# ---- design 1 ----
`src/rtl/ps2_pkg.sv`:
```
// Shared types and constants for the PS/2 key controller.
package ps2_pkg;

  typedef enum logic [1:0] {IDLE, DATA, PARITY, STOP} ps2_state_t;

  localparam logic [7:0] PS2_EXT_PREFIX   = 8'hE0;
  localparam logic [7:0] PS2_BREAK_PREFIX = 8'hF0;

  typedef struct packed {
    logic       ext;
    logic       brk;
    logic [7:0] code;
  } key_evt_t;

endpackage

```
`src/rtl/ps2_key_controller_if.sv`:
```
// Valid/ready key-event channel from the PS/2 controller to the game logic.
interface ps2_key_controller_if;
  logic       evt_valid;
  logic       evt_ready;
  logic [7:0] evt_code;
  logic       evt_break;
  logic       evt_ext;

  modport master (output evt_valid, evt_code, evt_break, evt_ext, input evt_ready);
  modport slave  (input evt_valid, evt_code, evt_break, evt_ext, output evt_ready);
endinterface

```
`src/rtl/ps2_key_controller_key_evt_fifo.sv`:
```
// First-word-fall-through queue of key events; push and pop may coincide even when full.
module key_evt_fifo
  import ps2_pkg::*;
#(
  parameter int DEPTH = 4
) (
  input  logic     clk,
  input  logic     rst,
  input  logic     push,
  input  key_evt_t din,
  input  logic     ready,
  output logic     valid,
  output key_evt_t dout,
  output logic     overflow
);
  localparam int AW = $clog2(DEPTH);

  key_evt_t          mem [DEPTH];
  logic [AW-1:0]     rptr, wptr;
  logic [AW:0]       cnt;
  logic              full, pop, wr;

  assign valid    = (cnt != '0);
  assign full     = (cnt == (AW+1)'(DEPTH));
  assign pop      = valid && ready;
  assign wr       = push && (!full || pop);
  assign overflow = push && full && !pop;
  assign dout     = mem[rptr];

  always_ff @(posedge clk) begin
    if (wr) mem[wptr] <= din;
  end

  always_ff @(posedge clk) begin
    if (rst) begin
      rptr <= '0;
      wptr <= '0;
      cnt  <= '0;
    end else begin
      if (wr)  wptr <= wptr + 1'b1;
      if (pop) rptr <= rptr + 1'b1;
      case ({wr, pop})
        2'b10:   cnt <= cnt + 1'b1;
        2'b01:   cnt <= cnt - 1'b1;
        default: cnt <= cnt;
      endcase
    end
  end
endmodule

```
`src/rtl/ps2_key_controller.sv`:
```
// PS/2 keyboard receiver: sync, 11-bit frame FSM, E0/F0 prefix folding, event queue.
// Define KEYEVT_FIFO_EN for a FIFO_DEPTH-entry queue; otherwise a single holding register.
module ps2_key_controller
  import ps2_pkg::*;
#(
  parameter int TIMEOUT_CYC = 50000,
  parameter int FIFO_DEPTH  = 4
) (
  input  logic                        clk,
  input  logic                        rst,
  input  logic                        ps2_clk,
  input  logic                        ps2_data,
  ps2_key_controller_if.master        evt,
  output logic                        frame_err,
  output logic                        overflow
);
  localparam int CW = $clog2(TIMEOUT_CYC + 1);

  logic [1:0]  clk_sync, data_sync;
  logic        clk_prev, fall, data_s;
  ps2_state_t  state, state_n;
  logic [2:0]  bit_cnt;
  logic [7:0]  shreg;
  logic        par_bit;
  logic [CW-1:0] to_cnt;
  logic        stop_ok, stop_bad, tmo;
  logic        byte_vld;
  logic        ext_pend, brk_pend;
  logic        push, pop, valid;
  key_evt_t    evt_in, head;

  assign data_s = data_sync[1];
  assign fall   = clk_prev && !clk_sync[1];

  always_ff @(posedge clk) begin
    if (rst) begin
      clk_sync  <= 2'b11;
      data_sync <= 2'b11;
      clk_prev  <= 1'b1;
    end else begin
      clk_sync  <= {clk_sync[0], ps2_clk};
      data_sync <= {data_sync[0], ps2_data};
      clk_prev  <= clk_sync[1];
    end
  end

  always_comb begin
    state_n  = state;
    stop_ok  = 1'b0;
    stop_bad = 1'b0;
    tmo      = 1'b0;
    if (fall) begin
      case (state)
        IDLE:    if (!data_s) state_n = DATA;
        DATA:    if (bit_cnt == 3'd7) state_n = PARITY;
        PARITY:  state_n = STOP;
        STOP: begin
          state_n = IDLE;
          if (data_s && ^{shreg, par_bit}) stop_ok  = 1'b1;
          else                             stop_bad = 1'b1;
        end
        default: state_n = IDLE;
      endcase
    end else if (state != IDLE && to_cnt == CW'(TIMEOUT_CYC - 1)) begin
      state_n = IDLE;
      tmo     = 1'b1;
    end
  end

  always_ff @(posedge clk) begin
    if (rst) begin
      state     <= IDLE;
      bit_cnt   <= '0;
      shreg     <= '0;
      par_bit   <= 1'b0;
      to_cnt    <= '0;
      byte_vld  <= 1'b0;
      frame_err <= 1'b0;
    end else begin
      state     <= state_n;
      byte_vld  <= stop_ok;
      frame_err <= stop_bad || tmo;
      if (fall || state == IDLE || tmo) to_cnt <= '0;
      else                              to_cnt <= to_cnt + 1'b1;
      if (fall && state == IDLE) bit_cnt <= '0;
      if (fall && state == DATA) begin
        shreg   <= {data_s, shreg[7:1]};
        bit_cnt <= bit_cnt + 1'b1;
      end
      if (fall && state == PARITY) par_bit <= data_s;
    end
  end

  // shreg is untouched until the next frame's first data edge, so it is still valid here
  assign push   = byte_vld && shreg != PS2_EXT_PREFIX && shreg != PS2_BREAK_PREFIX;
  assign evt_in = '{ext: ext_pend, brk: brk_pend, code: shreg};

  always_ff @(posedge clk) begin
    if (rst || frame_err) begin
      ext_pend <= 1'b0;
      brk_pend <= 1'b0;
    end else if (byte_vld) begin
      if (shreg == PS2_EXT_PREFIX)        ext_pend <= 1'b1;
      else if (shreg == PS2_BREAK_PREFIX) brk_pend <= 1'b1;
      else begin
        ext_pend <= 1'b0;
        brk_pend <= 1'b0;
      end
    end
  end

`ifdef KEYEVT_FIFO_EN
  assign pop = valid && evt.evt_ready;

  key_evt_fifo #(.DEPTH(FIFO_DEPTH)) u_fifo (
    .clk      (clk),
    .rst      (rst),
    .push     (push),
    .din      (evt_in),
    .ready    (evt.evt_ready),
    .valid    (valid),
    .dout     (head),
    .overflow (overflow)
  );
`else
  assign pop      = valid && evt.evt_ready;
  assign overflow = push && valid && !pop;

  always_ff @(posedge clk) begin
    if (rst) begin
      valid <= 1'b0;
    end else if (push && (!valid || pop)) begin
      valid <= 1'b1;
      head  <= evt_in;
    end else if (pop) begin
      valid <= 1'b0;
    end
  end
`endif

  assign evt.evt_valid = valid;
  assign evt.evt_code  = head.code;
  assign evt.evt_break = head.brk;
  assign evt.evt_ext   = head.ext;
endmodule

```
`src/flat_wrapper.sv`:
```
// flat-port wrapper written by rule: the top's interface ports become plain ports
module ps2_key_controller_flat import ps2_pkg::*;
#(
  parameter int TIMEOUT_CYC = 50000,
  parameter int FIFO_DEPTH  = 4
)
  (clk, rst, ps2_clk, ps2_data, frame_err, overflow, evt_evt_valid, evt_evt_code, evt_evt_break, evt_evt_ext, evt_evt_ready);
  ps2_key_controller_if evt_i ();
  input  logic clk;
  input  logic rst;
  input  logic ps2_clk;
  input  logic ps2_data;
  output logic frame_err;
  output logic overflow;
  output wire logic [$bits(evt_i.evt_valid)-1:0] evt_evt_valid;
  output wire logic [$bits(evt_i.evt_code)-1:0] evt_evt_code;
  output wire logic [$bits(evt_i.evt_break)-1:0] evt_evt_break;
  output wire logic [$bits(evt_i.evt_ext)-1:0] evt_evt_ext;
  input wire logic [$bits(evt_i.evt_ready)-1:0] evt_evt_ready;
  assign evt_evt_valid = evt_i.evt_valid;
  assign evt_evt_code = evt_i.evt_code;
  assign evt_evt_break = evt_i.evt_break;
  assign evt_evt_ext = evt_i.evt_ext;
  assign evt_i.evt_ready = evt_evt_ready;
  ps2_key_controller #(.TIMEOUT_CYC(TIMEOUT_CYC), .FIFO_DEPTH(FIFO_DEPTH)) u_core (.clk(clk), .rst(rst), .ps2_clk(ps2_clk), .ps2_data(ps2_data), .evt(evt_i), .frame_err(frame_err), .overflow(overflow));
endmodule
```
`config.mk`:
```
export PLATFORM = sky130hd
export DESIGN_NAME = ps2_key_controller_flat
export DESIGN_NICKNAME = d
export VERILOG_FILES = /design/src/rtl/ps2_pkg.sv /design/src/rtl/ps2_key_controller_if.sv /design/src/rtl/ps2_key_controller_key_evt_fifo.sv /design/src/rtl/ps2_key_controller.sv /design/src/flat_wrapper.sv
export SDC_FILE = /design/constraint.sdc
export NUM_CORES = 1
export LEC_CHECK = 0
export CAP_MARGIN = 20
export CORE_MARGIN = 2
export CORE_UTILIZATION = 30
export CTS_CLUSTER_SIZE = 24
export DETAILED_ROUTE_END_ITERATION = 8
export PLACE_DENSITY_LB_ADDON = 0.05
export SYNTH_ARGS = -nofsm -noshare
export SYNTH_HDL_FRONTEND = slang
export SYNTH_SLANG_ARGS = --single-unit
```
`constraint.sdc`:
```
create_clock -name clk -period 4.9 [get_ports clk]
set_input_delay 0.98 -clock clk [delete_from_list [all_inputs] [get_ports clk]]
set_output_delay 0.98 -clock clk [all_outputs]
set_load 0.01 [all_outputs]
```
==> changes_impl.md <==
### Implementation results

- CLK BUF: 5
- Cell family with most CP delay: simple AND/OR/NAND/NOR gates
- Slew Limit Fails: 0
- Crit Path Max Fanout: 5
- Flop share of the area: 0.443
- Most used flip-flop cell: dfxtp_1
- Largest net degree at the start of global routing: 17
- Worst slew pin tran: roughly 640 ps
- Met1 GRT Util: 0.156
- First-pass GRT wire length: 7150 um
- RSZ-0062 raised after global routing: false
- Async S/R FF share, synth: 0
- Status: finished clean
- Crit-path max cell delay: 550 ps
- Syn. warnings: 0
- Period utilization: 0.681
- Commonest Layout Cell: dfxtp_1
- Tap cells: 96
- Number of enable flip-flop cells: 10
- CTS clk-pin slew, worst paths: 100 ps
- Top Layout Cells: 40 x dfxtp_1, 29 x nand2_1, 21 x nor2_1
- MI comb cells: 148
- Comb area leader: simple AND/OR/NAND/NOR gates
- M2 GR Usage: 0.179
- Sequential share of power: 0.628
- Flops: 50
- Tot Pwr: 669 uW
- Final TNS setup: 0 ps
- Slowest cell on the critical path: o41ai_1
- Crit path arrival time: 2360 ps
- GR peak layer: met2
- Top Ports: 18
- Metal2 WL: 1810 um
- CTS buffer count: 5
- Hold WC Path Type: register to register
- DIE WIDTH: 88.7 um
- Final worst slack: 1560 ps
- R2r worst-path depth: 4
- Worst slack, placed: 1750 ps
- Clock latency (worst-skew pair): 300 ps
- Leakage power: 0.000814 uW
- Worst Path Buf+Inv: 1
- Net Sw Frac: 0.218
- Antenna violations before repair: 0
- Crit Path Category: register to output pin
- Min cycle time layout: 3340 ps
- Final Non-Filler Cells: 328
- Peak supply drop: between 0.09 and 0.1 mV
- Flop area: between 0.001 and 0.0015 sq mm
- Xor and xnor fraction of the mapped netlist area: 0.0895
- Antenna fix cells: 0
- Layout area overhead: 15.5%
- P_seq: 420 uW
- Top cells, area: dfxtp_1 37%, edfxtp_1 14%, nand2_1 5.1%, ha_1 4.6%, nor2_1 3.7%
- Filler instances: 682
- Clock share of power: 0.352
- Worst clock skew: 8.49 ps
- Syn Std Cell Area: around 0.0022 sq mm
- Max_cap viols: 0
- Bufs w/o clock: 19
- Hold_buf cts: 0
- Crit-path cells: or3b_2 > o41ai_1 > nor2_1 > clkdlybuf4s50_1
==> worst paths after layout <==
kind	end
max	overflow
min	u_core.clk_sync[1]
max reg2reg	u_core.evt.evt_code[0]
min reg2reg	u_core.clk_sync[1]
==> cell usage after synthesis, types with 3 or more instances <==
cell       n
ha_1       8
a211oi_1   3
nor2_1    21
edfxtp_1  10
inv_1      7
clkbuf_1   4
xnor2_1    9
o21ai_0    3
nand3_1    7
nand4_1    5
nand2_1   29
nor3_1     4
or2_2      6
xor2_1     7
dfxtp_1   40
a21oi_1   15
Design 1, clock wires, drivers and flops:
(4 px per um)
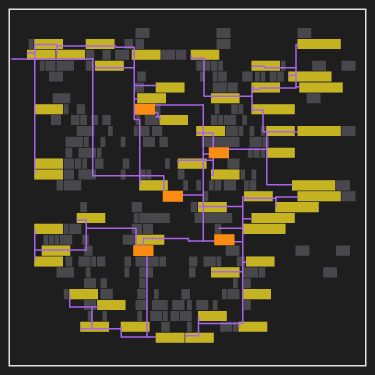
- cells driving clock nets: orange (count 5)
- clock wires: purple (length 636 um)
- flip-flops: yellow (count 50)
- flops lie: all over the die
- routed clock nets: 6

Design 1, signal wires on met3:
(6 px per um) Cells faint in the background.
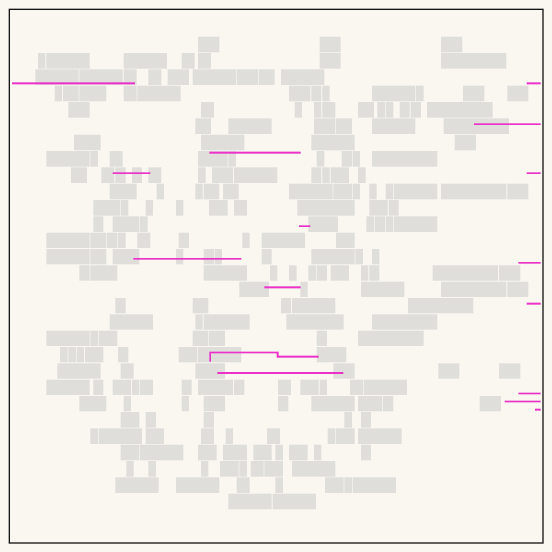
- share of all routed wire: 3.4%
- wire length on this layer: 137 um
- main direction: horizontal
- longest straight run: 20.7 um
- nets with wire on the layer: 12
WL final: 4100 um
Via Count: 1518
GRT met3 Usage: 0.0345


# ---- design 2 ----
Design 2, cell density map:
(4 px per um) The die is cut into 11 by 11 equal tiles; white is low, dark blue is high, 0 to 100% covered.
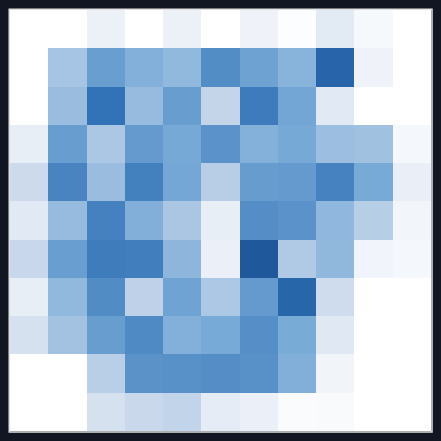
Design 2, the metal 1 layer:
(2 px per um) Supply wires on this layer in grey.
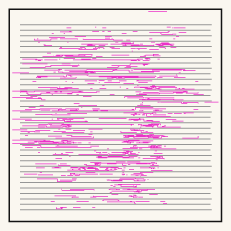
--- src/rtl/spi_reg_ctrl.sv ---
// spi_reg_ctrl: SPI-slave write decoder owning the five PWM configuration registers
module spi_reg_ctrl #(
  parameter int SYNC_STAGES = 2,
  parameter int MAX_ADDR    = 4
) (
  input  logic       clk,
  input  logic       rst,
  input  logic       sclk,
  input  logic       copi,
  input  logic       ncs,
  output logic [7:0] en_reg_out_7_0,
  output logic [7:0] en_reg_out_15_8,
  output logic [7:0] en_reg_pwm_7_0,
  output logic [7:0] en_reg_pwm_15_8,
  output logic [7:0] pwm_duty_cycle,
  output logic       wr_strobe,
  output logic       frame_err
);
  typedef enum logic [1:0] {IDLE, SHIFT, COMMIT} state_t;
  state_t r_state, w_next;
  logic [SYNC_STAGES-1:0] r_sclk_sync, r_copi_sync, r_ncs_sync;
  logic r_sclk_d, r_ncs_d;
  logic [15:0] r_shift;
  logic [4:0] r_cnt;
  logic [7:0] r_regs [5];
  logic r_wr, r_err;
  logic w_sclk_rise, w_ncs_rise, w_ncs_fall, w_copi, w_valid;
  logic w_clr, w_shift, w_commit, w_err;
  assign w_sclk_rise = r_sclk_sync[SYNC_STAGES-1] & ~r_sclk_d;
  assign w_ncs_rise  = r_ncs_sync[SYNC_STAGES-1] & ~r_ncs_d;
  assign w_ncs_fall  = ~r_ncs_sync[SYNC_STAGES-1] & r_ncs_d;
  assign w_copi      = r_copi_sync[SYNC_STAGES-1];
  assign w_valid     = (r_cnt == 5'd16) && r_shift[15] && (r_shift[14:8] <= 7'(MAX_ADDR));
  // Synchronizers start at idle bus levels so reset release never fakes an edge
  always_ff @(posedge clk or posedge rst) begin
    if (rst) begin
      r_sclk_sync <= '0;
      r_copi_sync <= '0;
      r_ncs_sync  <= '1;
      r_sclk_d    <= 1'b0;
      r_ncs_d     <= 1'b1;
    end else begin
      r_sclk_sync <= {r_sclk_sync[SYNC_STAGES-2:0], sclk};
      r_copi_sync <= {r_copi_sync[SYNC_STAGES-2:0], copi};
      r_ncs_sync  <= {r_ncs_sync[SYNC_STAGES-2:0], ncs};
      r_sclk_d    <= r_sclk_sync[SYNC_STAGES-1];
      r_ncs_d     <= r_ncs_sync[SYNC_STAGES-1];
    end
  end
  // State register
  always_ff @(posedge clk or posedge rst) begin
    if (rst) r_state <= IDLE;
    else     r_state <= w_next;
  end
  // Next state and datapath controls; ncs rise wins over a coincident sclk rise
  always_comb begin
    w_next   = r_state;
    w_clr    = 1'b0;
    w_shift  = 1'b0;
    w_commit = 1'b0;
    w_err    = 1'b0;
    case (r_state)
      IDLE: begin
        w_next = w_ncs_fall ? SHIFT : IDLE;
        w_clr  = w_ncs_fall;
      end
      SHIFT: begin
        w_next  = w_ncs_rise ? (w_valid ? COMMIT : IDLE) : SHIFT;
        w_err   = w_ncs_rise & ~w_valid;
        w_shift = ~w_ncs_rise & w_sclk_rise;
      end
      COMMIT: begin
        w_commit = 1'b1;
        w_next   = w_ncs_fall ? SHIFT : IDLE;
        w_clr    = w_ncs_fall;
      end
      default: w_next = IDLE;
    endcase
  end
  // Shift register, saturating bit counter, register file and strobes
  always_ff @(posedge clk or posedge rst) begin
    if (rst) begin
      r_shift <= '0;
      r_cnt   <= '0;
      r_wr    <= 1'b0;
      r_err   <= 1'b0;
      for (int i = 0; i < 5; i++) r_regs[i] <= '0;
    end else begin
      r_wr  <= w_commit;
      r_err <= w_err;
      if (w_clr) begin
        r_shift <= '0;
        r_cnt   <= '0;
      end else if (w_shift) begin
        r_shift <= {r_shift[14:0], w_copi};
        r_cnt   <= (r_cnt == 5'd17) ? 5'd17 : r_cnt + 5'd1;
      end
      for (int i = 0; i < 5; i++)
        if (w_commit && r_shift[14:8] == 7'(i)) r_regs[i] <= r_shift[7:0];
    end
  end
  assign en_reg_out_7_0  = r_regs[0];
  assign en_reg_out_15_8 = r_regs[1];
  assign en_reg_pwm_7_0  = r_regs[2];
  assign en_reg_pwm_15_8 = r_regs[3];
  assign pwm_duty_cycle  = r_regs[4];
  assign wr_strobe       = r_wr;
  assign frame_err       = r_err;
endmodule

--- config.mk ---
export PLATFORM = sky130hd
export DESIGN_NAME = spi_reg_ctrl
export DESIGN_NICKNAME = d
export VERILOG_FILES = /design/src/rtl/spi_reg_ctrl.sv
export SDC_FILE = /design/constraint.sdc
export NUM_CORES = 1
export LEC_CHECK = 0
export CORE_MARGIN = 5
export CORE_UTILIZATION = 31
export CTS_CLUSTER_DIAMETER = 200
export CTS_CLUSTER_SIZE = 30
export DETAILED_ROUTE_END_ITERATION = 8
export PLACE_DENSITY = 0.48
export SKIP_LAST_GASP = 1
export SYNTH_ARGS = -nofsm -noshare
export SYNTH_HDL_FRONTEND = slang
export SYNTH_SLANG_ARGS = --single-unit
export TNS_END_PERCENT = 5
--- constraint.sdc ---
create_clock -name clk -period 2.55 [get_ports clk]
set_input_delay 0.255 -clock clk [delete_from_list [all_inputs] [get_ports clk]]
set_output_delay 0.255 -clock clk [all_outputs]
set_load 0.02 [all_outputs]
==> changes_impl.md <==
### Implementation results

- RSZ-0062 raised after global routing: false
- Count of final setup violators: 0
- Core Region: ~0.009 sq mm
- Tool warnings: 28
- Gate power share: 0.052
- Worst r2r src: r_shift[11]
- Largest register FFs: 16
- WP data required: ~2800 ps
- Top Layout Cells: 70 x dfrtp_1, 46 x clkdlybuf4s50_1, 40 x mux2_2
- Leakage power: 0.00174 uW
- Post-Route M1 WL: approximately 3000 um
- DR WL met3: roughly 400 um
- Placed Area: 0.00344 sq mm
- Yosys stat chip area: ~0.0028 sq mm
- Share of cells above drive strength 1: 0.310
- Hold WC Path Type: input pin to asynchronous set/reset pin
- Async S/R FF share, synth: 1.00
- CTS tree: done
- Max_cap viols: 0
- Sequential share of power: 0.507
- Pwr/cell area: 655 mW/mm^2
- Combinational group power: 126 uW
- Register share after synthesis: 0.650
- Commonest Layout Cell: dfrtp_1
- GR peak layer: met2
- DIE WIDTH: 105 um
- Setup crit start kind: register
- Metal2 WL: roughly 2600 um
- Synth cell count leaders: 70 x dfrtp_1, 40 x mux2_2, 15 x a22o_1
- Reg2reg end: pwm_duty_cycle[2]
- Cell area after layout: around 0.0037 sq mm
- Fmax: 0.514 GHz
- Avg Vias per Cell: 4.80
- Status: finished clean
- Final Non-Filler Cells: approximately 350
- Clock share of power: 0.441
- Antenna violations before repair: 0
- Post-Synthesis Cells: roughly 180
- CTS buffer count: 9
- M2 GR Usage: 0.164
- Layout area overhead: 30.4%
- Placed cells: 333
- Int Pwr: roughly 1900 uW
- Worst slew pin tran: 624 ps
- Floorplan Utilization: 0.320
- Top Ports: between 40 and 50
## Picture notes: 'cell density map' of design 2
- mean over tiles: 32%
- nearly empty tiles: 19%
- fullest tile: 84%
- emptiest ninth of the die: lower right

## Picture notes: 'the metal 1 layer' of design 2
- share of all routed wire: 49%
- longest straight run: 38.6 um
WL final: 6050 um
met1 GRT Util: 0.162
Via Count: 1664

-- worst reg2reg max path: stages, from the launching register on --
cell	delay, ps
dfrtp_1	420
nor4_4	510
nand4_2	480
mux2_2	420
-- final cells by class --
class | count | area [sq um] | share of cell area
Timing Repair Buffer | 50 | 515 | 0.140
Multi-Input combinational cell | 99 | 952 | 0.259
Clock inverter | 5 | 106 | 0.0289
Tap cell | 108 | 135 | 0.0368
Inverter | 3 | 11.3 | 0.00306
Clock buffer | 9 | 124 | 0.0337
Sequential cell | 73 | 1830 | 0.498

# ---- design 3 ----
Design 3, clock routing:
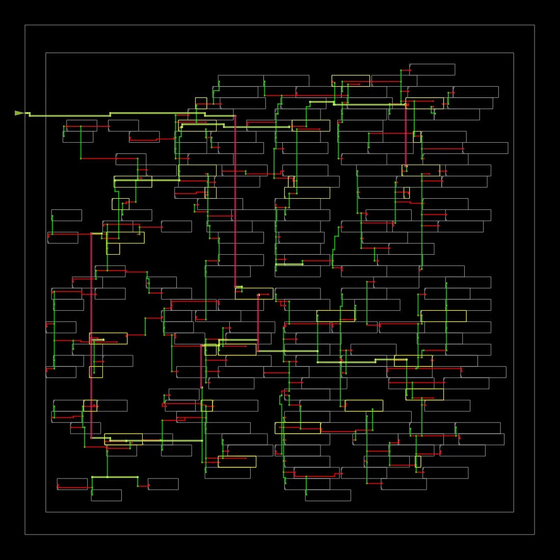
Design 3, clock wires, drivers and flops:
(3 px per um)
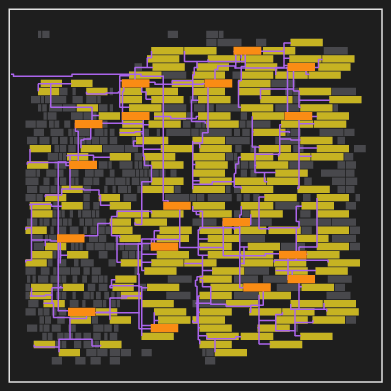
`src/rtl/fx2_fifo_reader.sv`:
```
// Purpose : drain an FX2 slave-FIFO OUT endpoint into a 16x8 FWFT FIFO.
// Latency : byte sampled on the last SLRD-low edge is on rx_data the next cycle (FIFO empty).
// Backpressure: rx_ready low fills the FIFO; at 16 entries no new SLRD strobe is started.
//
// Ports (fx2_rx_fifo): clk/rst, push_vld/push_dat write side, pop_rdy read side,
// head_vld/head_dat first-word-fall-through head, level occupancy 0..2^AW.
module fx2_rx_fifo #(
  parameter int DW = 8,
  parameter int AW = 4
) (
  input  logic          clk,
  input  logic          rst,
  input  logic          push_vld,
  input  logic [DW-1:0] push_dat,
  input  logic          pop_rdy,
  output logic [DW-1:0] head_dat,
  output logic          head_vld,
  output logic [AW:0]   level
);
  localparam int DEPTH = 1 << AW;
  localparam logic [AW:0] FULL_CNT = (AW+1)'(DEPTH);

  logic [DW-1:0] mem_q [DEPTH];
  logic [AW-1:0] wr_ptr_q, wr_ptr_d;
  logic [AW-1:0] rd_ptr_q, rd_ptr_d;
  logic [AW:0]   cnt_q, cnt_d;
  logic          do_push, do_pop;

  always_comb begin
    do_pop   = pop_rdy && (cnt_q != '0);
    // a simultaneous pop frees the slot, so push is still legal at full
    do_push  = push_vld && ((cnt_q != FULL_CNT) || do_pop);
    wr_ptr_d = wr_ptr_q;
    rd_ptr_d = rd_ptr_q;
    cnt_d    = cnt_q;
    if (do_push) begin
      wr_ptr_d = wr_ptr_q + 1'b1;
    end
    if (do_pop) begin
      rd_ptr_d = rd_ptr_q + 1'b1;
    end
    if (do_push && !do_pop) begin
      cnt_d = cnt_q + 1'b1;
    end else if (do_pop && !do_push) begin
      cnt_d = cnt_q - 1'b1;
    end
  end

  always_ff @(posedge clk) begin
    if (rst) begin
      wr_ptr_q <= '0;
      rd_ptr_q <= '0;
      cnt_q    <= '0;
    end else begin
      wr_ptr_q <= wr_ptr_d;
      rd_ptr_q <= rd_ptr_d;
      cnt_q    <= cnt_d;
    end
  end

  // storage needs no reset: the head is masked to zero while empty
  always_ff @(posedge clk) begin
    if (do_push) begin
      mem_q[wr_ptr_q] <= push_dat;
    end
  end

  assign head_vld = (cnt_q != '0);
  assign head_dat = head_vld ? mem_q[rd_ptr_q] : '0;
  assign level    = cnt_q;
endmodule

// Purpose : FX2 slave-FIFO read master (SLOE/SLRD strobing) feeding an rx valid/ready stream.
// Latency : one byte per SLRD_LOW+SLRD_HIGH+1 cycles back-to-back; rx_data valid 1 cycle after capture.
// Backpressure: a strobe starts only when the internal FIFO has room; strobes in flight always complete.
//
// Ports: sys_clk/sys_rst (sync, active high); enable; cy_D + FLAGA (empty flag, async, active low)
// from the FX2; SLRD/SLOE/FIFOADR to the FX2; rx_data/rx_valid/rx_ready stream; level; byte_count.
module fx2_fifo_reader #(
  parameter int unsigned SLRD_LOW  = 3,
  parameter int unsigned SLRD_HIGH = 3,
  parameter logic [1:0]  EP_ADDR   = 2'b00
) (
  input  logic        sys_clk,
  input  logic        sys_rst,
  input  logic        enable,
  input  logic [7:0]  cy_D,
  input  logic        cy_to_fpga_CTL0_FLAGA,
  output logic        cy_from_fpga_RDY0_SLRD,
  output logic        cy_from_fpga_A2_SLOE,
  output logic        cy_from_fpga_A4_FIFOADR0,
  output logic        cy_from_fpga_A5_FIFOADR1,
  output logic [7:0]  rx_data,
  output logic        rx_valid,
  input  logic        rx_ready,
  output logic [4:0]  level,
  output logic [15:0] byte_count
);
  typedef enum logic [2:0] {IDLE, OE, CHECK, RD_LOW, RD_HIGH} state_t;

  localparam logic [3:0] LOW_LAST  = 4'(SLRD_LOW - 1);
  localparam logic [3:0] HIGH_LAST = 4'(SLRD_HIGH - 1);

  state_t      state_q, state_d;
  logic [3:0]  cnt_q, cnt_d;
  logic [15:0] byte_count_q, byte_count_d;
  logic        flag_meta_q, flag_meta_d;
  logic        flag_ne_q, flag_ne_d;
  logic        slrd_q, slrd_d;
  logic        sloe_q, sloe_d;
  logic        push_vld;

  // FLAGA is asynchronous to sys_clk; nothing else looks at the raw pin
  assign flag_meta_d = cy_to_fpga_CTL0_FLAGA;
  assign flag_ne_d   = flag_meta_q;

  always_comb begin
    state_d      = state_q;
    cnt_d        = cnt_q;
    byte_count_d = byte_count_q;
    push_vld     = 1'b0;
    case (state_q)
      IDLE: begin
        if (enable) state_d = OE;
      end
      OE: begin
        state_d = CHECK;
      end
      CHECK: begin
        cnt_d = '0;
        if (!enable) begin
          state_d = IDLE;
        end else if (flag_ne_q && (level <= 5'd15)) begin
          state_d = RD_LOW;
        end
      end
      RD_LOW: begin
        // enable is ignored here so a strobe is never cut short
        if (cnt_q == LOW_LAST) begin
          push_vld     = 1'b1;
          byte_count_d = byte_count_q + 16'd1;
          cnt_d        = '0;
          state_d      = RD_HIGH;
        end else begin
          cnt_d = cnt_q + 4'd1;
        end
      end
      RD_HIGH: begin
        if (cnt_q == HIGH_LAST) begin
          cnt_d   = '0;
          state_d = CHECK;
        end else begin
          cnt_d = cnt_q + 4'd1;
        end
      end
      default: begin
        state_d = IDLE;
      end
    endcase
    // pins are registered from the next state so they change glitch-free
    // on the same edge the state does
    slrd_d = (state_d != RD_LOW);
    sloe_d = (state_d == IDLE);
  end

  always_ff @(posedge sys_clk) begin
    if (sys_rst) begin
      state_q      <= IDLE;
      cnt_q        <= '0;
      byte_count_q <= '0;
      flag_meta_q  <= 1'b0;
      flag_ne_q    <= 1'b0;
      slrd_q       <= 1'b1;
      sloe_q       <= 1'b1;
    end else begin
      state_q      <= state_d;
      cnt_q        <= cnt_d;
      byte_count_q <= byte_count_d;
      flag_meta_q  <= flag_meta_d;
      flag_ne_q    <= flag_ne_d;
      slrd_q       <= slrd_d;
      sloe_q       <= sloe_d;
    end
  end

  fx2_rx_fifo #(.DW(8), .AW(4)) u_rx_fifo (
    .clk      (sys_clk),
    .rst      (sys_rst),
    .push_vld (push_vld),
    .push_dat (cy_D),
    .pop_rdy  (rx_ready),
    .head_dat (rx_data),
    .head_vld (rx_valid),
    .level    (level)
  );

  assign cy_from_fpga_RDY0_SLRD   = slrd_q;
  assign cy_from_fpga_A2_SLOE     = sloe_q;
  assign cy_from_fpga_A4_FIFOADR0 = EP_ADDR[0];
  assign cy_from_fpga_A5_FIFOADR1 = EP_ADDR[1];
  assign byte_count               = byte_count_q;
endmodule

```
`config.mk`:
```
export PLATFORM = sky130hd
export DESIGN_NAME = fx2_fifo_reader
export DESIGN_NICKNAME = d
export VERILOG_FILES = /design/src/rtl/fx2_fifo_reader.sv
export SDC_FILE = /design/constraint.sdc
export NUM_CORES = 1
export LEC_CHECK = 0
export CORE_MARGIN = 5
export CORE_UTILIZATION = 55
export CTS_CLUSTER_SIZE = 30
export DETAILED_ROUTE_END_ITERATION = 10
export GPL_TIMING_DRIVEN = 0
export PLACE_DENSITY = 0.81
export SYNTH_ARGS = -nofsm -noshare
export SYNTH_HDL_FRONTEND = slang
export SYNTH_SLANG_ARGS = --single-unit
export TNS_END_PERCENT = 5
```
`constraint.sdc`:
```
create_clock -name sys_clk -period 3.28 [get_ports sys_clk]
set_input_delay 0.656 -clock sys_clk [delete_from_list [all_inputs] [get_ports sys_clk]]
set_output_delay 0.656 -clock sys_clk [all_outputs]
set_load 0.05 [all_outputs]
```
==> changes_impl.md <==
### Implementation results

- Xor and xnor fraction of the mapped netlist area: 0.0172
- Int Pwr: 4080 uW
- Period utilization: 0.987
- Tool warnings: 33
- Mux area share: 0.118
- Clk cell area share: 0.0713
- Floorplan Utilization: 0.561
- Setup crit start kind: register
- Yosys top cell area share: 0.540
- Cell area after layout: roughly 0.0084 sq mm
- Gate power share: 0.229
- Pwr/cell area: between 600 and 700 mW/mm^2
- Synth flops: 172
- Largest power group: registers
- Critical Path Most Common Cell: a211oi_1
- GR peak layer: met2
- Avg Vias per Cell: 5.89
- Top Ports: around 47
- Worst slew pin tran: roughly 1100 ps
- Mapped Avg Cell Area: about 15 sq um
- RSZ-0062 raised after global routing: true
- Peak supply drop: between 0.6 and 0.7 mV
- Via Count: 4196
- Top Layer Used: met4
- CLK BUF: 19
- Post-Synthesis Cells: 466
- Post-Route M1 WL: 5950 um
- Status: finished clean
- Syn. warnings: 0
- Crit path arrival time: 2580 ps
- Max_cap viols: 0
- Flop share of the area: 0.562
- Core Region: about 0.013 sq mm
- TritonCTS Sinks: 172
- Hold path cells: 1
- Final TNS setup: 0 ps
- Fraction of area in multi-input gates: 0.268
- WP data required: 2620 ps
- Combinational group power: around 1300 uW
- Cell variety after synth: between 50 and 60
- Die area: 0.0153 sq mm
- DRT antenna net count: 0
- Tap cells: 172
- Tot GR Track Use: 0.207
- Worst Path Buf+Inv: 2
- Synth cell count leaders: 128 x edfxtp_1, 44 x dfxtp_1, 32 x mux4_2
- Hold WC Path Type: register to register
About 'clock routing' of design 3:
worst clock skew: 14.1 ps
clock latency (worst-skew pair): 430 ps

About 'clock wires, drivers and flops' of design 3:
- cells driving clock nets: orange (count 17)
- flip-flops: yellow (count 172)
- clock wires: purple (length 1820 um)
- flops lie: all over the die

## repair_timing
item,CTS,global route
pin swaps,0,1
resized,35,8
setup endpoints to repair,9,11
## placed cells by master, fill, tap and decap left out, types with 9 or more instances in the layout
master,netlist,final
clkbuf_1,13,10
mux4_2,32,32
nor2b_1,13,13
clkdlybuf4s50_1,0,35
a211oi_1,17,15
a21oi_1,16,16
nor2_1,31,30
nand2_1,11,11
dfxtp_1,44,42
nand3_1,10,10
inv_1,16,16
mux2i_1,11,11
and2_1,12,12
xnor2_1,9,9
ha_1,12,12
edfxtp_1,128,128
clkbuf_16,0,17

# ---- design 4 ----
### src/rtl/reg_alu_seq.sv
// reg_alu_seq: 8-slot program sequencer that drives a register-file/ALU bus and captures selected results.
// Optional feature: define REG_ALU_SEQ_LOOP_EN to let a run wrap from slot len back to slot 0 while loop=1.
module reg_alu_seq (
    input  logic        clk,
    input  logic        reset,
    input  logic        ld_en,
    input  logic [2:0]  ld_addr,
    input  logic [28:0] ld_data,
    input  logic        start,
    input  logic [2:0]  len,
    input  logic        abort,
    input  logic        loop,
    output logic        sel,
    output logic        wr,
    output logic [1:0]  op,
    output logic [2:0]  rd_addr_a,
    output logic [2:0]  rd_addr_b,
    output logic [2:0]  wr_addr,
    output logic [15:0] d_in,
    input  logic [15:0] d_out_a,
    input  logic [15:0] d_out_b,
    input  logic        cout,
    output logic        busy,
    output logic        done,
    output logic [15:0] res,
    output logic        res_cout,
    output logic [3:0]  op_cnt
);
    typedef enum logic [1:0] {IDLE, RUN, FIN} state_t;
    state_t      state;
    logic [28:0] mem [8];
    logic [28:0] bus;
    logic [2:0]  ptr, last, nxt;
    logic        wrap;
    logic        unused_in;

    assign {sel, wr, op, rd_addr_a, rd_addr_b, wr_addr, d_in} = bus;
    assign nxt = (ptr == last) ? 3'd0 : ptr + 3'd1;

`ifdef REG_ALU_SEQ_LOOP_EN
    assign wrap      = loop;
    assign unused_in = ^d_out_b;
`else
    assign wrap      = 1'b0;
    assign unused_in = ^{d_out_b, loop};
`endif

    // program memory: writable only while idle so a running program never changes under the bus
    always_ff @(posedge clk or negedge reset)
        if (!reset) mem <= '{default: '0};
        else if (ld_en && state == IDLE) mem[ld_addr] <= ld_data;

    // sequencer: issues one word per cycle, zero bus outside a run, captures ALU result on sel words
    always_ff @(posedge clk or negedge reset)
        if (!reset) begin
            state    <= IDLE;
            ptr      <= '0;
            last     <= '0;
            bus      <= '0;
            busy     <= 1'b0;
            done     <= 1'b0;
            res      <= '0;
            res_cout <= 1'b0;
            op_cnt   <= '0;
        end else begin
            if (state == RUN && bus[28]) begin
                res      <= d_out_a;
                res_cout <= cout;
                op_cnt   <= op_cnt + 4'd1;
            end
            case (state)
                IDLE: if (start && !abort) begin
                    state <= RUN;
                    ptr   <= '0;
                    last  <= len;
                    bus   <= mem[0];
                    busy  <= 1'b1;
                end
                RUN: if (abort || (ptr == last && !wrap)) begin
                    state <= FIN;
                    bus   <= '0;
                    busy  <= 1'b0;
                    done  <= 1'b1;
                end else begin
                    ptr <= nxt;
                    bus <= mem[nxt];
                end
                FIN: begin
                    state <= IDLE;
                    done  <= 1'b0;
                end
                default: state <= IDLE;
            endcase
        end
endmodule

### config.mk
export PLATFORM = sky130hd
export DESIGN_NAME = reg_alu_seq
export DESIGN_NICKNAME = d
export VERILOG_FILES = /design/src/rtl/reg_alu_seq.sv
export SDC_FILE = /design/constraint.sdc
export NUM_CORES = 1
export LEC_CHECK = 0
export ABC_AREA = 1
export CAP_MARGIN = 15
export CORE_MARGIN = 2
export CORE_UTILIZATION = 55
export DETAILED_ROUTE_END_ITERATION = 8
export PLACE_DENSITY = 0.83
export SLEW_MARGIN = 5
export SYNTH_ARGS = -nofsm -noshare
export SYNTH_HDL_FRONTEND = slang
export SYNTH_SLANG_ARGS = --single-unit
### constraint.sdc
create_clock -name clk -period 4.2 [get_ports clk]
set_input_delay 0.42 -clock clk [delete_from_list [all_inputs] [get_ports clk]]
set_output_delay 0.42 -clock clk [all_outputs]
set_load 0.01 [all_outputs]
Design 4, cell density map:
(2 px per um) The die is cut into 16 by 16 equal tiles; white is low, dark blue is high, 0 to 100% covered.
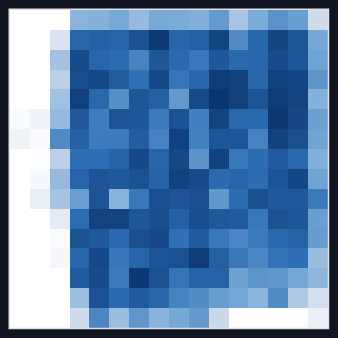
- nearly empty tiles: 13%
- fullest tile: 98%
- mean over tiles: 60%

==> changes_impl.md <==
### Implementation results

- Vias in the first global route: 11153
- CTS buffer count: 29
- Synth cell count leaders: 503 x nand2_1, 292 x dfrtp_1, 217 x o21ai_0
- R2r worst-path depth: 10
- Fmax: about 0.32 GHz
- Simple Share, Synth: 0.255
- First-pass GRT wire length: 57800 um
- Flop area: ~0.0073 sq mm
- Hpwl dp: roughly 19000 um
- Cell variety after synth: 24
- RSZ-0062 raised after global routing: false
- Final Util: 0.660
- Top Layer Used: met4
- Status: finished clean
- WL final: 34500 um
- Reg2reg end: bus[15]
- Register share after synthesis: 0.554
- Worst setup path endpoint: bus[15]
- Post-Synth Adder-Cell Area: 0.00190
- Inverter count: 75
- Period utilization: 0.736
- TritonCTS Sinks: 292
- CTS H-Tree Depth: 1
- Tot Pwr: 12500 uW
- Floorplan Utilization: 0.560
- Drt pass-1 iters: 9
- Count of final setup violators: 0
- Most used flip-flop cell: dfrtp_1
- Leakage power: between 0.007 and 0.008 uW
- Min cycle time layout: 3090 ps
- Largest power group: registers
- Top cells, area: dfrtp_1 55%, nand2_1 14%, o21ai_0 8.2%, nand3_1 6.9%, nor2_1 3.4%
- Async S/R FF share, synth: 1.00
- Commonest Layout Cell: nand2_1
- Worst r2r src: ptr[0]
- Non-clk buf share: 0.0867
- Synthesized net count: 1697
- Clk cell area share: 0.0683
- Crit-path max cell delay: 800 ps
- Tool warnings: 45
- Slew Limit Fails: 0
- Crit. End Element: register
- Syn. warnings: 0
- Critical Path Most Common Cell: nand2_1
- Hold_buf cts: 1
- Clock share of power: 0.228
[flip-flops by register name, summed over array words and instances, names as in the netlist]
name      cells
bus          29
busy          1
done          1
last          3
mem         232
op_cnt        4
ptr           3
res          16
res_cout      1
state         2
[kinds of logic (layout without fill, tap and decap cells)]
kind of cell	Yosys count	after routing
flops	292	292
buf+inv	187	265
simple gates	820	820
mux	19	19
compound gates	296	296
fa+ha+maj	2	2
xor+xnor	5	5

# ---- design 5 ----
Design 5, the metal 1 layer:
(1.5 px per um) Supply wires on this layer in grey.
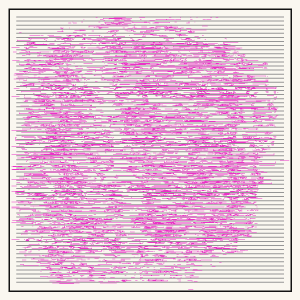
Design 5, clock wires, drivers and flops:
(2 px per um)
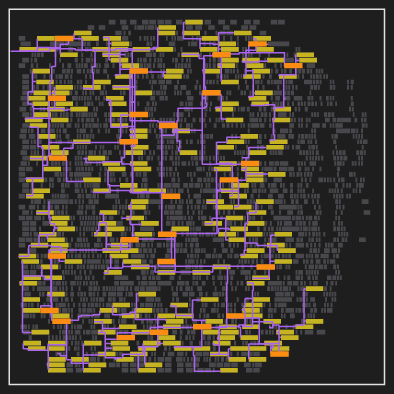
==> config.mk <==
export PLATFORM = sky130hd
export DESIGN_NAME = seq_divider
export DESIGN_NICKNAME = d
export VERILOG_FILES = /design/src/rtl/seq_divider_pkg.sv /design/src/rtl/seq_divider_abs_neg_unit.sv /design/src/rtl/seq_divider.sv
export SDC_FILE = /design/constraint.sdc
export NUM_CORES = 1
export LEC_CHECK = 0
export ABC_AREA = 1
export CORE_MARGIN = 4
export CORE_UTILIZATION = 47
export CTS_BUF_LIST = sky130_fd_sc_hd__clkbuf_16
export DETAILED_ROUTE_END_ITERATION = 10
export PLACE_DENSITY = 0.75
export SLEW_MARGIN = 5
export SYNTH_ARGS = -nofsm -noshare
export SYNTH_HDL_FRONTEND = slang
export SYNTH_SLANG_ARGS = --single-unit
export TNS_END_PERCENT = 100
==> constraint.sdc <==
create_clock -name clock -period 2.49 [get_ports clock]
set_input_delay 0.498 -clock clock [delete_from_list [all_inputs] [get_ports clock]]
set_output_delay 0.498 -clock clock [all_outputs]
set_load 0.01 [all_outputs]
==> src/rtl/seq_divider_pkg.sv <==
// Shared types and constants for the multi-cycle signed divider serving the DIV opcode.
package seq_divider_pkg;

   localparam int         DATA_W  = 32;
   localparam logic [4:0] OPC_DIV = 5'b01111;

   typedef enum logic [2:0] {
      IDLE = 3'd0,
      PREP = 3'd1,
      ITER = 3'd2,
      FIX  = 3'd3,
      DONE = 3'd4
   } state_t;

endpackage

==> src/rtl/seq_divider_abs_neg_unit.sv <==
// Combinational conditional two's-complement negate: res = neg ? -val : val.
module abs_neg_unit #(
   parameter int W = 33
) (
   input  logic [W-1:0] val,
   input  logic         neg,
   output logic [W-1:0] res
);

   assign res = neg ? (~val + W'(1)) : val;

endmodule

==> src/rtl/seq_divider.sv <==
// Restoring signed divider: quotient to z_lo, remainder to z_hi, one iteration per clock.
// Optional macro DIV_ZERO_EXC_EN adds a sticky div_zero flag output.
module seq_divider
   import seq_divider_pkg::*;
#(
   parameter int WIDTH = DATA_W,
   parameter int CNT_W = 6
) (
   input  logic             clock,
   input  logic             clear_n,
   input  logic             start,
   input  logic [WIDTH-1:0] dividend,
   input  logic [WIDTH-1:0] divisor,
   output logic [WIDTH-1:0] z_lo,
   output logic [WIDTH-1:0] z_hi,
   output logic             busy,
`ifdef DIV_ZERO_EXC_EN
   output logic             div_zero,
`endif
   output logic             done
);

   state_t           state_r, state_nxt_s;
   logic [WIDTH-1:0] dvd_r, dvs_r, quo_r;
   logic [WIDTH:0]   rem_r, dvs_abs_r;
   logic             sign_q_r, sign_r_r, zero_r;
   logic [CNT_W-1:0] cnt_r;
   logic [WIDTH-1:0] z_lo_r, z_hi_r;
   logic             busy_r, done_r;

   logic             capture_s, fix_s, done_s, busy_s;
   logic [WIDTH-1:0] neg_a_in_s, neg_a_out_s;
   logic [WIDTH:0]   neg_b_in_s, neg_b_out_s;
   logic             neg_a_s, neg_b_s;
   logic [WIDTH:0]   rem_sh_s, trial_s;
   logic             fits_s;

   // State register
   always_ff @(posedge clock or negedge clear_n) begin
      if (!clear_n) begin
         state_r <= IDLE;
      end else begin
         state_r <= state_nxt_s;
      end
   end

   // Next-state logic
   always_comb begin
      state_nxt_s = state_r;
      case (state_r)
         IDLE: begin
            if (start) state_nxt_s = PREP;
            else       state_nxt_s = IDLE;
         end
         PREP: state_nxt_s = ITER;
         ITER: begin
            if (cnt_r == CNT_W'(1)) state_nxt_s = FIX;
            else                    state_nxt_s = ITER;
         end
         FIX:     state_nxt_s = DONE;
         DONE:    state_nxt_s = IDLE;
         default: state_nxt_s = IDLE;
      endcase
   end

   // Output/control decode; busy follows the next state so it tracks PREP..FIX exactly
   always_comb begin
      capture_s = (state_r == IDLE) && start;
      fix_s     = (state_r == FIX);
      done_s    = (state_r == DONE);
      busy_s    = (state_nxt_s == PREP) || (state_nxt_s == ITER) || (state_nxt_s == FIX);
   end

   // Both negate units are time-shared: operand abs in PREP, sign restore in FIX
   always_comb begin
      if (fix_s) begin
         neg_a_in_s = quo_r;
         neg_a_s    = sign_q_r;
         neg_b_in_s = rem_r;
         neg_b_s    = sign_r_r;
      end else begin
         neg_a_in_s = dvd_r;
         neg_a_s    = dvd_r[WIDTH-1];
         neg_b_in_s = {dvs_r[WIDTH-1], dvs_r};
         neg_b_s    = dvs_r[WIDTH-1];
      end
   end

   abs_neg_unit #(.W(WIDTH)) u_neg_a (
      .val (neg_a_in_s),
      .neg (neg_a_s),
      .res (neg_a_out_s)
   );

   abs_neg_unit #(.W(WIDTH + 1)) u_neg_b (
      .val (neg_b_in_s),
      .neg (neg_b_s),
      .res (neg_b_out_s)
   );

   // One restoring step on the shifted {rem,quo} pair
   always_comb begin
      rem_sh_s = {rem_r[WIDTH-1:0], quo_r[WIDTH-1]};
      trial_s  = rem_sh_s - dvs_abs_r;
      fits_s   = (rem_sh_s >= dvs_abs_r);
   end

   // Datapath and registered outputs
   always_ff @(posedge clock or negedge clear_n) begin
      if (!clear_n) begin
         dvd_r     <= {WIDTH{1'b0}};
         dvs_r     <= {WIDTH{1'b0}};
         quo_r     <= {WIDTH{1'b0}};
         rem_r     <= {(WIDTH + 1){1'b0}};
         dvs_abs_r <= {(WIDTH + 1){1'b0}};
         sign_q_r  <= 1'b0;
         sign_r_r  <= 1'b0;
         zero_r    <= 1'b0;
         cnt_r     <= {CNT_W{1'b0}};
         z_lo_r    <= {WIDTH{1'b0}};
         z_hi_r    <= {WIDTH{1'b0}};
         busy_r    <= 1'b0;
         done_r    <= 1'b0;
      end else begin
         if (capture_s) begin
            dvd_r    <= dividend;
            dvs_r    <= divisor;
            sign_q_r <= dividend[WIDTH-1] ^ divisor[WIDTH-1];
            sign_r_r <= dividend[WIDTH-1];
         end
         case (state_r)
            PREP: begin
               quo_r     <= neg_a_out_s;
               dvs_abs_r <= neg_b_out_s;
               rem_r     <= {(WIDTH + 1){1'b0}};
               cnt_r     <= CNT_W'(WIDTH);
               zero_r    <= (dvs_r == {WIDTH{1'b0}});
            end
            ITER: begin
               rem_r <= fits_s ? trial_s : rem_sh_s;
               quo_r <= {quo_r[WIDTH-2:0], fits_s};
               cnt_r <= cnt_r - CNT_W'(1);
            end
            FIX: begin
               // Divide by zero reports an all-ones quotient regardless of sign
               z_lo_r <= zero_r ? {WIDTH{1'b1}} : neg_a_out_s;
               z_hi_r <= neg_b_out_s[WIDTH-1:0];
            end
            default: begin
               cnt_r <= cnt_r;
            end
         endcase
         busy_r <= busy_s;
         done_r <= done_s;
      end
   end

`ifdef DIV_ZERO_EXC_EN
   logic div_zero_r;

   // Divide-by-zero flag: set with the result, cleared by the next accepted start
   always_ff @(posedge clock or negedge clear_n) begin
      if (!clear_n) begin
         div_zero_r <= 1'b0;
      end else if (capture_s) begin
         div_zero_r <= 1'b0;
      end else if (fix_s) begin
         div_zero_r <= zero_r;
      end else begin
         div_zero_r <= div_zero_r;
      end
   end

   assign div_zero = div_zero_r;
`endif

   assign z_lo = z_lo_r;
   assign z_hi = z_hi_r;
   assign busy = busy_r;
   assign done = done_r;

endmodule
==> changes_impl.md <==
### Implementation results

- Yosys stat chip area: 0.0150 sq mm
- FP Rows: 65
- Cell family with most CP delay: simple AND/OR/NAND/NOR gates
- Status: finished clean
- Logic area: 0.00790 sq mm
- Fmax: ~0.42 GHz
- Crit-path cells: ha_1 > inv_1 > nor3_1 > nand3_1 > nor2_2 > nor2_2 > nand2_4 > buf_12 > nand2_1 > nand3_1 > nand2_1
- Antenna violations before repair: 0
- Simple Share, Synth: 0.348
- WP data required: roughly 2900 ps
- Min cycle time layout: 2400 ps
- Avg Vias per Cell: 5.40
- DR iter-0 viols: 1472
- Reg2Reg Setup Slack: between 80 and 90 ps
- CTS clk-pin slew, worst paths: approximately 60 ps
- CTS tree: done
- Setup crit start kind: register
- Yosys top cell by area: dfrtp_1
- CLK BUF: 27
- Aoi share: 0.103
- Max_cap viols: 0
- Worst Hold Slack: 479 ps
- Crit Path Category: register to register
- MI comb cells: approximately 1600
- Mux area share: 0
- RSZ-0062 raised after global routing: true
- Flop share of the area: 0.321
- Post-CTS setup buffers: 0
- Fraction of area in multi-input gates: 0.426
- Max clock buf depth: 3
Notes on 'the metal 1 layer' of design 5 above:
- main direction: horizontal
- longest straight run: 51.1 um
WL final: 48800 um
met1 GRT Util: 0.358
Via Count: 15214

Notes on 'clock wires, drivers and flops' of design 5 above:
- cells driving clock nets: orange (count 26)
- flip-flops: yellow (count 238)
- clock wires: purple (length 3070 um)
- routed clock nets: 27
clock latency (worst-skew pair): 530 ps
worst clock skew: 18.4 ps
clock-net power: 3860 uW
clock share of power: 0.126

[per-layer routing]
layer  GRT usage  vias to the layer above
met5           0                        -
met4      0.0904                        0
met3      0.0321                      126
met2       0.454                      602
met1       0.358                     7140
li1            -                     7346
[sequential cells by signal, indices dropped and copies added (netlist names), 3 cells and up]
register,cells
rem_r,32
dvs_r,32
dvs_abs_r,33
state_r,3
cnt_r,6
z_hi,32
quo_r,32
z_lo,32
dvd_r,32
[report_power, final]
part           internal, uW  total [uW]  leakage, uW  switching, uW
sequential             5710        6890      0.00294           1190
combinational          7430       19900      0.00608          12500
clock                  2270        3860     0.000434           1590
total                 15400       30700      0.00946          15300

# ---- design 6 ----
===== src/rtl/shift_reg_pkg.sv =====
// ---------------------------------------------------------------------------
// shift_reg_pkg
//   Shared encodings for the shift_reg_en block.
//   - mode_e  : operation select carried on the 2-bit mode port
//   - state_e : transfer-tracking FSM states (IDLE / ACTIVE)
//   - is_shift: true for the two modes that move data one position and
//               therefore count towards a completed transfer
// ---------------------------------------------------------------------------
package shift_reg_pkg;

  typedef enum logic [1:0] {
    MODE_HOLD = 2'b00,
    MODE_SHR  = 2'b01,
    MODE_SHL  = 2'b10,
    MODE_LOAD = 2'b11
  } mode_e;

  typedef enum logic {
    IDLE   = 1'b0,
    ACTIVE = 1'b1
  } state_e;

  // A rotate uses the same mode codes as a shift, so it counts the same way.
  function automatic logic is_shift(input logic [1:0] m);
    return (m == MODE_SHR) || (m == MODE_SHL);
  endfunction

endpackage : shift_reg_pkg


===== src/rtl/dff_en_rst.sv =====
// ---------------------------------------------------------------------------
// dff_en_rst
//   One storage bit of the shift register: D flip-flop with clock enable and
//   synchronous active-high reset to a per-bit reset value.
// Ports
//   clk     in  rising-edge clock
//   reset   in  synchronous active-high reset (overrides en)
//   en      in  clock enable; 0 keeps the stored bit
//   d       in  next data bit
//   rst_val in  value stored on reset
//   q       out stored bit
// ---------------------------------------------------------------------------
module dff_en_rst (
  input  logic clk,
  input  logic reset,
  input  logic en,
  input  logic d,
  input  logic rst_val,
  output logic q
);

  logic q_q;
  logic q_d;

  // Next value: take d when enabled, otherwise recirculate.
  always_comb begin
    q_d = q_q;
    if (en) begin
      q_d = d;
    end else begin
      q_d = q_q;
    end
  end

  // Storage flop with synchronous reset.
  always_ff @(posedge clk) begin
    if (reset) begin
      q_q <= rst_val;
    end else begin
      q_q <= q_d;
    end
  end

  assign q = q_q;

endmodule : dff_en_rst


===== src/rtl/shift_reg_en.sv =====
// ---------------------------------------------------------------------------
// shift_reg_en
//   WIDTH-bit bidirectional shift register with clock enable, parallel load
//   and a transfer tracker: after a load the block is busy until WIDTH
//   shifts have been made, then pulses done for one cycle.
//
//   Optional feature macro: SHIFT_ROTATE_EN
//     defined   -> rot=1 turns shift right/left into rotate right/left
//     undefined -> rot is ignored and no rotate path exists
//
// Parameters
//   WIDTH     register width, 2..32
//   RESET_VAL value loaded into q on reset
// Ports
//   clk    in  rising-edge clock
//   reset  in  synchronous active-high reset
//   en     in  clock enable; 0 freezes q, cnt and state (done drops to 0)
//   mode   in  00 hold, 01 shift right, 10 shift left, 11 parallel load
//   d_par  in  parallel load data
//   d_sr   in  serial input into q[WIDTH-1] on shift right
//   d_sl   in  serial input into q[0] on shift left
//   rot    in  rotate request (only with SHIFT_ROTATE_EN)
//   q      out register contents
//   so_r   out q[0]
//   so_l   out q[WIDTH-1]
//   cnt    out shifts counted since the last load
//   busy   out high while a transfer is in progress (state ACTIVE)
//   done   out one-cycle pulse after the WIDTH-th counted shift
// ---------------------------------------------------------------------------
module shift_reg_en
  import shift_reg_pkg::*;
#(
  parameter int              WIDTH     = 8,
  parameter logic [WIDTH-1:0] RESET_VAL = {WIDTH{1'b0}}
) (
  input  logic                      clk,
  input  logic                      reset,
  input  logic                      en,
  input  logic [1:0]                mode,
  input  logic [WIDTH-1:0]          d_par,
  input  logic                      d_sr,
  input  logic                      d_sl,
  input  logic                      rot,
  output logic [WIDTH-1:0]          q,
  output logic                      so_r,
  output logic                      so_l,
  output logic [$clog2(WIDTH)-1:0]  cnt,
  output logic                      busy,
  output logic                      done
);

  localparam int             CW       = $clog2(WIDTH);
  localparam logic [CW-1:0]  CNT_LAST = CW'(WIDTH - 1);

  logic [WIDTH-1:0] q_s;
  logic [WIDTH-1:0] q_d;
  state_e           state_q;
  state_e           state_d;
  logic [CW-1:0]    cnt_q;
  logic [CW-1:0]    cnt_d;
  logic             done_q;
  logic             done_d;

`ifndef SHIFT_ROTATE_EN
  // rot has no function in this build.
  logic unused_rot_s;
  assign unused_rot_s = rot;
`endif

  // Data path: next register contents for the selected operation.
  always_comb begin
    q_d = q_s;
    if (en) begin
      case (mode_e'(mode))
        MODE_HOLD: q_d = q_s;
        MODE_SHR: begin
`ifdef SHIFT_ROTATE_EN
          if (rot) begin
            q_d = {q_s[0], q_s[WIDTH-1:1]};
          end else begin
            q_d = {d_sr, q_s[WIDTH-1:1]};
          end
`else
          q_d = {d_sr, q_s[WIDTH-1:1]};
`endif
        end
        MODE_SHL: begin
`ifdef SHIFT_ROTATE_EN
          if (rot) begin
            q_d = {q_s[WIDTH-2:0], q_s[WIDTH-1]};
          end else begin
            q_d = {q_s[WIDTH-2:0], d_sl};
          end
`else
          q_d = {q_s[WIDTH-2:0], d_sl};
`endif
        end
        MODE_LOAD: q_d = d_par;
        default:   q_d = q_s;
      endcase
    end else begin
      q_d = q_s;
    end
  end

  // Storage: one enabled, resettable flop per bit.
  for (genvar i = 0; i < WIDTH; i++) begin : g_bit
    dff_en_rst u_bit (
      .clk     (clk),
      .reset   (reset),
      .en      (en),
      .d       (q_d[i]),
      .rst_val (RESET_VAL[i]),
      .q       (q_s[i])
    );
  end

  // Transfer tracker next state: a load starts/restarts a transfer, counted
  // shifts advance it, and the WIDTH-th shift ends it with a done pulse.
  always_comb begin
    state_d = state_q;
    cnt_d   = cnt_q;
    done_d  = 1'b0;
    if (en) begin
      if (mode == MODE_LOAD) begin
        state_d = ACTIVE;
        cnt_d   = {CW{1'b0}};
      end else if (is_shift(mode) && (state_q == ACTIVE)) begin
        if (cnt_q == CNT_LAST) begin
          state_d = IDLE;
          cnt_d   = {CW{1'b0}};
          done_d  = 1'b1;
        end else begin
          state_d = ACTIVE;
          cnt_d   = cnt_q + CW'(1'b1);
        end
      end else begin
        // Hold, or a shift while IDLE: tracker untouched.
        state_d = state_q;
        cnt_d   = cnt_q;
      end
    end else begin
      state_d = state_q;
      cnt_d   = cnt_q;
    end
  end

  // Tracker registers; reset aborts any transfer without a done pulse.
  always_ff @(posedge clk) begin
    if (reset) begin
      state_q <= IDLE;
      cnt_q   <= {CW{1'b0}};
      done_q  <= 1'b0;
    end else begin
      state_q <= state_d;
      cnt_q   <= cnt_d;
      done_q  <= done_d;
    end
  end

  assign q    = q_s;
  assign so_r = q_s[0];
  assign so_l = q_s[WIDTH-1];
  assign cnt  = cnt_q;
  assign busy = (state_q == ACTIVE);
  assign done = done_q;

endmodule : shift_reg_en

===== config.mk =====
export PLATFORM = sky130hd
export DESIGN_NAME = shift_reg_en
export DESIGN_NICKNAME = d
export VERILOG_FILES = /design/src/rtl/shift_reg_pkg.sv /design/src/rtl/dff_en_rst.sv /design/src/rtl/shift_reg_en.sv
export SDC_FILE = /design/constraint.sdc
export NUM_CORES = 1
export LEC_CHECK = 0
export CORE_MARGIN = 3
export CORE_UTILIZATION = 38
export CTS_CLUSTER_SIZE = 8
export DETAILED_ROUTE_END_ITERATION = 10
export GPL_TIMING_DRIVEN = 1
export MAX_ROUTING_LAYER = met4
export PLACE_DENSITY = 0.7
export SYNTH_ARGS = -nofsm -noshare
export SYNTH_HDL_FRONTEND = slang
export SYNTH_SLANG_ARGS = --single-unit

===== constraint.sdc =====
create_clock -name clk -period 1.4 [get_ports clk]
set_input_delay 0.28 -clock clk [delete_from_list [all_inputs] [get_ports clk]]
set_output_delay 0.28 -clock clk [all_outputs]
set_load 0.05 [all_outputs]

Design 6, cell density map:
(8 px per um) The die is cut into 10 by 10 equal tiles; white is low, dark blue is high, 0 to 100% covered.
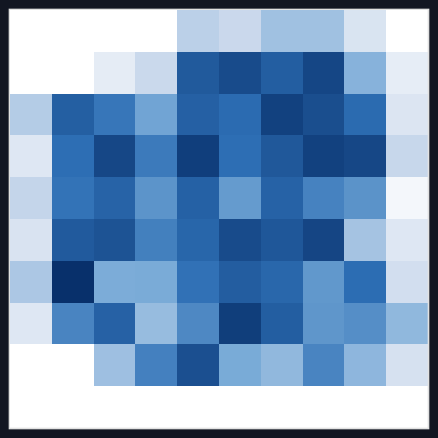
- fullest tile: 100%
- densest ninth of the die: centre
- nearly empty tiles: 19%
- mean over tiles: 48%
- tiles over 75% full: 34%
Floorplan Utilization: 0.406
Core Region: 0.00200 sq mm
Final Util: 0.675

==> routing by layer <==
metal  share of wire  routed length (um)  global-route usage  up-vias
met5               0                   0                   -        -
met3           0.064                 133              0.0313        2
met2            0.49                1030               0.310       24
met1            0.44                 920               0.197      356
li1                -                   -                   -      377
met4          0.0062                  13              0.0638        0
==> worst paths after layout <==
kind,from,to,cells past startpoint
max,mode[0],g_bit[7].u_bit.q,7
min,en,done,3
max reg2reg,cnt[0],cnt[0],5
min reg2reg,cnt[1],cnt[1],2
==> changes_impl.md <==
### Implementation results

- Status: finished clean
- Most used flip-flop cell: dfxtp_1
- Tool warnings: 30
- Post-CTS setup buffers: 0
- Crit-path max cell delay: 260 ps
- Synth flops: 13
- CTS tree: done
- GRT Residual Overflow: 0
- Root Driver: clkbuf_4
- Yosys top cell by area: dfxtp_1
- Setup crit start kind: input pin
- WP data required: around 1600 ps
- Largest power group: registers
- Async S/R FF share, synth: 0
- DR iter-0 viols: 1
- Layout area overhead: 66.4%
- Placed Area: 0.00121 sq mm
- Final hold vios: 0
- CLK BUF: 4
- CTS resizes: 23
- Register share after synthesis: 0.320
- Int Pwr: about 700 uW
- MI comb cells: between 50 and 60
- Top cells, area: dfxtp_1 32%, ha_1 9.2%, buf_4 8.3%, a221oi_1 7.6%, nor3b_1 7.4%
- TritonCTS Sinks: 13
- Simple Share, Synth: 0.186
- Wire length per cell: about 15 um
- P_seq: ~430 uW
- Post-Synth Adder-Cell Area: 0.0924
- Sequential share of power: 0.409
- Tot Pwr: around 1000 uW
- Antenna violations before repair: 0
- Placed cells: 136
- DIE WIDTH: 52.2 um
- Comb area leader: AND-OR/OR-AND gates
- Sw Pwr: 351 uW
- Mapped Avg Cell Area: 9.12 sq um
- Count of final setup violators: 0
- Crit Path Max Fanout: 8
- Top Ports: 31
- CTS clk-pin slew, worst paths: 90 ps
- Gate power share: 0.369
- Hold WC Path Type: input pin to register
- Chip height: approximately 52 um
- Number of enable flip-flop cells: 0
- WL final: roughly 2100 um
- Period utilization: 0.944
- Clock latency (worst-skew pair): 270 ps
- Logic area: approximately 520 sq um
- Tot GR Track Use: 0.175
- Via Count: 759
- Slew HR: 0.816
- Syn. warnings: 0
- Largest register FFs: 8
- Tap cells: 27
- Fmax: 0.757 GHz
- Leakage power: 0.000533 uW
- Top class by area: combinational gates
- Clk cell area share: 0.0194
- Vias in the first global route: approximately 800
- Clock-net power: between 200 and 250 uW
- Yosys top cell area share: 0.320
- DRT antenna net count: 0
- FP Rows: 16
- Largest net degree at the start of global routing: 17

# ---- design 7 ----
Design 7, the metal 1 layer:
(2 px per um) Supply wires on this layer in grey.
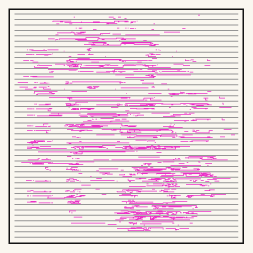
===== config.mk =====
export PLATFORM = sky130hd
export DESIGN_NAME = ssd_scan
export DESIGN_NICKNAME = d
export VERILOG_FILES = /design/src/rtl/ssd_pkg.sv /design/src/rtl/ssd_tick.sv /design/src/rtl/ssd_scan.sv
export SDC_FILE = /design/constraint.sdc
export NUM_CORES = 1
export LEC_CHECK = 0
export CAP_MARGIN = 20
export CORE_MARGIN = 2
export CORE_UTILIZATION = 30
export CTS_CLUSTER_SIZE = 12
export DETAILED_ROUTE_END_ITERATION = 10
export GPL_ROUTABILITY_DRIVEN = 0
export GPL_TIMING_DRIVEN = 0
export PLACE_DENSITY_LB_ADDON = 0.08
export SLEW_MARGIN = 30
export SYNTH_ARGS = -nofsm -noshare
export SYNTH_HDL_FRONTEND = slang
export SYNTH_HIERARCHICAL = 1
export SYNTH_SLANG_ARGS = --single-unit

===== constraint.sdc =====
create_clock -name clk -period 2.3 [get_ports clk]
set_input_delay 0.23 -clock clk [delete_from_list [all_inputs] [get_ports clk]]
set_output_delay 0.23 -clock clk [all_outputs]
set_load 0.005 [all_outputs]

===== src/rtl/ssd_pkg.sv =====
// Shared constants and helpers for the seven-segment display path.
// Segment patterns are active-low, bit6..0 = g..a.
package ssd_pkg;

    localparam int SEG_W = 7;
    localparam logic [SEG_W-1:0] SEG_BLANK = 7'b1111111;

    // Patterns shared with the per-nibble decoder table
    localparam logic [SEG_W-1:0] SEG_0 = 7'b1000000;
    localparam logic [SEG_W-1:0] SEG_1 = 7'b1111001;
    localparam logic [SEG_W-1:0] SEG_2 = 7'b0100100;
    localparam logic [SEG_W-1:0] SEG_3 = 7'b0110000;
    localparam logic [SEG_W-1:0] SEG_4 = 7'b0011001;
    localparam logic [SEG_W-1:0] SEG_5 = 7'b0010010;
    localparam logic [SEG_W-1:0] SEG_6 = 7'b0000010;
    localparam logic [SEG_W-1:0] SEG_7 = 7'b1111000;
    localparam logic [SEG_W-1:0] SEG_8 = 7'b0000000;
    localparam logic [SEG_W-1:0] SEG_9 = 7'b0010000;

    // Active-low one-hot anode vector; callers cast down to their digit count.
    function automatic logic [31:0] onehot_n(input logic [31:0] idx);
        onehot_n = ~(32'd1 << idx);
    endfunction

endpackage


===== src/rtl/ssd_tick.sv =====
// Slot timer: counts 0..REFRESH_DIV-1, flags the last cycle of a slot and
// the leading guard cycles during which all anodes stay dark.
module ssd_tick
    import ssd_pkg::*;
#(
    parameter int REFRESH_DIV = 100000,
    parameter int GUARD       = 2
) (
    input  logic                           clk,
    input  logic                           reset,
    output logic [$clog2(REFRESH_DIV)-1:0] div_cnt,
    output logic                           tick,
    output logic                           guard
);

    localparam int CNT_W = $clog2(REFRESH_DIV);
    localparam logic [CNT_W-1:0] LAST_CNT  = CNT_W'(REFRESH_DIV - 1);
    localparam logic [CNT_W-1:0] GUARD_CNT = CNT_W'(GUARD);

    logic [CNT_W-1:0] div_cnt_reg;
    logic [CNT_W-1:0] div_cnt_next;

    always_comb begin
        div_cnt_next = div_cnt_reg + 1'b1;
        if (div_cnt_reg == LAST_CNT) begin
            div_cnt_next = '0;
        end
    end

    always_ff @(posedge clk) begin
        if (reset) begin
            div_cnt_reg <= '0;
        end else begin
            div_cnt_reg <= div_cnt_next;
        end
    end

    assign div_cnt = div_cnt_reg;
    assign tick    = (div_cnt_reg == LAST_CNT);
    assign guard   = (div_cnt_reg < GUARD_CNT);

endmodule


===== src/rtl/ssd_scan.sv =====
// Time-multiplexed 4-digit common-anode display driver. New frames are staged
// on load and committed to the displayed shadow copy only at frame wrap.
module ssd_scan
    import ssd_pkg::*;
#(
    parameter int N_DIGITS    = 4,
    parameter int REFRESH_DIV = 100000,
    parameter int GUARD       = 2
) (
    input  logic                      clk,
    input  logic                      reset,
    input  logic [SEG_W*N_DIGITS-1:0] seg_in,
    input  logic                      load,
    output logic                      load_ack,
    output logic                      frame_done,
    output logic [N_DIGITS-1:0]       an,
    output logic [SEG_W-1:0]          seg
);

    localparam int CNT_W = $clog2(REFRESH_DIV);
    localparam int DIG_W = $clog2(N_DIGITS);
    localparam logic [CNT_W-1:0] LAST_CNT   = CNT_W'(REFRESH_DIV - 1);
    localparam logic [DIG_W-1:0] LAST_DIGIT = DIG_W'(N_DIGITS - 1);

    logic [CNT_W-1:0]    div_cnt;
    logic                tick;
    logic                guard;

    logic [DIG_W-1:0]    digit_reg;
    logic [DIG_W-1:0]    digit_next;
    logic                pending_reg;
    logic                pending_next;
    logic [SEG_W-1:0]    staging_reg [N_DIGITS];
    logic [SEG_W-1:0]    shadow_reg  [N_DIGITS];

    logic [N_DIGITS-1:0] an_reg;
    logic [SEG_W-1:0]    seg_reg;
    logic                load_ack_reg;
    logic                frame_done_reg;

    logic                wrap;
    logic                commit;
    logic [N_DIGITS-1:0] an_sel;

    ssd_tick #(
        .REFRESH_DIV (REFRESH_DIV),
        .GUARD       (GUARD)
    ) u_tick (
        .clk     (clk),
        .reset   (reset),
        .div_cnt (div_cnt),
        .tick    (tick),
        .guard   (guard)
    );

    // Frame end is the last cycle of the last digit's slot.
    assign wrap   = (div_cnt == LAST_CNT) && (digit_reg == LAST_DIGIT);
    assign commit = wrap && pending_reg;
    assign an_sel = N_DIGITS'(onehot_n(32'(digit_reg)));

    always_comb begin
        digit_next = digit_reg;
        if (tick) begin
            digit_next = wrap ? '0 : digit_reg + 1'b1;
        end
    end

    // A load in the commit cycle keeps the request alive for the next frame.
    always_comb begin
        pending_next = pending_reg;
        if (load) begin
            pending_next = 1'b1;
        end else if (commit) begin
            pending_next = 1'b0;
        end
    end

    always_ff @(posedge clk) begin
        if (reset) begin
            digit_reg   <= '0;
            pending_reg <= 1'b0;
        end else begin
            digit_reg   <= digit_next;
            pending_reg <= pending_next;
        end
    end

    generate
        for (genvar gi = 0; gi < N_DIGITS; gi++) begin : g_digit
            always_ff @(posedge clk) begin
                if (reset) begin
                    staging_reg[gi] <= SEG_BLANK;
                    shadow_reg[gi]  <= SEG_BLANK;
                end else begin
                    if (load) begin
                        staging_reg[gi] <= seg_in[SEG_W*gi +: SEG_W];
                    end
                    if (commit) begin
                        shadow_reg[gi] <= staging_reg[gi];
                    end
                end
            end
        end
    endgenerate

    always_ff @(posedge clk) begin
        if (reset) begin
            an_reg         <= '1;
            seg_reg        <= SEG_BLANK;
            load_ack_reg   <= 1'b0;
            frame_done_reg <= 1'b0;
        end else begin
            an_reg         <= guard ? '1 : an_sel;
            seg_reg        <= guard ? SEG_BLANK : shadow_reg[digit_reg];
            load_ack_reg   <= commit;
            frame_done_reg <= wrap;
        end
    end

    assign an         = an_reg;
    assign seg        = seg_reg;
    assign load_ack   = load_ack_reg;
    assign frame_done = frame_done_reg;

endmodule


==> changes_impl.md <==
### Implementation results

- Status: finished clean
- DR WL met3: 358 um
- GRT Residual Overflow: 0
- Yosys top cell by area: edfxtp_1
- Crit Path Max Fanout: 10
- Clock-net power: roughly 1400 uW
- Final Util: 0.380
- Avg Vias per Cell: roughly 4.4
- CTS H-Tree Depth: 3
- Placed Area: 0.00443 sq mm
- WL final: 7320 um
- Top Ports: about 44
- Commonest Layout Cell: edfxtp_1
- Crit-path max cell delay: 510 ps
- Worst r2r src: digit_reg[0]
- Clk cell area share: 0.0591
- Cell family with most CP delay: simple AND/OR/NAND/NOR gates
- Via Count: 2326
- DRT antenna net count: 0
- Tool warnings: 29
- Share of cells above drive strength 1: 0.103
- Pwr/cell area: 701 mW/mm^2
- Final Non-Filler Cells: 523
- Final hold vios: 0
- Register share after synthesis: 0.619
- Setup crit start kind: register
- TritonCTS Sinks: 89
- Final TNS setup: 0 ps
- Largest power group: registers
- WP data required: 2350 ps
- Period utilization: 0.899
- Drt pass-1 iters: 4
- Tap cells: 172
- Yosys top cell area share: 0.445
- R2r worst-path depth: 5
- Vias in the first global route: 2165
- Sw Pwr: about 650 uW
- Min cycle time layout: 2070 ps
- Flop share of the area: 0.494
- Hold path cells: 1
- Worst Path Buf+Inv: 1
- Levels on crit path: 5
- Post-layout net count: 382
- Cells in synth_stat.txt: 290
- Synthesized net count: 326
- Crit path arrival time: 2120 ps
- Top cells, area: edfxtp_1 44%, dfxtp_1 17%, nand4b_1 6.9%, nand2b_1 5.8%, mux4_2 4.2%
- Net Sw Frac: 0.197
- Synth cell count leaders: 56 x edfxtp_1, 35 x nand2b_1, 33 x dfxtp_1
- Syn. warnings: 6
- Critical Path Most Common Cell: nand4b_1
- Largest net degree at the start of global routing: 29
- Gate power share: 0.048
- Reg2Reg Setup Slack: approximately 230 ps
- Tot Pwr: 3320 uW
- Number of enable flip-flop cells: 56
- GRT met3 Usage: 0.0249
- Cell variety after synth: 41
- Slowest cell on the critical path: clkbuf_1
## Picture notes: 'the metal 1 layer' of design 7
- share of all routed wire: 48%
- nets with wire on the layer: 337
- wire length on this layer: 3520 um

## cell families (layout without fill, tap and decap cells)
family | after synthesis | after routing | synth area share
AND/OR/NAND/NOR | 143 | 143 | 0.242
XOR/XNOR | 15 | 15 | 0.0347
adder cells (fa/ha/maj) | 5 | 5 | 0.0165
multiplexers | 8 | 8 | 0.0443
buffers and inverters | 26 | 87 | 0.0357
AND-OR/OR-AND | 4 | 4 | 0.00695
flip-flops | 89 | 89 | 0.619

# ---- design 8 ----
Design 8, clock wires, drivers and flops:
(4 px per um)
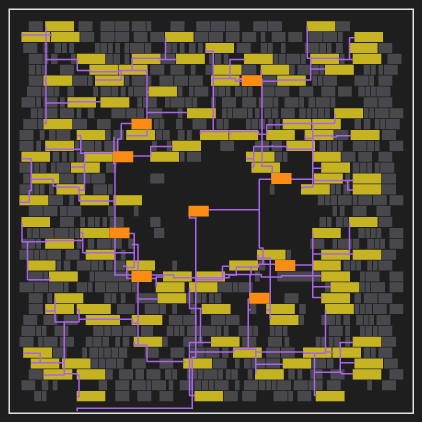
Design 8, clock routing:
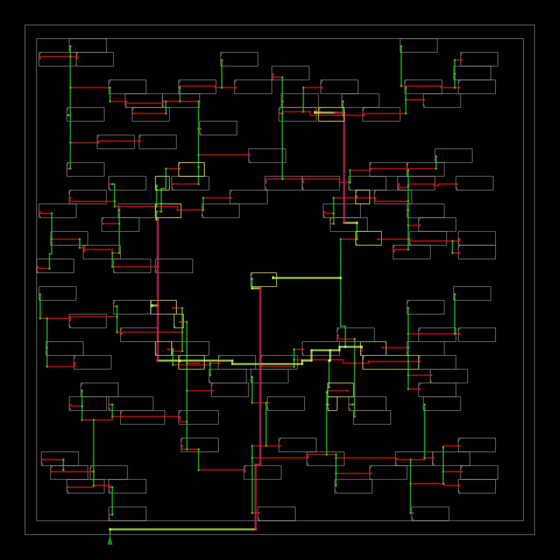
===== src/rtl/alu_ram_sequencer_pkg.sv =====
// alu_ram_sequencer_pkg: shared widths, ALU opcodes and sequencer state encoding
package alu_ram_sequencer_pkg;
  localparam int DATA_W = 32;
  localparam int ADDR_W = 4;
  localparam int OP_W = 4;
  localparam logic [OP_W-1:0] OP_ADD = 4'd0;
  localparam logic [OP_W-1:0] OP_SUB = 4'd1;
  localparam logic [OP_W-1:0] OP_AND = 4'd2;
  localparam logic [OP_W-1:0] OP_OR = 4'd3;
  localparam logic [OP_W-1:0] OP_XOR = 4'd4;
  typedef enum logic [2:0] {IDLE, FETCH, EXEC, WRITE, DONE} state_t;
endpackage


===== src/rtl/alu_ram_sequencer_if.sv =====
// alu_ram_sequencer_if: ROM/ALU/RAM datapath bus between sequencer and datapath
interface alu_ram_sequencer_if;
  import alu_ram_sequencer_pkg::*;
  logic en_ROM;
  logic [ADDR_W-1:0] addr_ROM;
  logic [DATA_W-1:0] rom_op1_d;
  logic [DATA_W-1:0] rom_op2_d;
  logic [DATA_W-1:0] alu_a;
  logic [DATA_W-1:0] alu_b;
  logic [OP_W-1:0] alu_op;
  logic [DATA_W-1:0] alu_res;
  logic ram_we;
  logic [ADDR_W-1:0] ram_addr;
  logic [DATA_W-1:0] ram_din;
  modport master (
    output en_ROM, addr_ROM, alu_a, alu_b, alu_op, ram_we, ram_addr, ram_din,
    input rom_op1_d, rom_op2_d, alu_res
  );
  modport slave (
    input en_ROM, addr_ROM, alu_a, alu_b, alu_op, ram_we, ram_addr, ram_din,
    output rom_op1_d, rom_op2_d, alu_res
  );
endinterface


===== src/rtl/alu_ram_sequencer_wait_counter.sv =====
// alu_ram_sequencer_wait_counter: loads LAT-1, counts down while enabled, flags zero
module alu_ram_sequencer_wait_counter #(
  parameter int LAT = 1
) (
  input logic clk,
  input logic rst,
  input logic load,
  input logic en,
  output logic expired
);
  localparam int W = LAT > 1 ? $clog2(LAT) : 1;
  logic [W-1:0] cnt;
  always_ff @(posedge clk) begin
    if (rst) cnt <= '0;
    else if (load) cnt <= W'(LAT - 1);
    else if (en && cnt != '0) cnt <= cnt - 1'b1;
  end
  assign expired = cnt == '0;
endmodule


===== src/rtl/alu_ram_sequencer.sv =====
// alu_ram_sequencer: walks all ROM addresses, runs each operand pair through the ALU, writes RAM
module alu_ram_sequencer
  import alu_ram_sequencer_pkg::*;
#(
  parameter int ALU_LAT = 1
) (
  input logic clk,
  input logic rst,
  input logic start,
  input logic [OP_W-1:0] op_sel,
  alu_ram_sequencer_if.master bus,
  output logic busy,
  output logic done
);
  state_t state, nxt;
  logic [ADDR_W-1:0] addr;
  logic [DATA_W-1:0] a_q, b_q, res_q;
  logic [OP_W-1:0] op_q;
  logic expired;
  logic last;
  assign last = &addr;
  alu_ram_sequencer_wait_counter #(.LAT(ALU_LAT)) u_wait (
    .clk(clk),
    .rst(rst),
    .load(state == FETCH),
    .en(state == EXEC),
    .expired(expired)
  );
  always_ff @(posedge clk) begin
    if (rst) begin
      state <= IDLE;
      addr <= '0;
      a_q <= '0;
      b_q <= '0;
      res_q <= '0;
      op_q <= '0;
    end else begin
      state <= nxt;
      if (state == IDLE && start) op_q <= op_sel;
      if (state == FETCH) begin
        a_q <= bus.rom_op1_d;
        b_q <= bus.rom_op2_d;
      end
      if (state == EXEC && expired) res_q <= bus.alu_res;
      if (state == WRITE && !last) addr <= addr + 1'b1;
      if (state == DONE) addr <= '0;
    end
  end
  always_comb begin
    nxt = state;
    case (state)
      IDLE: nxt = start ? FETCH : IDLE;
      FETCH: nxt = EXEC;
      EXEC: nxt = expired ? WRITE : EXEC;
      WRITE: nxt = last ? DONE : FETCH;
      DONE: nxt = IDLE;
      default: nxt = IDLE;
    endcase
  end
  assign bus.en_ROM = state == FETCH;
  assign bus.addr_ROM = addr;
  assign bus.alu_a = a_q;
  assign bus.alu_b = b_q;
  assign bus.alu_op = op_q;
  assign bus.ram_we = state == WRITE;
  assign bus.ram_addr = addr;
  assign bus.ram_din = res_q;
  assign busy = state == FETCH || state == EXEC || state == WRITE;
  assign done = state == DONE;
endmodule


===== src/flat_wrapper.sv =====
// flat-port wrapper written by rule: the top's interface ports become plain ports
module alu_ram_sequencer_flat import alu_ram_sequencer_pkg::*;
#(
  parameter int ALU_LAT = 1
)
  (clk, rst, start, op_sel, busy, done, bus_en_ROM, bus_addr_ROM, bus_alu_a, bus_alu_b, bus_alu_op, bus_ram_we, bus_ram_addr, bus_ram_din, bus_rom_op1_d, bus_rom_op2_d, bus_alu_res);
  alu_ram_sequencer_if bus_i ();
  input logic clk;
  input logic rst;
  input logic start;
  input logic [OP_W-1:0] op_sel;
  output logic busy;
  output logic done;
  output wire logic [$bits(bus_i.en_ROM)-1:0] bus_en_ROM;
  output wire logic [$bits(bus_i.addr_ROM)-1:0] bus_addr_ROM;
  output wire logic [$bits(bus_i.alu_a)-1:0] bus_alu_a;
  output wire logic [$bits(bus_i.alu_b)-1:0] bus_alu_b;
  output wire logic [$bits(bus_i.alu_op)-1:0] bus_alu_op;
  output wire logic [$bits(bus_i.ram_we)-1:0] bus_ram_we;
  output wire logic [$bits(bus_i.ram_addr)-1:0] bus_ram_addr;
  output wire logic [$bits(bus_i.ram_din)-1:0] bus_ram_din;
  input wire logic [$bits(bus_i.rom_op1_d)-1:0] bus_rom_op1_d;
  input wire logic [$bits(bus_i.rom_op2_d)-1:0] bus_rom_op2_d;
  input wire logic [$bits(bus_i.alu_res)-1:0] bus_alu_res;
  assign bus_en_ROM = bus_i.en_ROM;
  assign bus_addr_ROM = bus_i.addr_ROM;
  assign bus_alu_a = bus_i.alu_a;
  assign bus_alu_b = bus_i.alu_b;
  assign bus_alu_op = bus_i.alu_op;
  assign bus_ram_we = bus_i.ram_we;
  assign bus_ram_addr = bus_i.ram_addr;
  assign bus_ram_din = bus_i.ram_din;
  assign bus_i.rom_op1_d = bus_rom_op1_d;
  assign bus_i.rom_op2_d = bus_rom_op2_d;
  assign bus_i.alu_res = bus_alu_res;
  alu_ram_sequencer #(.ALU_LAT(ALU_LAT)) u_core (.clk(clk), .rst(rst), .start(start), .op_sel(op_sel), .bus(bus_i), .busy(busy), .done(done));
endmodule

===== config.mk =====
export PLATFORM = sky130hd
export DESIGN_NAME = alu_ram_sequencer_flat
export DESIGN_NICKNAME = d
export VERILOG_FILES = /design/src/rtl/alu_ram_sequencer_pkg.sv /design/src/rtl/alu_ram_sequencer_if.sv /design/src/rtl/alu_ram_sequencer_wait_counter.sv /design/src/rtl/alu_ram_sequencer.sv /design/src/flat_wrapper.sv
export SDC_FILE = /design/constraint.sdc
export NUM_CORES = 1
export LEC_CHECK = 0
export CAP_MARGIN = 0
export CORE_MARGIN = 2
export CORE_UTILIZATION = 42
export CTS_CLUSTER_SIZE = 16
export DETAILED_ROUTE_END_ITERATION = 12
export PLACE_DENSITY = 0.93
export SLEW_MARGIN = 20
export SYNTH_ARGS = -nofsm -noshare
export SYNTH_HDL_FRONTEND = slang
export SYNTH_SLANG_ARGS = --single-unit

===== constraint.sdc =====
create_clock -name clk -period 2.6 [get_ports clk]
set_clock_uncertainty 0.2 [all_clocks]
set_input_delay 0.39 -clock clk [delete_from_list [all_inputs] [get_ports clk]]
set_output_delay 0.39 -clock clk [all_outputs]
set_load 0.02 [all_outputs]

==> changes_impl.md <==
### Implementation results

- Status: finished clean
- Top Ports: 215
- Cells in synth_stat.txt: 481
- Gate power share: 0.308
- Hold_buf cts: 0
- Root Driver: clkbuf_8
- Worst slew pin tran: 739 ps
- Routability Congestion: roughly 0.73
- Clock-net power: 993 uW
- Register share after synthesis: 0.552
- Filler instances: between 700 and 800
- Layout area overhead: 57.9%
- GR peak layer: met2
- Fraction of area in multi-input gates: 0.240
- Final hold vios: 0
- Crit-path cells: or3b_2 > inv_2 > clkdlybuf4s50_1
- Non-clk buf share: 0.354
- Final worst slack: 90.4 ps
- DIE WIDTH: just over 100 um
- Min cycle time layout: roughly 2500 ps
- Vias in the first global route: 3823
- Final TNS setup: 0 ps
- Chip height: ~100 um
- Crit Path Max Fanout: 8
- CTS clk-pin slew, worst paths: about 100 ps
- DRT antenna net count: 0
- Tap cells: 111
- Max clock buf depth: 2
- Post-CTS setup buffers: 0
- Dominant cell by count in the synthesized netlist: nand2_1
- Peak supply drop: 0.609 mV
- Crit Path Category: register to output pin
- GRT Residual Overflow: 0
- Share of cells above drive strength 1: 0.0458
- Synth cell count leaders: 193 x nand2_1, 108 x dfxtp_1, 100 x a21oi_1
- Crit-path max cell delay: 600 ps
- CP startpoint: u_core.state[0]
- CTS H-Tree Depth: 3
- P_seq: 1940 uW
- Most used flip-flop cell: dfxtp_1
Notes on 'clock wires, drivers and flops' of design 8 above:
- flip-flops: yellow (count 108)
- cells driving clock nets: orange (count 9)
- clock wires: purple (length 1170 um)
- routed clock nets: 10
- flops lie: all over the die
clock latency (worst-skew pair): 360 ps
clock share of power: 0.234

Notes on 'clock routing' of design 8 above:
CTS buffer count: 9
CLK BUF: 9
TritonCTS Sinks: 108

==> through the flow <==
stage          instance area, sq um  instances
2_1_floorplan                  3920        481
3_3_place_gp                   5990        773
3_5_place_dp                   5990        773
4_1_cts                        6180        788
5_1_grt                        6190        788
6_report                       6190        788
==> kinds of logic after synthesis <==
logic type,after synthesis,synth area share
AOI/OAI and AO/OA,104,0.134
muxes,4,0.0102
buffers and inverters,44,0.0696
adders and majority gates,1,0.00319
xor gates and xnor gates,1,0.00223
DFF,108,0.552
and+or+nand+nor,219,0.229
==> worst min-delay path: stages, from the launching register on <==
cell	delay, ps
dfxtp_1	320
nand2_1	50
a21oi_1	50

# ---- design 9 ----
### src/rtl/reg_file_mrw_pkg.sv
// Shared constants and helpers for the multi-read-port register file.
package reg_file_mrw_pkg;

    localparam int unsigned DefaultWidth = 32;
    localparam int unsigned DefaultDepth = 32;
    localparam int unsigned ZeroAddr     = 0;

    // Address width for a given depth, never narrower than one bit.
    function automatic int unsigned addr_width(input int unsigned depth);
        return (depth > 32'd1) ? 32'($clog2(depth)) : 32'd1;
    endfunction

endpackage

### src/rtl/reg_read_mux.sv
// DEPTH-to-1 selector over a flattened register array.
module reg_read_mux
    import reg_file_mrw_pkg::*;
#(
    parameter int unsigned WIDTH  = DefaultWidth,
    parameter int unsigned DEPTH  = DefaultDepth,
    localparam int unsigned ADDR_W = addr_width(DEPTH)
) (
    input  logic [DEPTH*WIDTH-1:0] data_i,
    input  logic [ADDR_W-1:0]      sel_i,
    output logic [WIDTH-1:0]       data_o
);

    always_comb begin
        data_o = '0;
        for (int i = 0; i < DEPTH; i++) begin
            if (sel_i == ADDR_W'(i)) begin
                data_o = data_i[i*WIDTH +: WIDTH];
            end
        end
    end

endmodule

### src/rtl/reg_file_mrw.sv
// Parametrised register file: one write port, N_RD read ports with optional
// registered reads, write-to-read bypass and a hardwired zero register.
module reg_file_mrw
    import reg_file_mrw_pkg::*;
#(
    parameter int unsigned WIDTH    = DefaultWidth,
    parameter int unsigned DEPTH    = DefaultDepth,
    parameter int unsigned N_RD     = 2,
    parameter bit          READ_REG = 1'b0,
    parameter bit          BYPASS   = 1'b1,
    parameter bit          ZERO_REG = 1'b1,
    localparam int unsigned ADDR_W  = addr_width(DEPTH)
) (
    input  logic                   clk,
    input  logic                   rst_n,
    input  logic                   we,
    input  logic [ADDR_W-1:0]      waddr,
    input  logic [WIDTH-1:0]       wdata,
    input  logic [N_RD-1:0]        re,
    input  logic [N_RD*ADDR_W-1:0] raddr,
    output logic [N_RD*WIDTH-1:0]  rdata,
    output logic [N_RD-1:0]        rvalid
);

    logic [WIDTH-1:0]       mem_q [DEPTH];
    logic [WIDTH-1:0]       mem_d [DEPTH];
    logic [DEPTH*WIDTH-1:0] mem_flat;
    logic                   wr_zero;

    assign wr_zero = ZERO_REG && (waddr == ADDR_W'(ZeroAddr));

    always_comb begin
        mem_d = mem_q;
        if (we && !wr_zero) begin
            mem_d[waddr] = wdata;
        end
    end

    always_ff @(posedge clk or negedge rst_n) begin
        if (!rst_n) begin
            for (int i = 0; i < DEPTH; i++) begin
                mem_q[i] <= '0;
            end
        end else begin
            mem_q <= mem_d;
        end
    end

    always_comb begin
        mem_flat = '0;
        for (int i = 0; i < DEPTH; i++) begin
            mem_flat[i*WIDTH +: WIDTH] = mem_q[i];
        end
    end

    for (genvar p = 0; p < N_RD; p++) begin : g_port
        logic [ADDR_W-1:0] addr;
        logic [WIDTH-1:0]  stored;
        logic [WIDTH-1:0]  fwd;

        assign addr = raddr[p*ADDR_W +: ADDR_W];

        reg_read_mux #(
            .WIDTH (WIDTH),
            .DEPTH (DEPTH)
        ) u_mux (
            .data_i (mem_flat),
            .sel_i  (addr),
            .data_o (stored)
        );

        // Zero forcing is applied last so it overrides a bypass hit on address 0.
        always_comb begin
            fwd = stored;
            if (BYPASS && we && (waddr == addr)) begin
                fwd = wdata;
            end
            if (ZERO_REG && (addr == ADDR_W'(ZeroAddr))) begin
                fwd = '0;
            end
        end

        if (READ_REG) begin : g_reg
            logic [WIDTH-1:0] rdata_q, rdata_d;
            logic             rvalid_q, rvalid_d;

            always_comb begin
                rdata_d  = re[p] ? fwd : rdata_q;
                rvalid_d = re[p];
            end

            always_ff @(posedge clk or negedge rst_n) begin
                if (!rst_n) begin
                    rdata_q  <= '0;
                    rvalid_q <= 1'b0;
                end else begin
                    rdata_q  <= rdata_d;
                    rvalid_q <= rvalid_d;
                end
            end

            assign rdata[p*WIDTH +: WIDTH] = rdata_q;
            assign rvalid[p]               = rvalid_q;
        end else begin : g_comb
            logic unused_re;
            assign unused_re               = re[p];
            assign rdata[p*WIDTH +: WIDTH] = fwd;
            assign rvalid[p]               = 1'b1;
        end
    end

endmodule
### config.mk
export PLATFORM = sky130hd
export DESIGN_NAME = reg_file_mrw
export DESIGN_NICKNAME = d
export VERILOG_FILES = /design/src/rtl/reg_file_mrw_pkg.sv /design/src/rtl/reg_read_mux.sv /design/src/rtl/reg_file_mrw.sv
export SDC_FILE = /design/constraint.sdc
export NUM_CORES = 2
export LEC_CHECK = 0
export CAP_MARGIN = 20
export CORE_MARGIN = 2
export CORE_UTILIZATION = 45
export CTS_BUF_LIST = sky130_fd_sc_hd__clkbuf_8
export DETAILED_ROUTE_END_ITERATION = 8
export PLACE_DENSITY = 0.72
export RECOVER_POWER = 50
export SLEW_MARGIN = 20
export SYNTH_ARGS = -nofsm -noshare
export SYNTH_HDL_FRONTEND = slang
export SYNTH_HIERARCHICAL = 1
export SYNTH_SLANG_ARGS = --single-unit
### constraint.sdc
create_clock -name clk -period 5.7 [get_ports clk]
set_input_delay 1.425 -clock clk [delete_from_list [all_inputs] [get_ports clk]]
set_output_delay 1.425 -clock clk [all_outputs]
set_load 0.1 [all_outputs]
Design 9, cell density map:
(1 px per um) The die is cut into 37 by 37 equal tiles; white is low, dark blue is high, 0 to 100% covered.
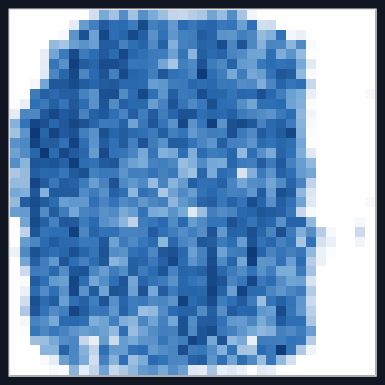
- emptiest ninth of the die: upper right
- fullest tile: 97%
- mean over tiles: 51%
- tiles over 75% full: 26%
- nearly empty tiles: 22%
Floorplan Utilization: 0.453
Core Region: 0.129 sq mm
Final Util: 0.541

==> changes_impl.md <==
### Implementation results

- Max_cap viols: 1
- Fmax: about 0.17 GHz
- Hold_sp: mem_flat[17]
- Mux area share: 0.242
- Failing checks: capacitance limit, slew limit, setup timing
- Peak supply drop: 0.231 mV
- Leakage power: 0.0303 uW
- Inverter count: 22
- RSZ-0062 raised after global routing: true
- Filler instances: 11191
- Status: finished with violations
- CLK BUF: between 200 and 250
- Antenna violations before repair: 13
- GRT Residual Overflow: 0
- Pwr/cell area: 310 mW/mm^2
- Worst r2r src: mem_flat[544]
- Yosys top cell area share: 0.436
- CTS tree: done
- Largest register FFs: 1024
- Slew Limit Fails: 64
- Slew HR: -2.15
- Die area: 0.133 sq mm
- Antenna fix cells: 2
- CP startpoint: raddr[6]
- Worst Path Buf+Inv: 7
- Post-Synthesis Cells: 5639
- Routability Congestion: 1.01
- Count of final setup violators: 3
- Worst slew pin tran: ~4700 ps
- Largest net degree at the start of global routing: approximately 160
- Xor and xnor fraction of the mapped netlist area: 0.00149
- Register share after synthesis: 0.436
- Worst slack, placed: -170 ps
- Tot GR Track Use: 0.344
- WL final: 235000 um
- First-pass GRT wire length: 343000 um
- MI comb cells: 3972
- Hold path cells: 0
- Via Count: 53583
- Min cycle time layout: 5740 ps
- Setup crit start kind: input pin
- Final worst slack: -37.3 ps
- Tot Pwr: between 20000 and 25000 uW
- Synth flops: 1024
- Flop area: 0.0256 sq mm
- DIE WIDTH: 365 um
- Cells in synth_stat.txt: 5639
- Worst Hold Slack: 403 ps
- Yosys stat chip area: a little under 0.06 sq mm
- CTS clk-pin slew, worst paths: 60 ps
[where the power goes]
group / internal [uW] / switching [uW] / total, uW
clock network: 3570 / 3200 / 6780
logic: 2390 / 2780 / 5170
registers: 8660 / 1110 / 9770
total: 14600 / 7100 / 21700
[metal layers]
layer | vias to the layer above | wire [um] | track usage
met4 | 16 | 13900 | 0.174
met3 | 976 | 32000 | 0.124
li1 | 21874 | - | -
met1 | 26725 | 90200 | 0.457
met2 | 3992 | 98400 | 0.492
met5 | - | 250 | 0

# ---- design 10 ----
Design 10, signal wires on met3:
(3 px per um) Cells faint in the background.
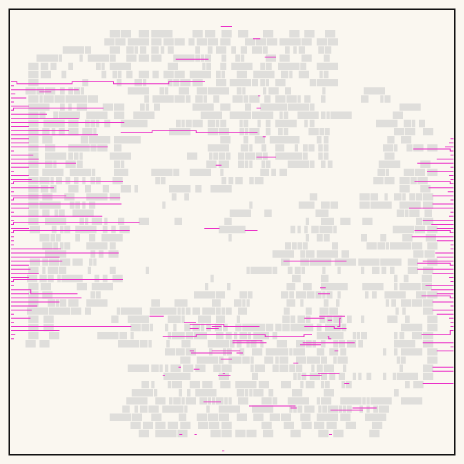
Design 10, clock routing:
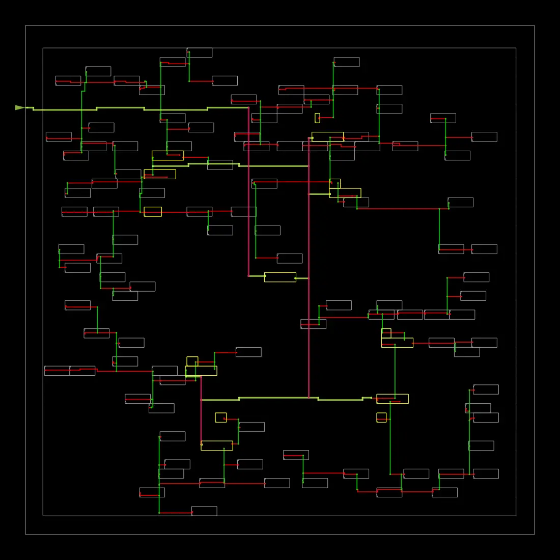
**src/rtl/lsu_pkg.sv**
```systemverilog
// Shared types and helpers for the load/store unit: RISC-V width codes,
// FSM state encoding and the request legality checks.
package lsu_pkg;

    localparam logic [2:0] F3_B  = 3'b000;
    localparam logic [2:0] F3_H  = 3'b001;
    localparam logic [2:0] F3_W  = 3'b010;
    localparam logic [2:0] F3_BU = 3'b100;
    localparam logic [2:0] F3_HU = 3'b101;

    typedef enum logic [1:0] {IDLE, ACCESS, WRITE, RESP} lsu_state_t;

    // Access size in bytes from funct3[1:0]; the reserved 11 code is
    // rejected by funct3_legal, so its size only has to be harmless.
    function automatic logic [2:0] access_size(input logic [1:0] width);
        case (width)
            2'b00:   access_size = 3'd1;
            2'b01:   access_size = 3'd2;
            default: access_size = 3'd4;
        endcase
    endfunction

    function automatic logic funct3_legal(input logic we, input logic [2:0] funct3);
        if (we)
            funct3_legal = (funct3 == F3_B) || (funct3 == F3_H) || (funct3 == F3_W);
        else
            funct3_legal = (funct3 == F3_B) || (funct3 == F3_H) || (funct3 == F3_W) ||
                           (funct3 == F3_BU) || (funct3 == F3_HU);
    endfunction

    function automatic logic misaligned(input logic [1:0] width, input logic [1:0] addr_lsb);
        case (width)
            2'b01:   misaligned = addr_lsb[0];
            2'b10:   misaligned = |addr_lsb;
            default: misaligned = 1'b0;
        endcase
    endfunction

endpackage

```
**src/rtl/lsu_format.sv**
```systemverilog
// Combinational data formatting: load extraction with sign/zero extension
// and the sub-word merge used for SB/SH read-modify-write.
module lsu_format
    import lsu_pkg::*;
(
    input  logic [2:0]  funct3,
    input  logic [31:0] mem_word,
    input  logic [31:0] store_data,
    output logic [31:0] load_data,
    output logic [31:0] merge_data
);

    always_comb begin
        load_data = mem_word;
        case (funct3)
            F3_B:    load_data = {{24{mem_word[7]}}, mem_word[7:0]};
            F3_BU:   load_data = {24'd0, mem_word[7:0]};
            F3_H:    load_data = {{16{mem_word[15]}}, mem_word[15:0]};
            F3_HU:   load_data = {16'd0, mem_word[15:0]};
            default: load_data = mem_word;
        endcase
    end

    // Memory always writes a full word, so narrow stores keep the old upper bytes.
    always_comb begin
        merge_data = store_data;
        case (funct3)
            F3_B:    merge_data = {mem_word[31:8], store_data[7:0]};
            F3_H:    merge_data = {mem_word[31:16], store_data[15:0]};
            default: merge_data = store_data;
        endcase
    end

endmodule

```
**src/rtl/load_store_unit.sv**
```systemverilog
// Load/store unit between the execute stage and a byte-addressed data memory:
// one request at a time, alignment/range checks, sub-word RMW, one-cycle response.
module load_store_unit
    import lsu_pkg::*;
#(
    parameter int MEM_BYTES = 128
) (
    input  logic        clk,
    input  logic        reset,
    input  logic        req_valid,
    output logic        req_ready,
    input  logic        req_we,
    input  logic [2:0]  req_funct3,
    input  logic [31:0] req_addr,
    input  logic [31:0] req_wdata,
    output logic        resp_valid,
    output logic [31:0] resp_rdata,
    output logic        resp_error,
    output logic [31:0] mem_read_address,
    input  logic [31:0] mem_read_data,
    output logic [31:0] mem_write_address,
    output logic        mem_write_en,
    output logic [31:0] mem_write_data,
    output lsu_state_t  dbg_state
);

    lsu_state_t  state;
    logic        we_q;
    logic [2:0]  funct3_q;
    logic [31:0] addr_q;
    logic [31:0] wdata_q;
    logic [31:0] rdata_q;
    logic        err_q;

    logic [32:0] end_addr;
    logic        req_error;
    logic        accept;
    logic [31:0] load_data;
    logic [31:0] merge_data;

    // Handshake: a request transfers on a rising edge where req_valid && req_ready.
    // req_ready is high only in IDLE outside reset; the core holds the request
    // stable until then. The response has no ready and is never stalled.
    assign req_ready = (state == IDLE) && !reset;
    assign accept    = req_valid && req_ready;

    // 33-bit end address so requests near 2^32 cannot wrap back into range.
    always_comb begin
        end_addr  = {1'b0, req_addr} + {30'd0, access_size(req_funct3[1:0])};
        req_error = !funct3_legal(req_we, req_funct3) ||
                    misaligned(req_funct3[1:0], req_addr[1:0]) ||
                    (end_addr > 33'(MEM_BYTES));
    end

    lsu_format u_format (
        .funct3     (funct3_q),
        .mem_word   (mem_read_data),
        .store_data (wdata_q),
        .load_data  (load_data),
        .merge_data (merge_data)
    );

    always_ff @(posedge clk) begin
        if (reset) begin
            state    <= IDLE;
            we_q     <= 1'b0;
            funct3_q <= 3'd0;
            addr_q   <= 32'd0;
            wdata_q  <= 32'd0;
            rdata_q  <= 32'd0;
            err_q    <= 1'b0;
        end else begin
            case (state)
                IDLE: begin
                    if (accept) begin
                        we_q     <= req_we;
                        funct3_q <= req_funct3;
                        addr_q   <= req_addr;
                        wdata_q  <= req_wdata;
                        rdata_q  <= 32'd0;
                        err_q    <= req_error;
                        if (req_error)
                            state <= RESP;
                        else if (req_we && (req_funct3 == F3_W))
                            state <= WRITE;
                        else
                            state <= ACCESS;
                    end
                end
                ACCESS: begin
                    if (we_q) begin
                        wdata_q <= merge_data;
                        state   <= WRITE;
                    end else begin
                        rdata_q <= load_data;
                        state   <= RESP;
                    end
                end
                WRITE:   state <= RESP;
                RESP:    state <= IDLE;
                default: state <= IDLE;
            endcase
        end
    end

    // Outputs are gated by reset so an aborted transaction never writes or responds.
    assign resp_valid        = (state == RESP) && !reset;
    assign resp_rdata        = resp_valid ? rdata_q : 32'd0;
    assign resp_error        = resp_valid && err_q;
    assign mem_write_en      = (state == WRITE) && !reset;
    assign mem_write_data    = reset ? 32'd0 : wdata_q;
    assign mem_read_address  = addr_q;
    assign mem_write_address = addr_q;
    assign dbg_state         = state;

endmodule
```
**config.mk**
```make
export PLATFORM = sky130hd
export DESIGN_NAME = load_store_unit
export DESIGN_NICKNAME = d
export VERILOG_FILES = /design/src/rtl/lsu_pkg.sv /design/src/rtl/lsu_format.sv /design/src/rtl/load_store_unit.sv
export SDC_FILE = /design/constraint.sdc
export NUM_CORES = 1
export LEC_CHECK = 0
export CAP_MARGIN = 20
export CORE_MARGIN = 5
export CORE_UTILIZATION = 30
export CTS_CLUSTER_SIZE = 40
export DETAILED_ROUTE_END_ITERATION = 8
export PLACE_DENSITY = 0.69
export SLEW_MARGIN = 15
export SYNTH_ARGS = -nofsm -noshare
export SYNTH_HDL_FRONTEND = slang
export SYNTH_SLANG_ARGS = --single-unit
```
**constraint.sdc**
```tcl
create_clock -name clk -period 5.13 [get_ports clk]
set_input_delay 0.7695 -clock clk [delete_from_list [all_inputs] [get_ports clk]]
set_output_delay 0.7695 -clock clk [all_outputs]
set_load 0.005 [all_outputs]
```
==> changes_impl.md <==
### Implementation results

- Tot GR Track Use: 0.168
- Slew Limit Fails: 0
- Sequential share of power: 0.364
- Hold_buf cts: 0
- Tool warnings: 31
- Levels on crit path: 13
- Worst Path Buf+Inv: 2
- Dominant cell by count in the synthesized netlist: nand2_1
- Crit Path Category: input pin to register
- Clock latency (worst-skew pair): approximately 360 ps
- Synth flops: around 100
- Tap cells: 234
- Setup crit start kind: input pin
- R2r worst-path depth: 8
- Net Sw Frac: 0.349
- Combinational group power: between 1000 and 1500 uW
- Clock share of power: 0.225
- First-pass GRT wire length: about 30000 um
- P_seq: around 1100 uW
- Number of enable flip-flop cells: 0
- Largest power group: combinational cells
- Final TNS setup: 0 ps
- Top cells, area: dfxtp_1 36%, nand2_1 7.2%, a21oi_1 5.1%, mux2i_1 4.9%, buf_4 4.3%
- Post-Route M1 WL: 8360 um
- Simple Share, Synth: 0.308
- Slowest cell on the critical path: clkdlybuf4s50_1
- Routability Congestion: 0.875
- Mapped Avg Cell Area: 7.88 sq um
- Syn Std Cell Area: 0.00571 sq mm
- Layout area overhead: 45.4%
- DRT antenna net count: 0
- Hold WC Path Type: register to register
- CTS tree: done
- CTS clk-pin slew, worst paths: ~70 ps
- Clk cell area share: 0.0342
- Reg2reg end: rdata_q[16]
- Top Layer Used: met4
- FP Rows: 50
- Antenna fix cells: 0
- Crit-path max cell delay: about 490 ps
- Pwr/cell area: 361 mW/mm^2
- GR peak layer: met2
- Post-layout net count: approximately 1000
- Port bufs: 236
- Cells in synth_stat.txt: approximately 730
- Crit Path Max Fanout: 9
- Leakage power: 0.00301 uW
- # DRC: 0
- Core Region: between 0.015 and 0.02 sq mm
- Hpwl dp: 14000 um
- Final hold vios: 0
- Crit-path cells: clkdlybuf4s50_1 > inv_1 > ha_1 > ha_1 > fa_1 > a21oi_2 > nor4_4 > a311o_1 > o21ai_0 > nand4b_2 > nor4_4 > nand4_1 > a22o_1
- Avg Vias per Cell: 4.98
- Flop area: 0.00206 sq mm
- Drt pass-1 iters: 5
- Post-Synthesis Cells: between 700 and 800
- Xor and xnor fraction of the mapped netlist area: 0.0123
- Synth cell count leaders: 109 x nand2_1, 103 x dfxtp_1, 58 x a21oi_1
- Filler instances: 1868
- Chip height: 148 um
- Clock-net power: around 680 uW
- Status: finished clean
- Async S/R FF share, synth: 0
- Slew HR: 0.377
## Picture notes: 'signal wires on met3' of design 10
- nets with wire on the layer: 156
- longest straight run: 41.9 um
Via Count: 5683
GRT met3 Usage: 0.0641
WL final: 18900 um

## Picture notes: 'clock routing' of design 10
TritonCTS Sinks: 103
worst clock skew: 11.7 ps
CLK BUF: 11
Flops: 103

-- metrics by stage --
stage	setup slack [ps]	area (sq um)	cells	power [uW]	util
after floorplan	1830	5710	725	1790	-
after global placement	1140	7990	1125	2320	0.427
after CTS	1460	8280	1141	3020	0.442
after global routing	1190	8300	1142	3220	0.444
after detailed placement	1100	7990	1125	2340	0.427
final	1420	8300	1142	3000	0.444
-- sequential cells by signal, summed over array words and instances, names as in the netlist --
signal and count:
mem_read_address 32, rdata_q 32, wdata_q 32, funct3_q 3, dbg_state 2, err_q 1, we_q 1

# ---- design 11 ----
Design 11, clock wires, drivers and flops:
(1 px per um)
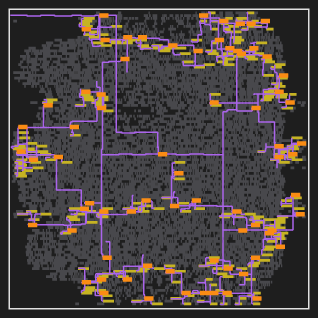
File: config.mk
export PLATFORM = sky130hd
export DESIGN_NAME = cmplx_fxp_mult
export DESIGN_NICKNAME = d
export VERILOG_FILES = /design/src/rtl/fft_fxp_pkg.sv /design/src/rtl/fxp_round_sat.sv /design/src/rtl/cmplx_fxp_mult.sv
export SDC_FILE = /design/constraint.sdc
export NUM_CORES = 2
export LEC_CHECK = 0
export ABC_AREA = 1
export CAP_MARGIN = 5
export CORE_MARGIN = 1.5
export CORE_UTILIZATION = 60
export CTS_BUF_LIST = sky130_fd_sc_hd__clkbuf_16
export CTS_CLUSTER_DIAMETER = 30
export DETAILED_ROUTE_END_ITERATION = 8
export PLACE_DENSITY = 0.81
export SYNTH_ARGS = -nofsm -noshare
export SYNTH_HDL_FRONTEND = slang
export SYNTH_SLANG_ARGS = --single-unit
File: constraint.sdc
create_clock -name i_clk -period 8.9 [get_ports i_clk]
set_input_delay 0.89 -clock i_clk [delete_from_list [all_inputs] [get_ports i_clk]]
set_output_delay 0.89 -clock i_clk [all_outputs]
set_load 0.005 [all_outputs]
File: src/rtl/fft_fxp_pkg.sv
// fft_fxp_pkg
//    Shared constants for the fixed-point FFT datapath:
//    - default operand width and fractional bits
//    - rounding-mode selectors
//    - saturation limits.
//    sat_max()/sat_min() return the N-bit signed limits in a 66-bit container.
//    66 bits is wide enough for the range check at the largest legal N (2*32+2).
package fft_fxp_pkg;

   localparam int N_DEFAULT     = 16;
   localparam int Q_DEFAULT     = 8;

   localparam int ROUND_FLOOR   = 0;
   localparam int ROUND_HALF_UP = 1;

   localparam int SAT_CALC_W    = 66;

   function automatic logic signed [SAT_CALC_W-1:0] sat_max(input int n);
      return (66'sd1 <<< (n - 1)) - 66'sd1;
   endfunction

   function automatic logic signed [SAT_CALC_W-1:0] sat_min(input int n);
      return -(66'sd1 <<< (n - 1));
   endfunction

   localparam logic signed [SAT_CALC_W-1:0] SAT_MAX_DEFAULT = sat_max(N_DEFAULT);
   localparam logic signed [SAT_CALC_W-1:0] SAT_MIN_DEFAULT = sat_min(N_DEFAULT);

endpackage

File: src/rtl/fxp_round_sat.sv
// fxp_round_sat
//    Combinational rounding and saturation of a (2N+1)-bit sum of Q-format
//    products.
//    The sum is first rounded, then shifted right arithmetically by Q.
//    The shifted value is then clamped to the N-bit signed range.
// Ports:
//    i_val  in  2N+1  signed full-precision sum
//    o_val  out N     rounded / saturated result
//    o_sat  out 1     result was clamped
module fxp_round_sat
   import fft_fxp_pkg::*;
#(
   parameter int N          = N_DEFAULT,
   parameter int Q          = Q_DEFAULT,
   parameter int ROUND_MODE = ROUND_FLOOR
) (
   input  logic signed [2*N:0] i_val,
   output logic [N-1:0]        o_val,
   output logic                o_sat
);

   // One guard bit above the input so the rounding constant can never wrap.
   localparam int W = 2*N + 2;

   localparam logic signed [W-1:0] MAX_V = W'(sat_max(N));
   localparam logic signed [W-1:0] MIN_V = W'(sat_min(N));
   localparam logic signed [W-1:0] RND_V = (ROUND_MODE == ROUND_HALF_UP) ?
                                           W'(66'sd1 <<< (Q - 1)) : W'(66'sd0);

   logic signed [W-1:0] biased;
   logic signed [W-1:0] shifted;

   always_comb begin
      biased  = $signed({i_val[2*N], i_val}) + RND_V;
      shifted = biased >>> Q;
      o_val   = shifted[N-1:0];
      o_sat   = 1'b0;
      if (shifted > MAX_V) begin
         o_val = MAX_V[N-1:0];
         o_sat = 1'b1;
      end else if (shifted < MIN_V) begin
         o_val = MIN_V[N-1:0];
         o_sat = 1'b1;
      end
   end

endmodule

File: src/rtl/cmplx_fxp_mult.sv
// cmplx_fxp_mult
//    Pipelined signed Q-format complex multiplier P = A * W.
//    The latency is 3 enabled cycles.
//    Stage 1 registers the operands.
//    Stage 2 forms the four partial products.
//    Stage 3 sums, rounds and saturates the products into the output register.
//    Every stage advances together whenever the output register is empty or
//    is being drained (en = !o_valid || i_ready).
// Ports:
//    i_clk, i_rst            clock, synchronous active-high reset
//    i_valid / o_ready       input handshake
//    i_a_re, i_a_im          operand A (N-bit signed)
//    i_w_re, i_w_im          twiddle W (N-bit signed)
//    i_conj                  use conj(W) for this sample (only with CMPLX_MULT_CONJ_EN)
//    o_valid / i_ready       output handshake
//    o_p_re, o_p_im          result (N-bit signed)
//    o_ovf                   at least one component saturated
// Optional build macro: CMPLX_MULT_CONJ_EN adds i_conj.
module cmplx_fxp_mult
   import fft_fxp_pkg::*;
#(
   parameter int N          = N_DEFAULT,
   parameter int Q          = Q_DEFAULT,
   parameter int ROUND_MODE = ROUND_FLOOR
) (
   input  logic         i_clk,
   input  logic         i_rst,
   input  logic         i_valid,
   output logic         o_ready,
   input  logic [N-1:0] i_a_re,
   input  logic [N-1:0] i_a_im,
   input  logic [N-1:0] i_w_re,
   input  logic [N-1:0] i_w_im,
`ifdef CMPLX_MULT_CONJ_EN
   input  logic         i_conj,
`endif
   output logic         o_valid,
   input  logic         i_ready,
   output logic [N-1:0] o_p_re,
   output logic [N-1:0] o_p_im,
   output logic         o_ovf
);

   logic en;

   logic         v1_reg, v2_reg, v3_reg;
   logic [N-1:0] a_re1_reg, a_im1_reg, w_re1_reg, w_im1_reg;
   logic         conj1_reg;

   logic signed [2*N-1:0] rr2_reg, ii2_reg, ri2_reg, ir2_reg;
   logic signed [2*N-1:0] a_re_x, a_im_x, w_re_x, w_im_x, w_im_sx;

   logic signed [2*N:0] sum_c  [2];
   logic [N-1:0]        rs_val [2];
   logic                rs_sat [2];

   logic [N-1:0] p_re_reg, p_im_reg;
   logic         ovf_reg;

   assign en      = !v3_reg || i_ready;
   assign o_ready = en;
   assign o_valid = v3_reg;
   assign o_p_re  = p_re_reg;
   assign o_p_im  = p_im_reg;
   assign o_ovf   = ovf_reg;

`ifdef CMPLX_MULT_CONJ_EN
   logic conj_in;
   assign conj_in = i_conj;
`else
   logic conj_in;
   assign conj_in = 1'b0;
`endif

   // Valid bits: cleared on reset so in-flight samples vanish.
   always_ff @(posedge i_clk) begin
      if (i_rst) begin
         v1_reg <= 1'b0;
         v2_reg <= 1'b0;
         v3_reg <= 1'b0;
      end else if (en) begin
         v1_reg <= i_valid;
         v2_reg <= v1_reg;
         v3_reg <= v2_reg;
      end
   end

   // Operand and product registers: contents are don't-care while invalid.
   always_ff @(posedge i_clk) begin
      if (en) begin
         a_re1_reg <= i_a_re;
         a_im1_reg <= i_a_im;
         w_re1_reg <= i_w_re;
         w_im1_reg <= i_w_im;
         conj1_reg <= conj_in;
         rr2_reg   <= a_re_x * w_re_x;
         ii2_reg   <= a_im_x * w_im_x;
         ri2_reg   <= a_re_x * w_im_x;
         ir2_reg   <= a_im_x * w_re_x;
      end
   end

   // Operands are sign-extended to 2N bits before multiplying.
   // This makes negating -2^(N-1) exact: 2N bits is at least N+1.
   // Every true product, conjugated or not, fits in 2N signed bits.
   // The 2N-bit truncated product is therefore exact.
   always_comb begin
      a_re_x  = {{N{a_re1_reg[N-1]}}, a_re1_reg};
      a_im_x  = {{N{a_im1_reg[N-1]}}, a_im1_reg};
      w_re_x  = {{N{w_re1_reg[N-1]}}, w_re1_reg};
      w_im_sx = {{N{w_im1_reg[N-1]}}, w_im1_reg};
      w_im_x  = conj1_reg ? -w_im_sx : w_im_sx;
   end

   assign sum_c[0] = {rr2_reg[2*N-1], rr2_reg} - {ii2_reg[2*N-1], ii2_reg};
   assign sum_c[1] = {ri2_reg[2*N-1], ri2_reg} + {ir2_reg[2*N-1], ir2_reg};

   // Lane 0 is the real part, lane 1 the imaginary part.
   for (genvar gi = 0; gi < 2; gi++) begin : g_lane
      fxp_round_sat #(
         .N          (N),
         .Q          (Q),
         .ROUND_MODE (ROUND_MODE)
      ) u_round_sat (
         .i_val (sum_c[gi]),
         .o_val (rs_val[gi]),
         .o_sat (rs_sat[gi])
      );
   end

   always_ff @(posedge i_clk) begin
      if (i_rst) begin
         p_re_reg <= '0;
         p_im_reg <= '0;
         ovf_reg  <= 1'b0;
      end else if (en) begin
         p_re_reg <= rs_val[0];
         p_im_reg <= rs_val[1];
         ovf_reg  <= rs_sat[0] | rs_sat[1];
      end
   end

endmodule

==> changes_impl.md <==
### Implementation results

- Status: finished clean
- DRT antenna net count: 0
- Crit-path cells: buf_4 > nand2_1 > inv_1 > fa_1 > fa_1 > fa_1 > fa_1 > fa_1 > inv_1 > fa_1 > inv_1 > ha_1 > nand2_1 > nor4_1 > nand2_1 > o211ai_1 > nand2_1 > nand2_1 > a31oi_1 > xnor2_1
- Inverter count: 1936
- Placed cells: about 7600
- Worst slew pin tran: 1200 ps
- Final Util: 0.659
- Port bufs: 102
- Top cells, area: fa_1 40%, inv_1 14%, nand2_1 12%, edfxtp_1 11%, ha_1 9.3%
- Floorplan Utilization: 0.604
- Worst r2r src: w_im1_reg[3]
- Min cycle time layout: 7360 ps
- Synthesized net count: 7916
- Core Region: ~0.086 sq mm
- WL final: 135000 um
- Root Driver: clkbuf_16
- Yosys stat chip area: about 0.052 sq mm
- Flops: 228
- MI comb cells: 4043
- CTS tree: done
- Post-layout net count: 7978
- Synth flops: 228
- Cell variety after synth: 47
- Slew HR: 0.200
- Yosys top cell by area: fa_1
- Antenna violations before repair: 1
- Slowest cell on the critical path: fa_1
- Avg Vias per Cell: 5.37
- Wire length per cell: 17.6 um
- Max_cap viols: 0
- Crit path arrival time: 7750 ps
- R2r worst-path depth: 20
- CTS H-Tree Depth: 3
- Worst slack, placed: 1750 ps
- First-pass GRT wire length: 221000 um
- Final Non-Filler Cells: 7685
- Drt pass-1 iters: 7
## Picture notes: 'clock wires, drivers and flops' of design 11
- cells driving clock nets: orange (count 73)
- clock wires: purple (length 5040 um)
- flip-flops: yellow (count 228)
- flops lie: all over the die
clock latency (worst-skew pair): 650 ps
worst clock skew: 38.8 ps

## logic make-up after synthesis
kind of cell,count (synthesis),synth area share
AND/OR/NAND/NOR,2025,0.151
XOR/XNOR,184,0.0310
adder cells (fa/ha/maj),1438,0.495
flip-flops,228,0.124
buffers and inverters,2139,0.155
AND-OR/OR-AND,396,0.0434
## metal layers
metal	part of all wire	track usage	wire, um	vias to the layer above
met3	0.12	0.0736	16600	308
li1	-	-	-	18538
met5	0	0	0	-
met1	0.39	0.447	53300	20125
met4	0.044	0.131	5930	0
met2	0.44	0.478	59300	2333


==> layout pictures side by side <==
The metal 1 layer.
Plate I
(6 px per um) Supply wires on this layer in grey.
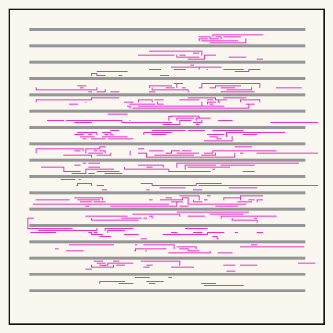
Plate II
(3 px per um) Supply wires on this layer in grey.
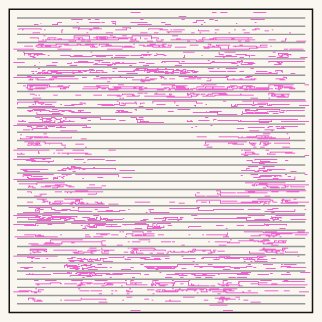
Plate III
(1.5 px per um) Supply wires on this layer in grey.
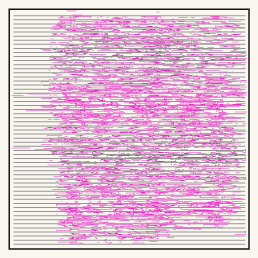
Plate IV
(3 px per um) Supply wires on this layer in grey.
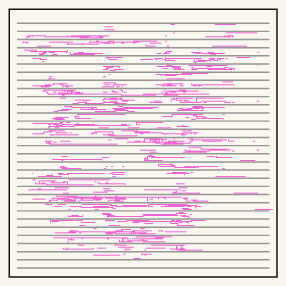
Plate V
(2 px per um) Supply wires on this layer in grey.
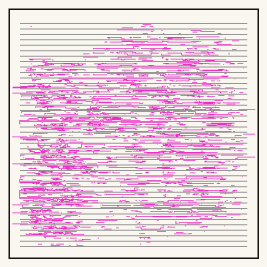
Plate VI
(2 px per um) Supply wires on this layer in grey.
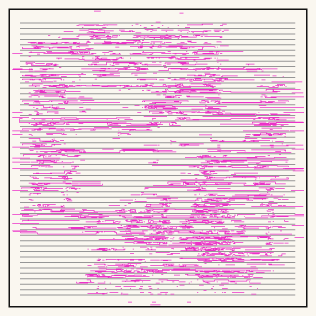
Plate II: design 8
Plate IV: design 1
Plate I: design 6
Plate V: design 3
Plate III: design 4
Plate VI: design 10


==> screenshots <==
Clock routing.
shot_01.png
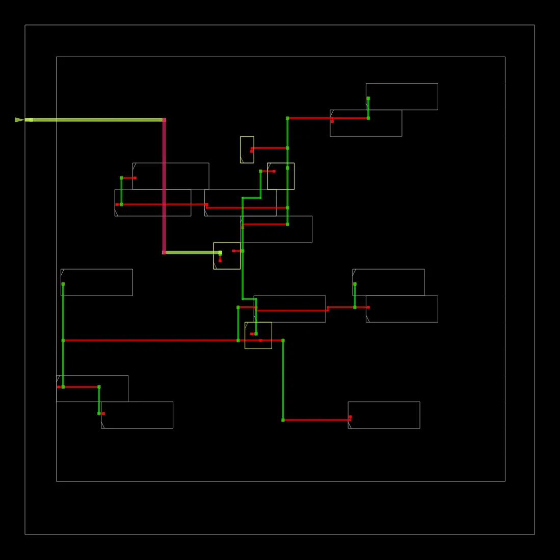
shot_02.png
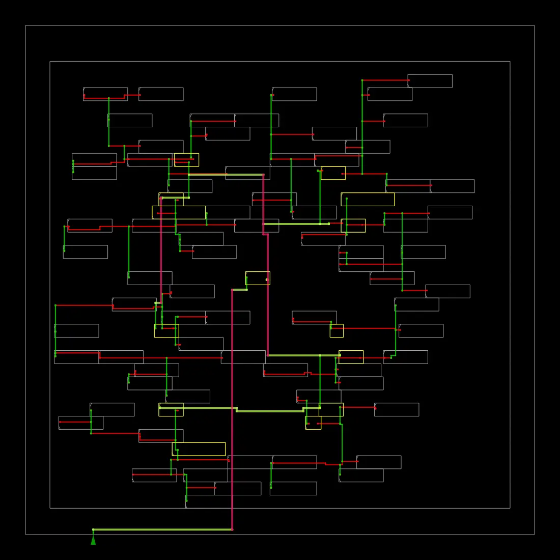
shot_03.png
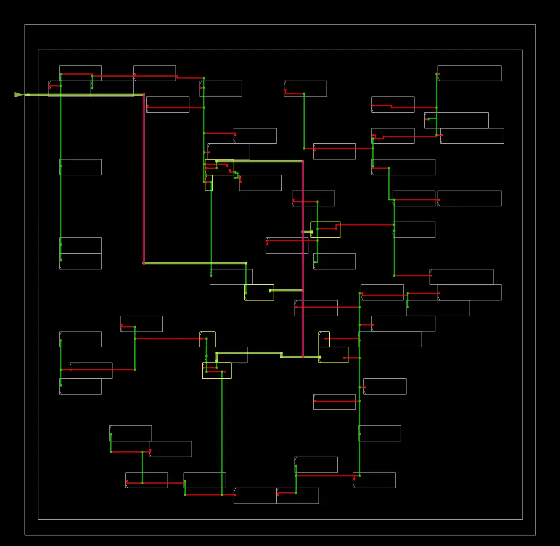
shot_04.png
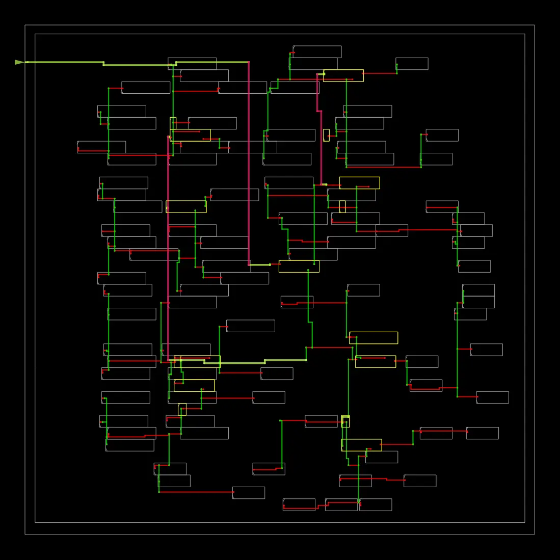
shot_05.png
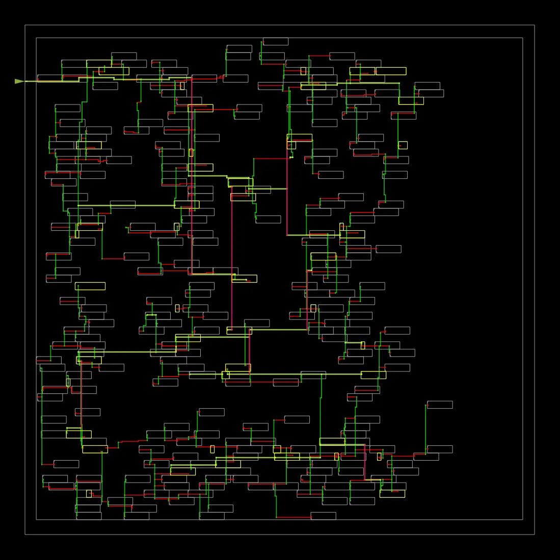
shot_06.png
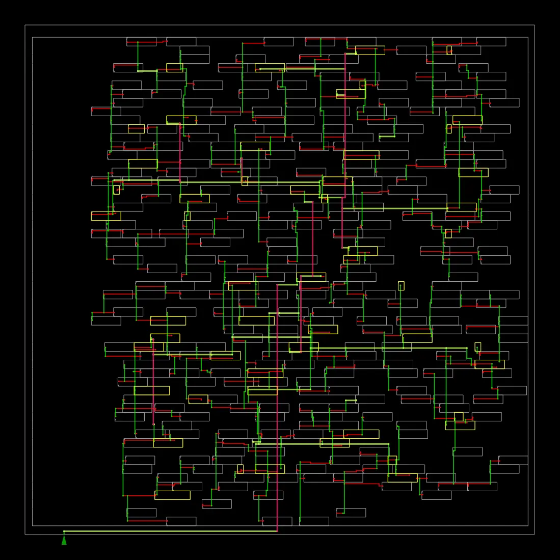
Of these, most clock buffers: shot_06.png
Of these, most sequential cells: shot_06.png
- shot_03.png = design 1
- shot_01.png = design 6
- shot_02.png = design 2
- shot_05.png = design 5
- shot_04.png = design 7
- shot_06.png = design 4

Power figures rest on the tool's default switching activity, not on a simulated workload.
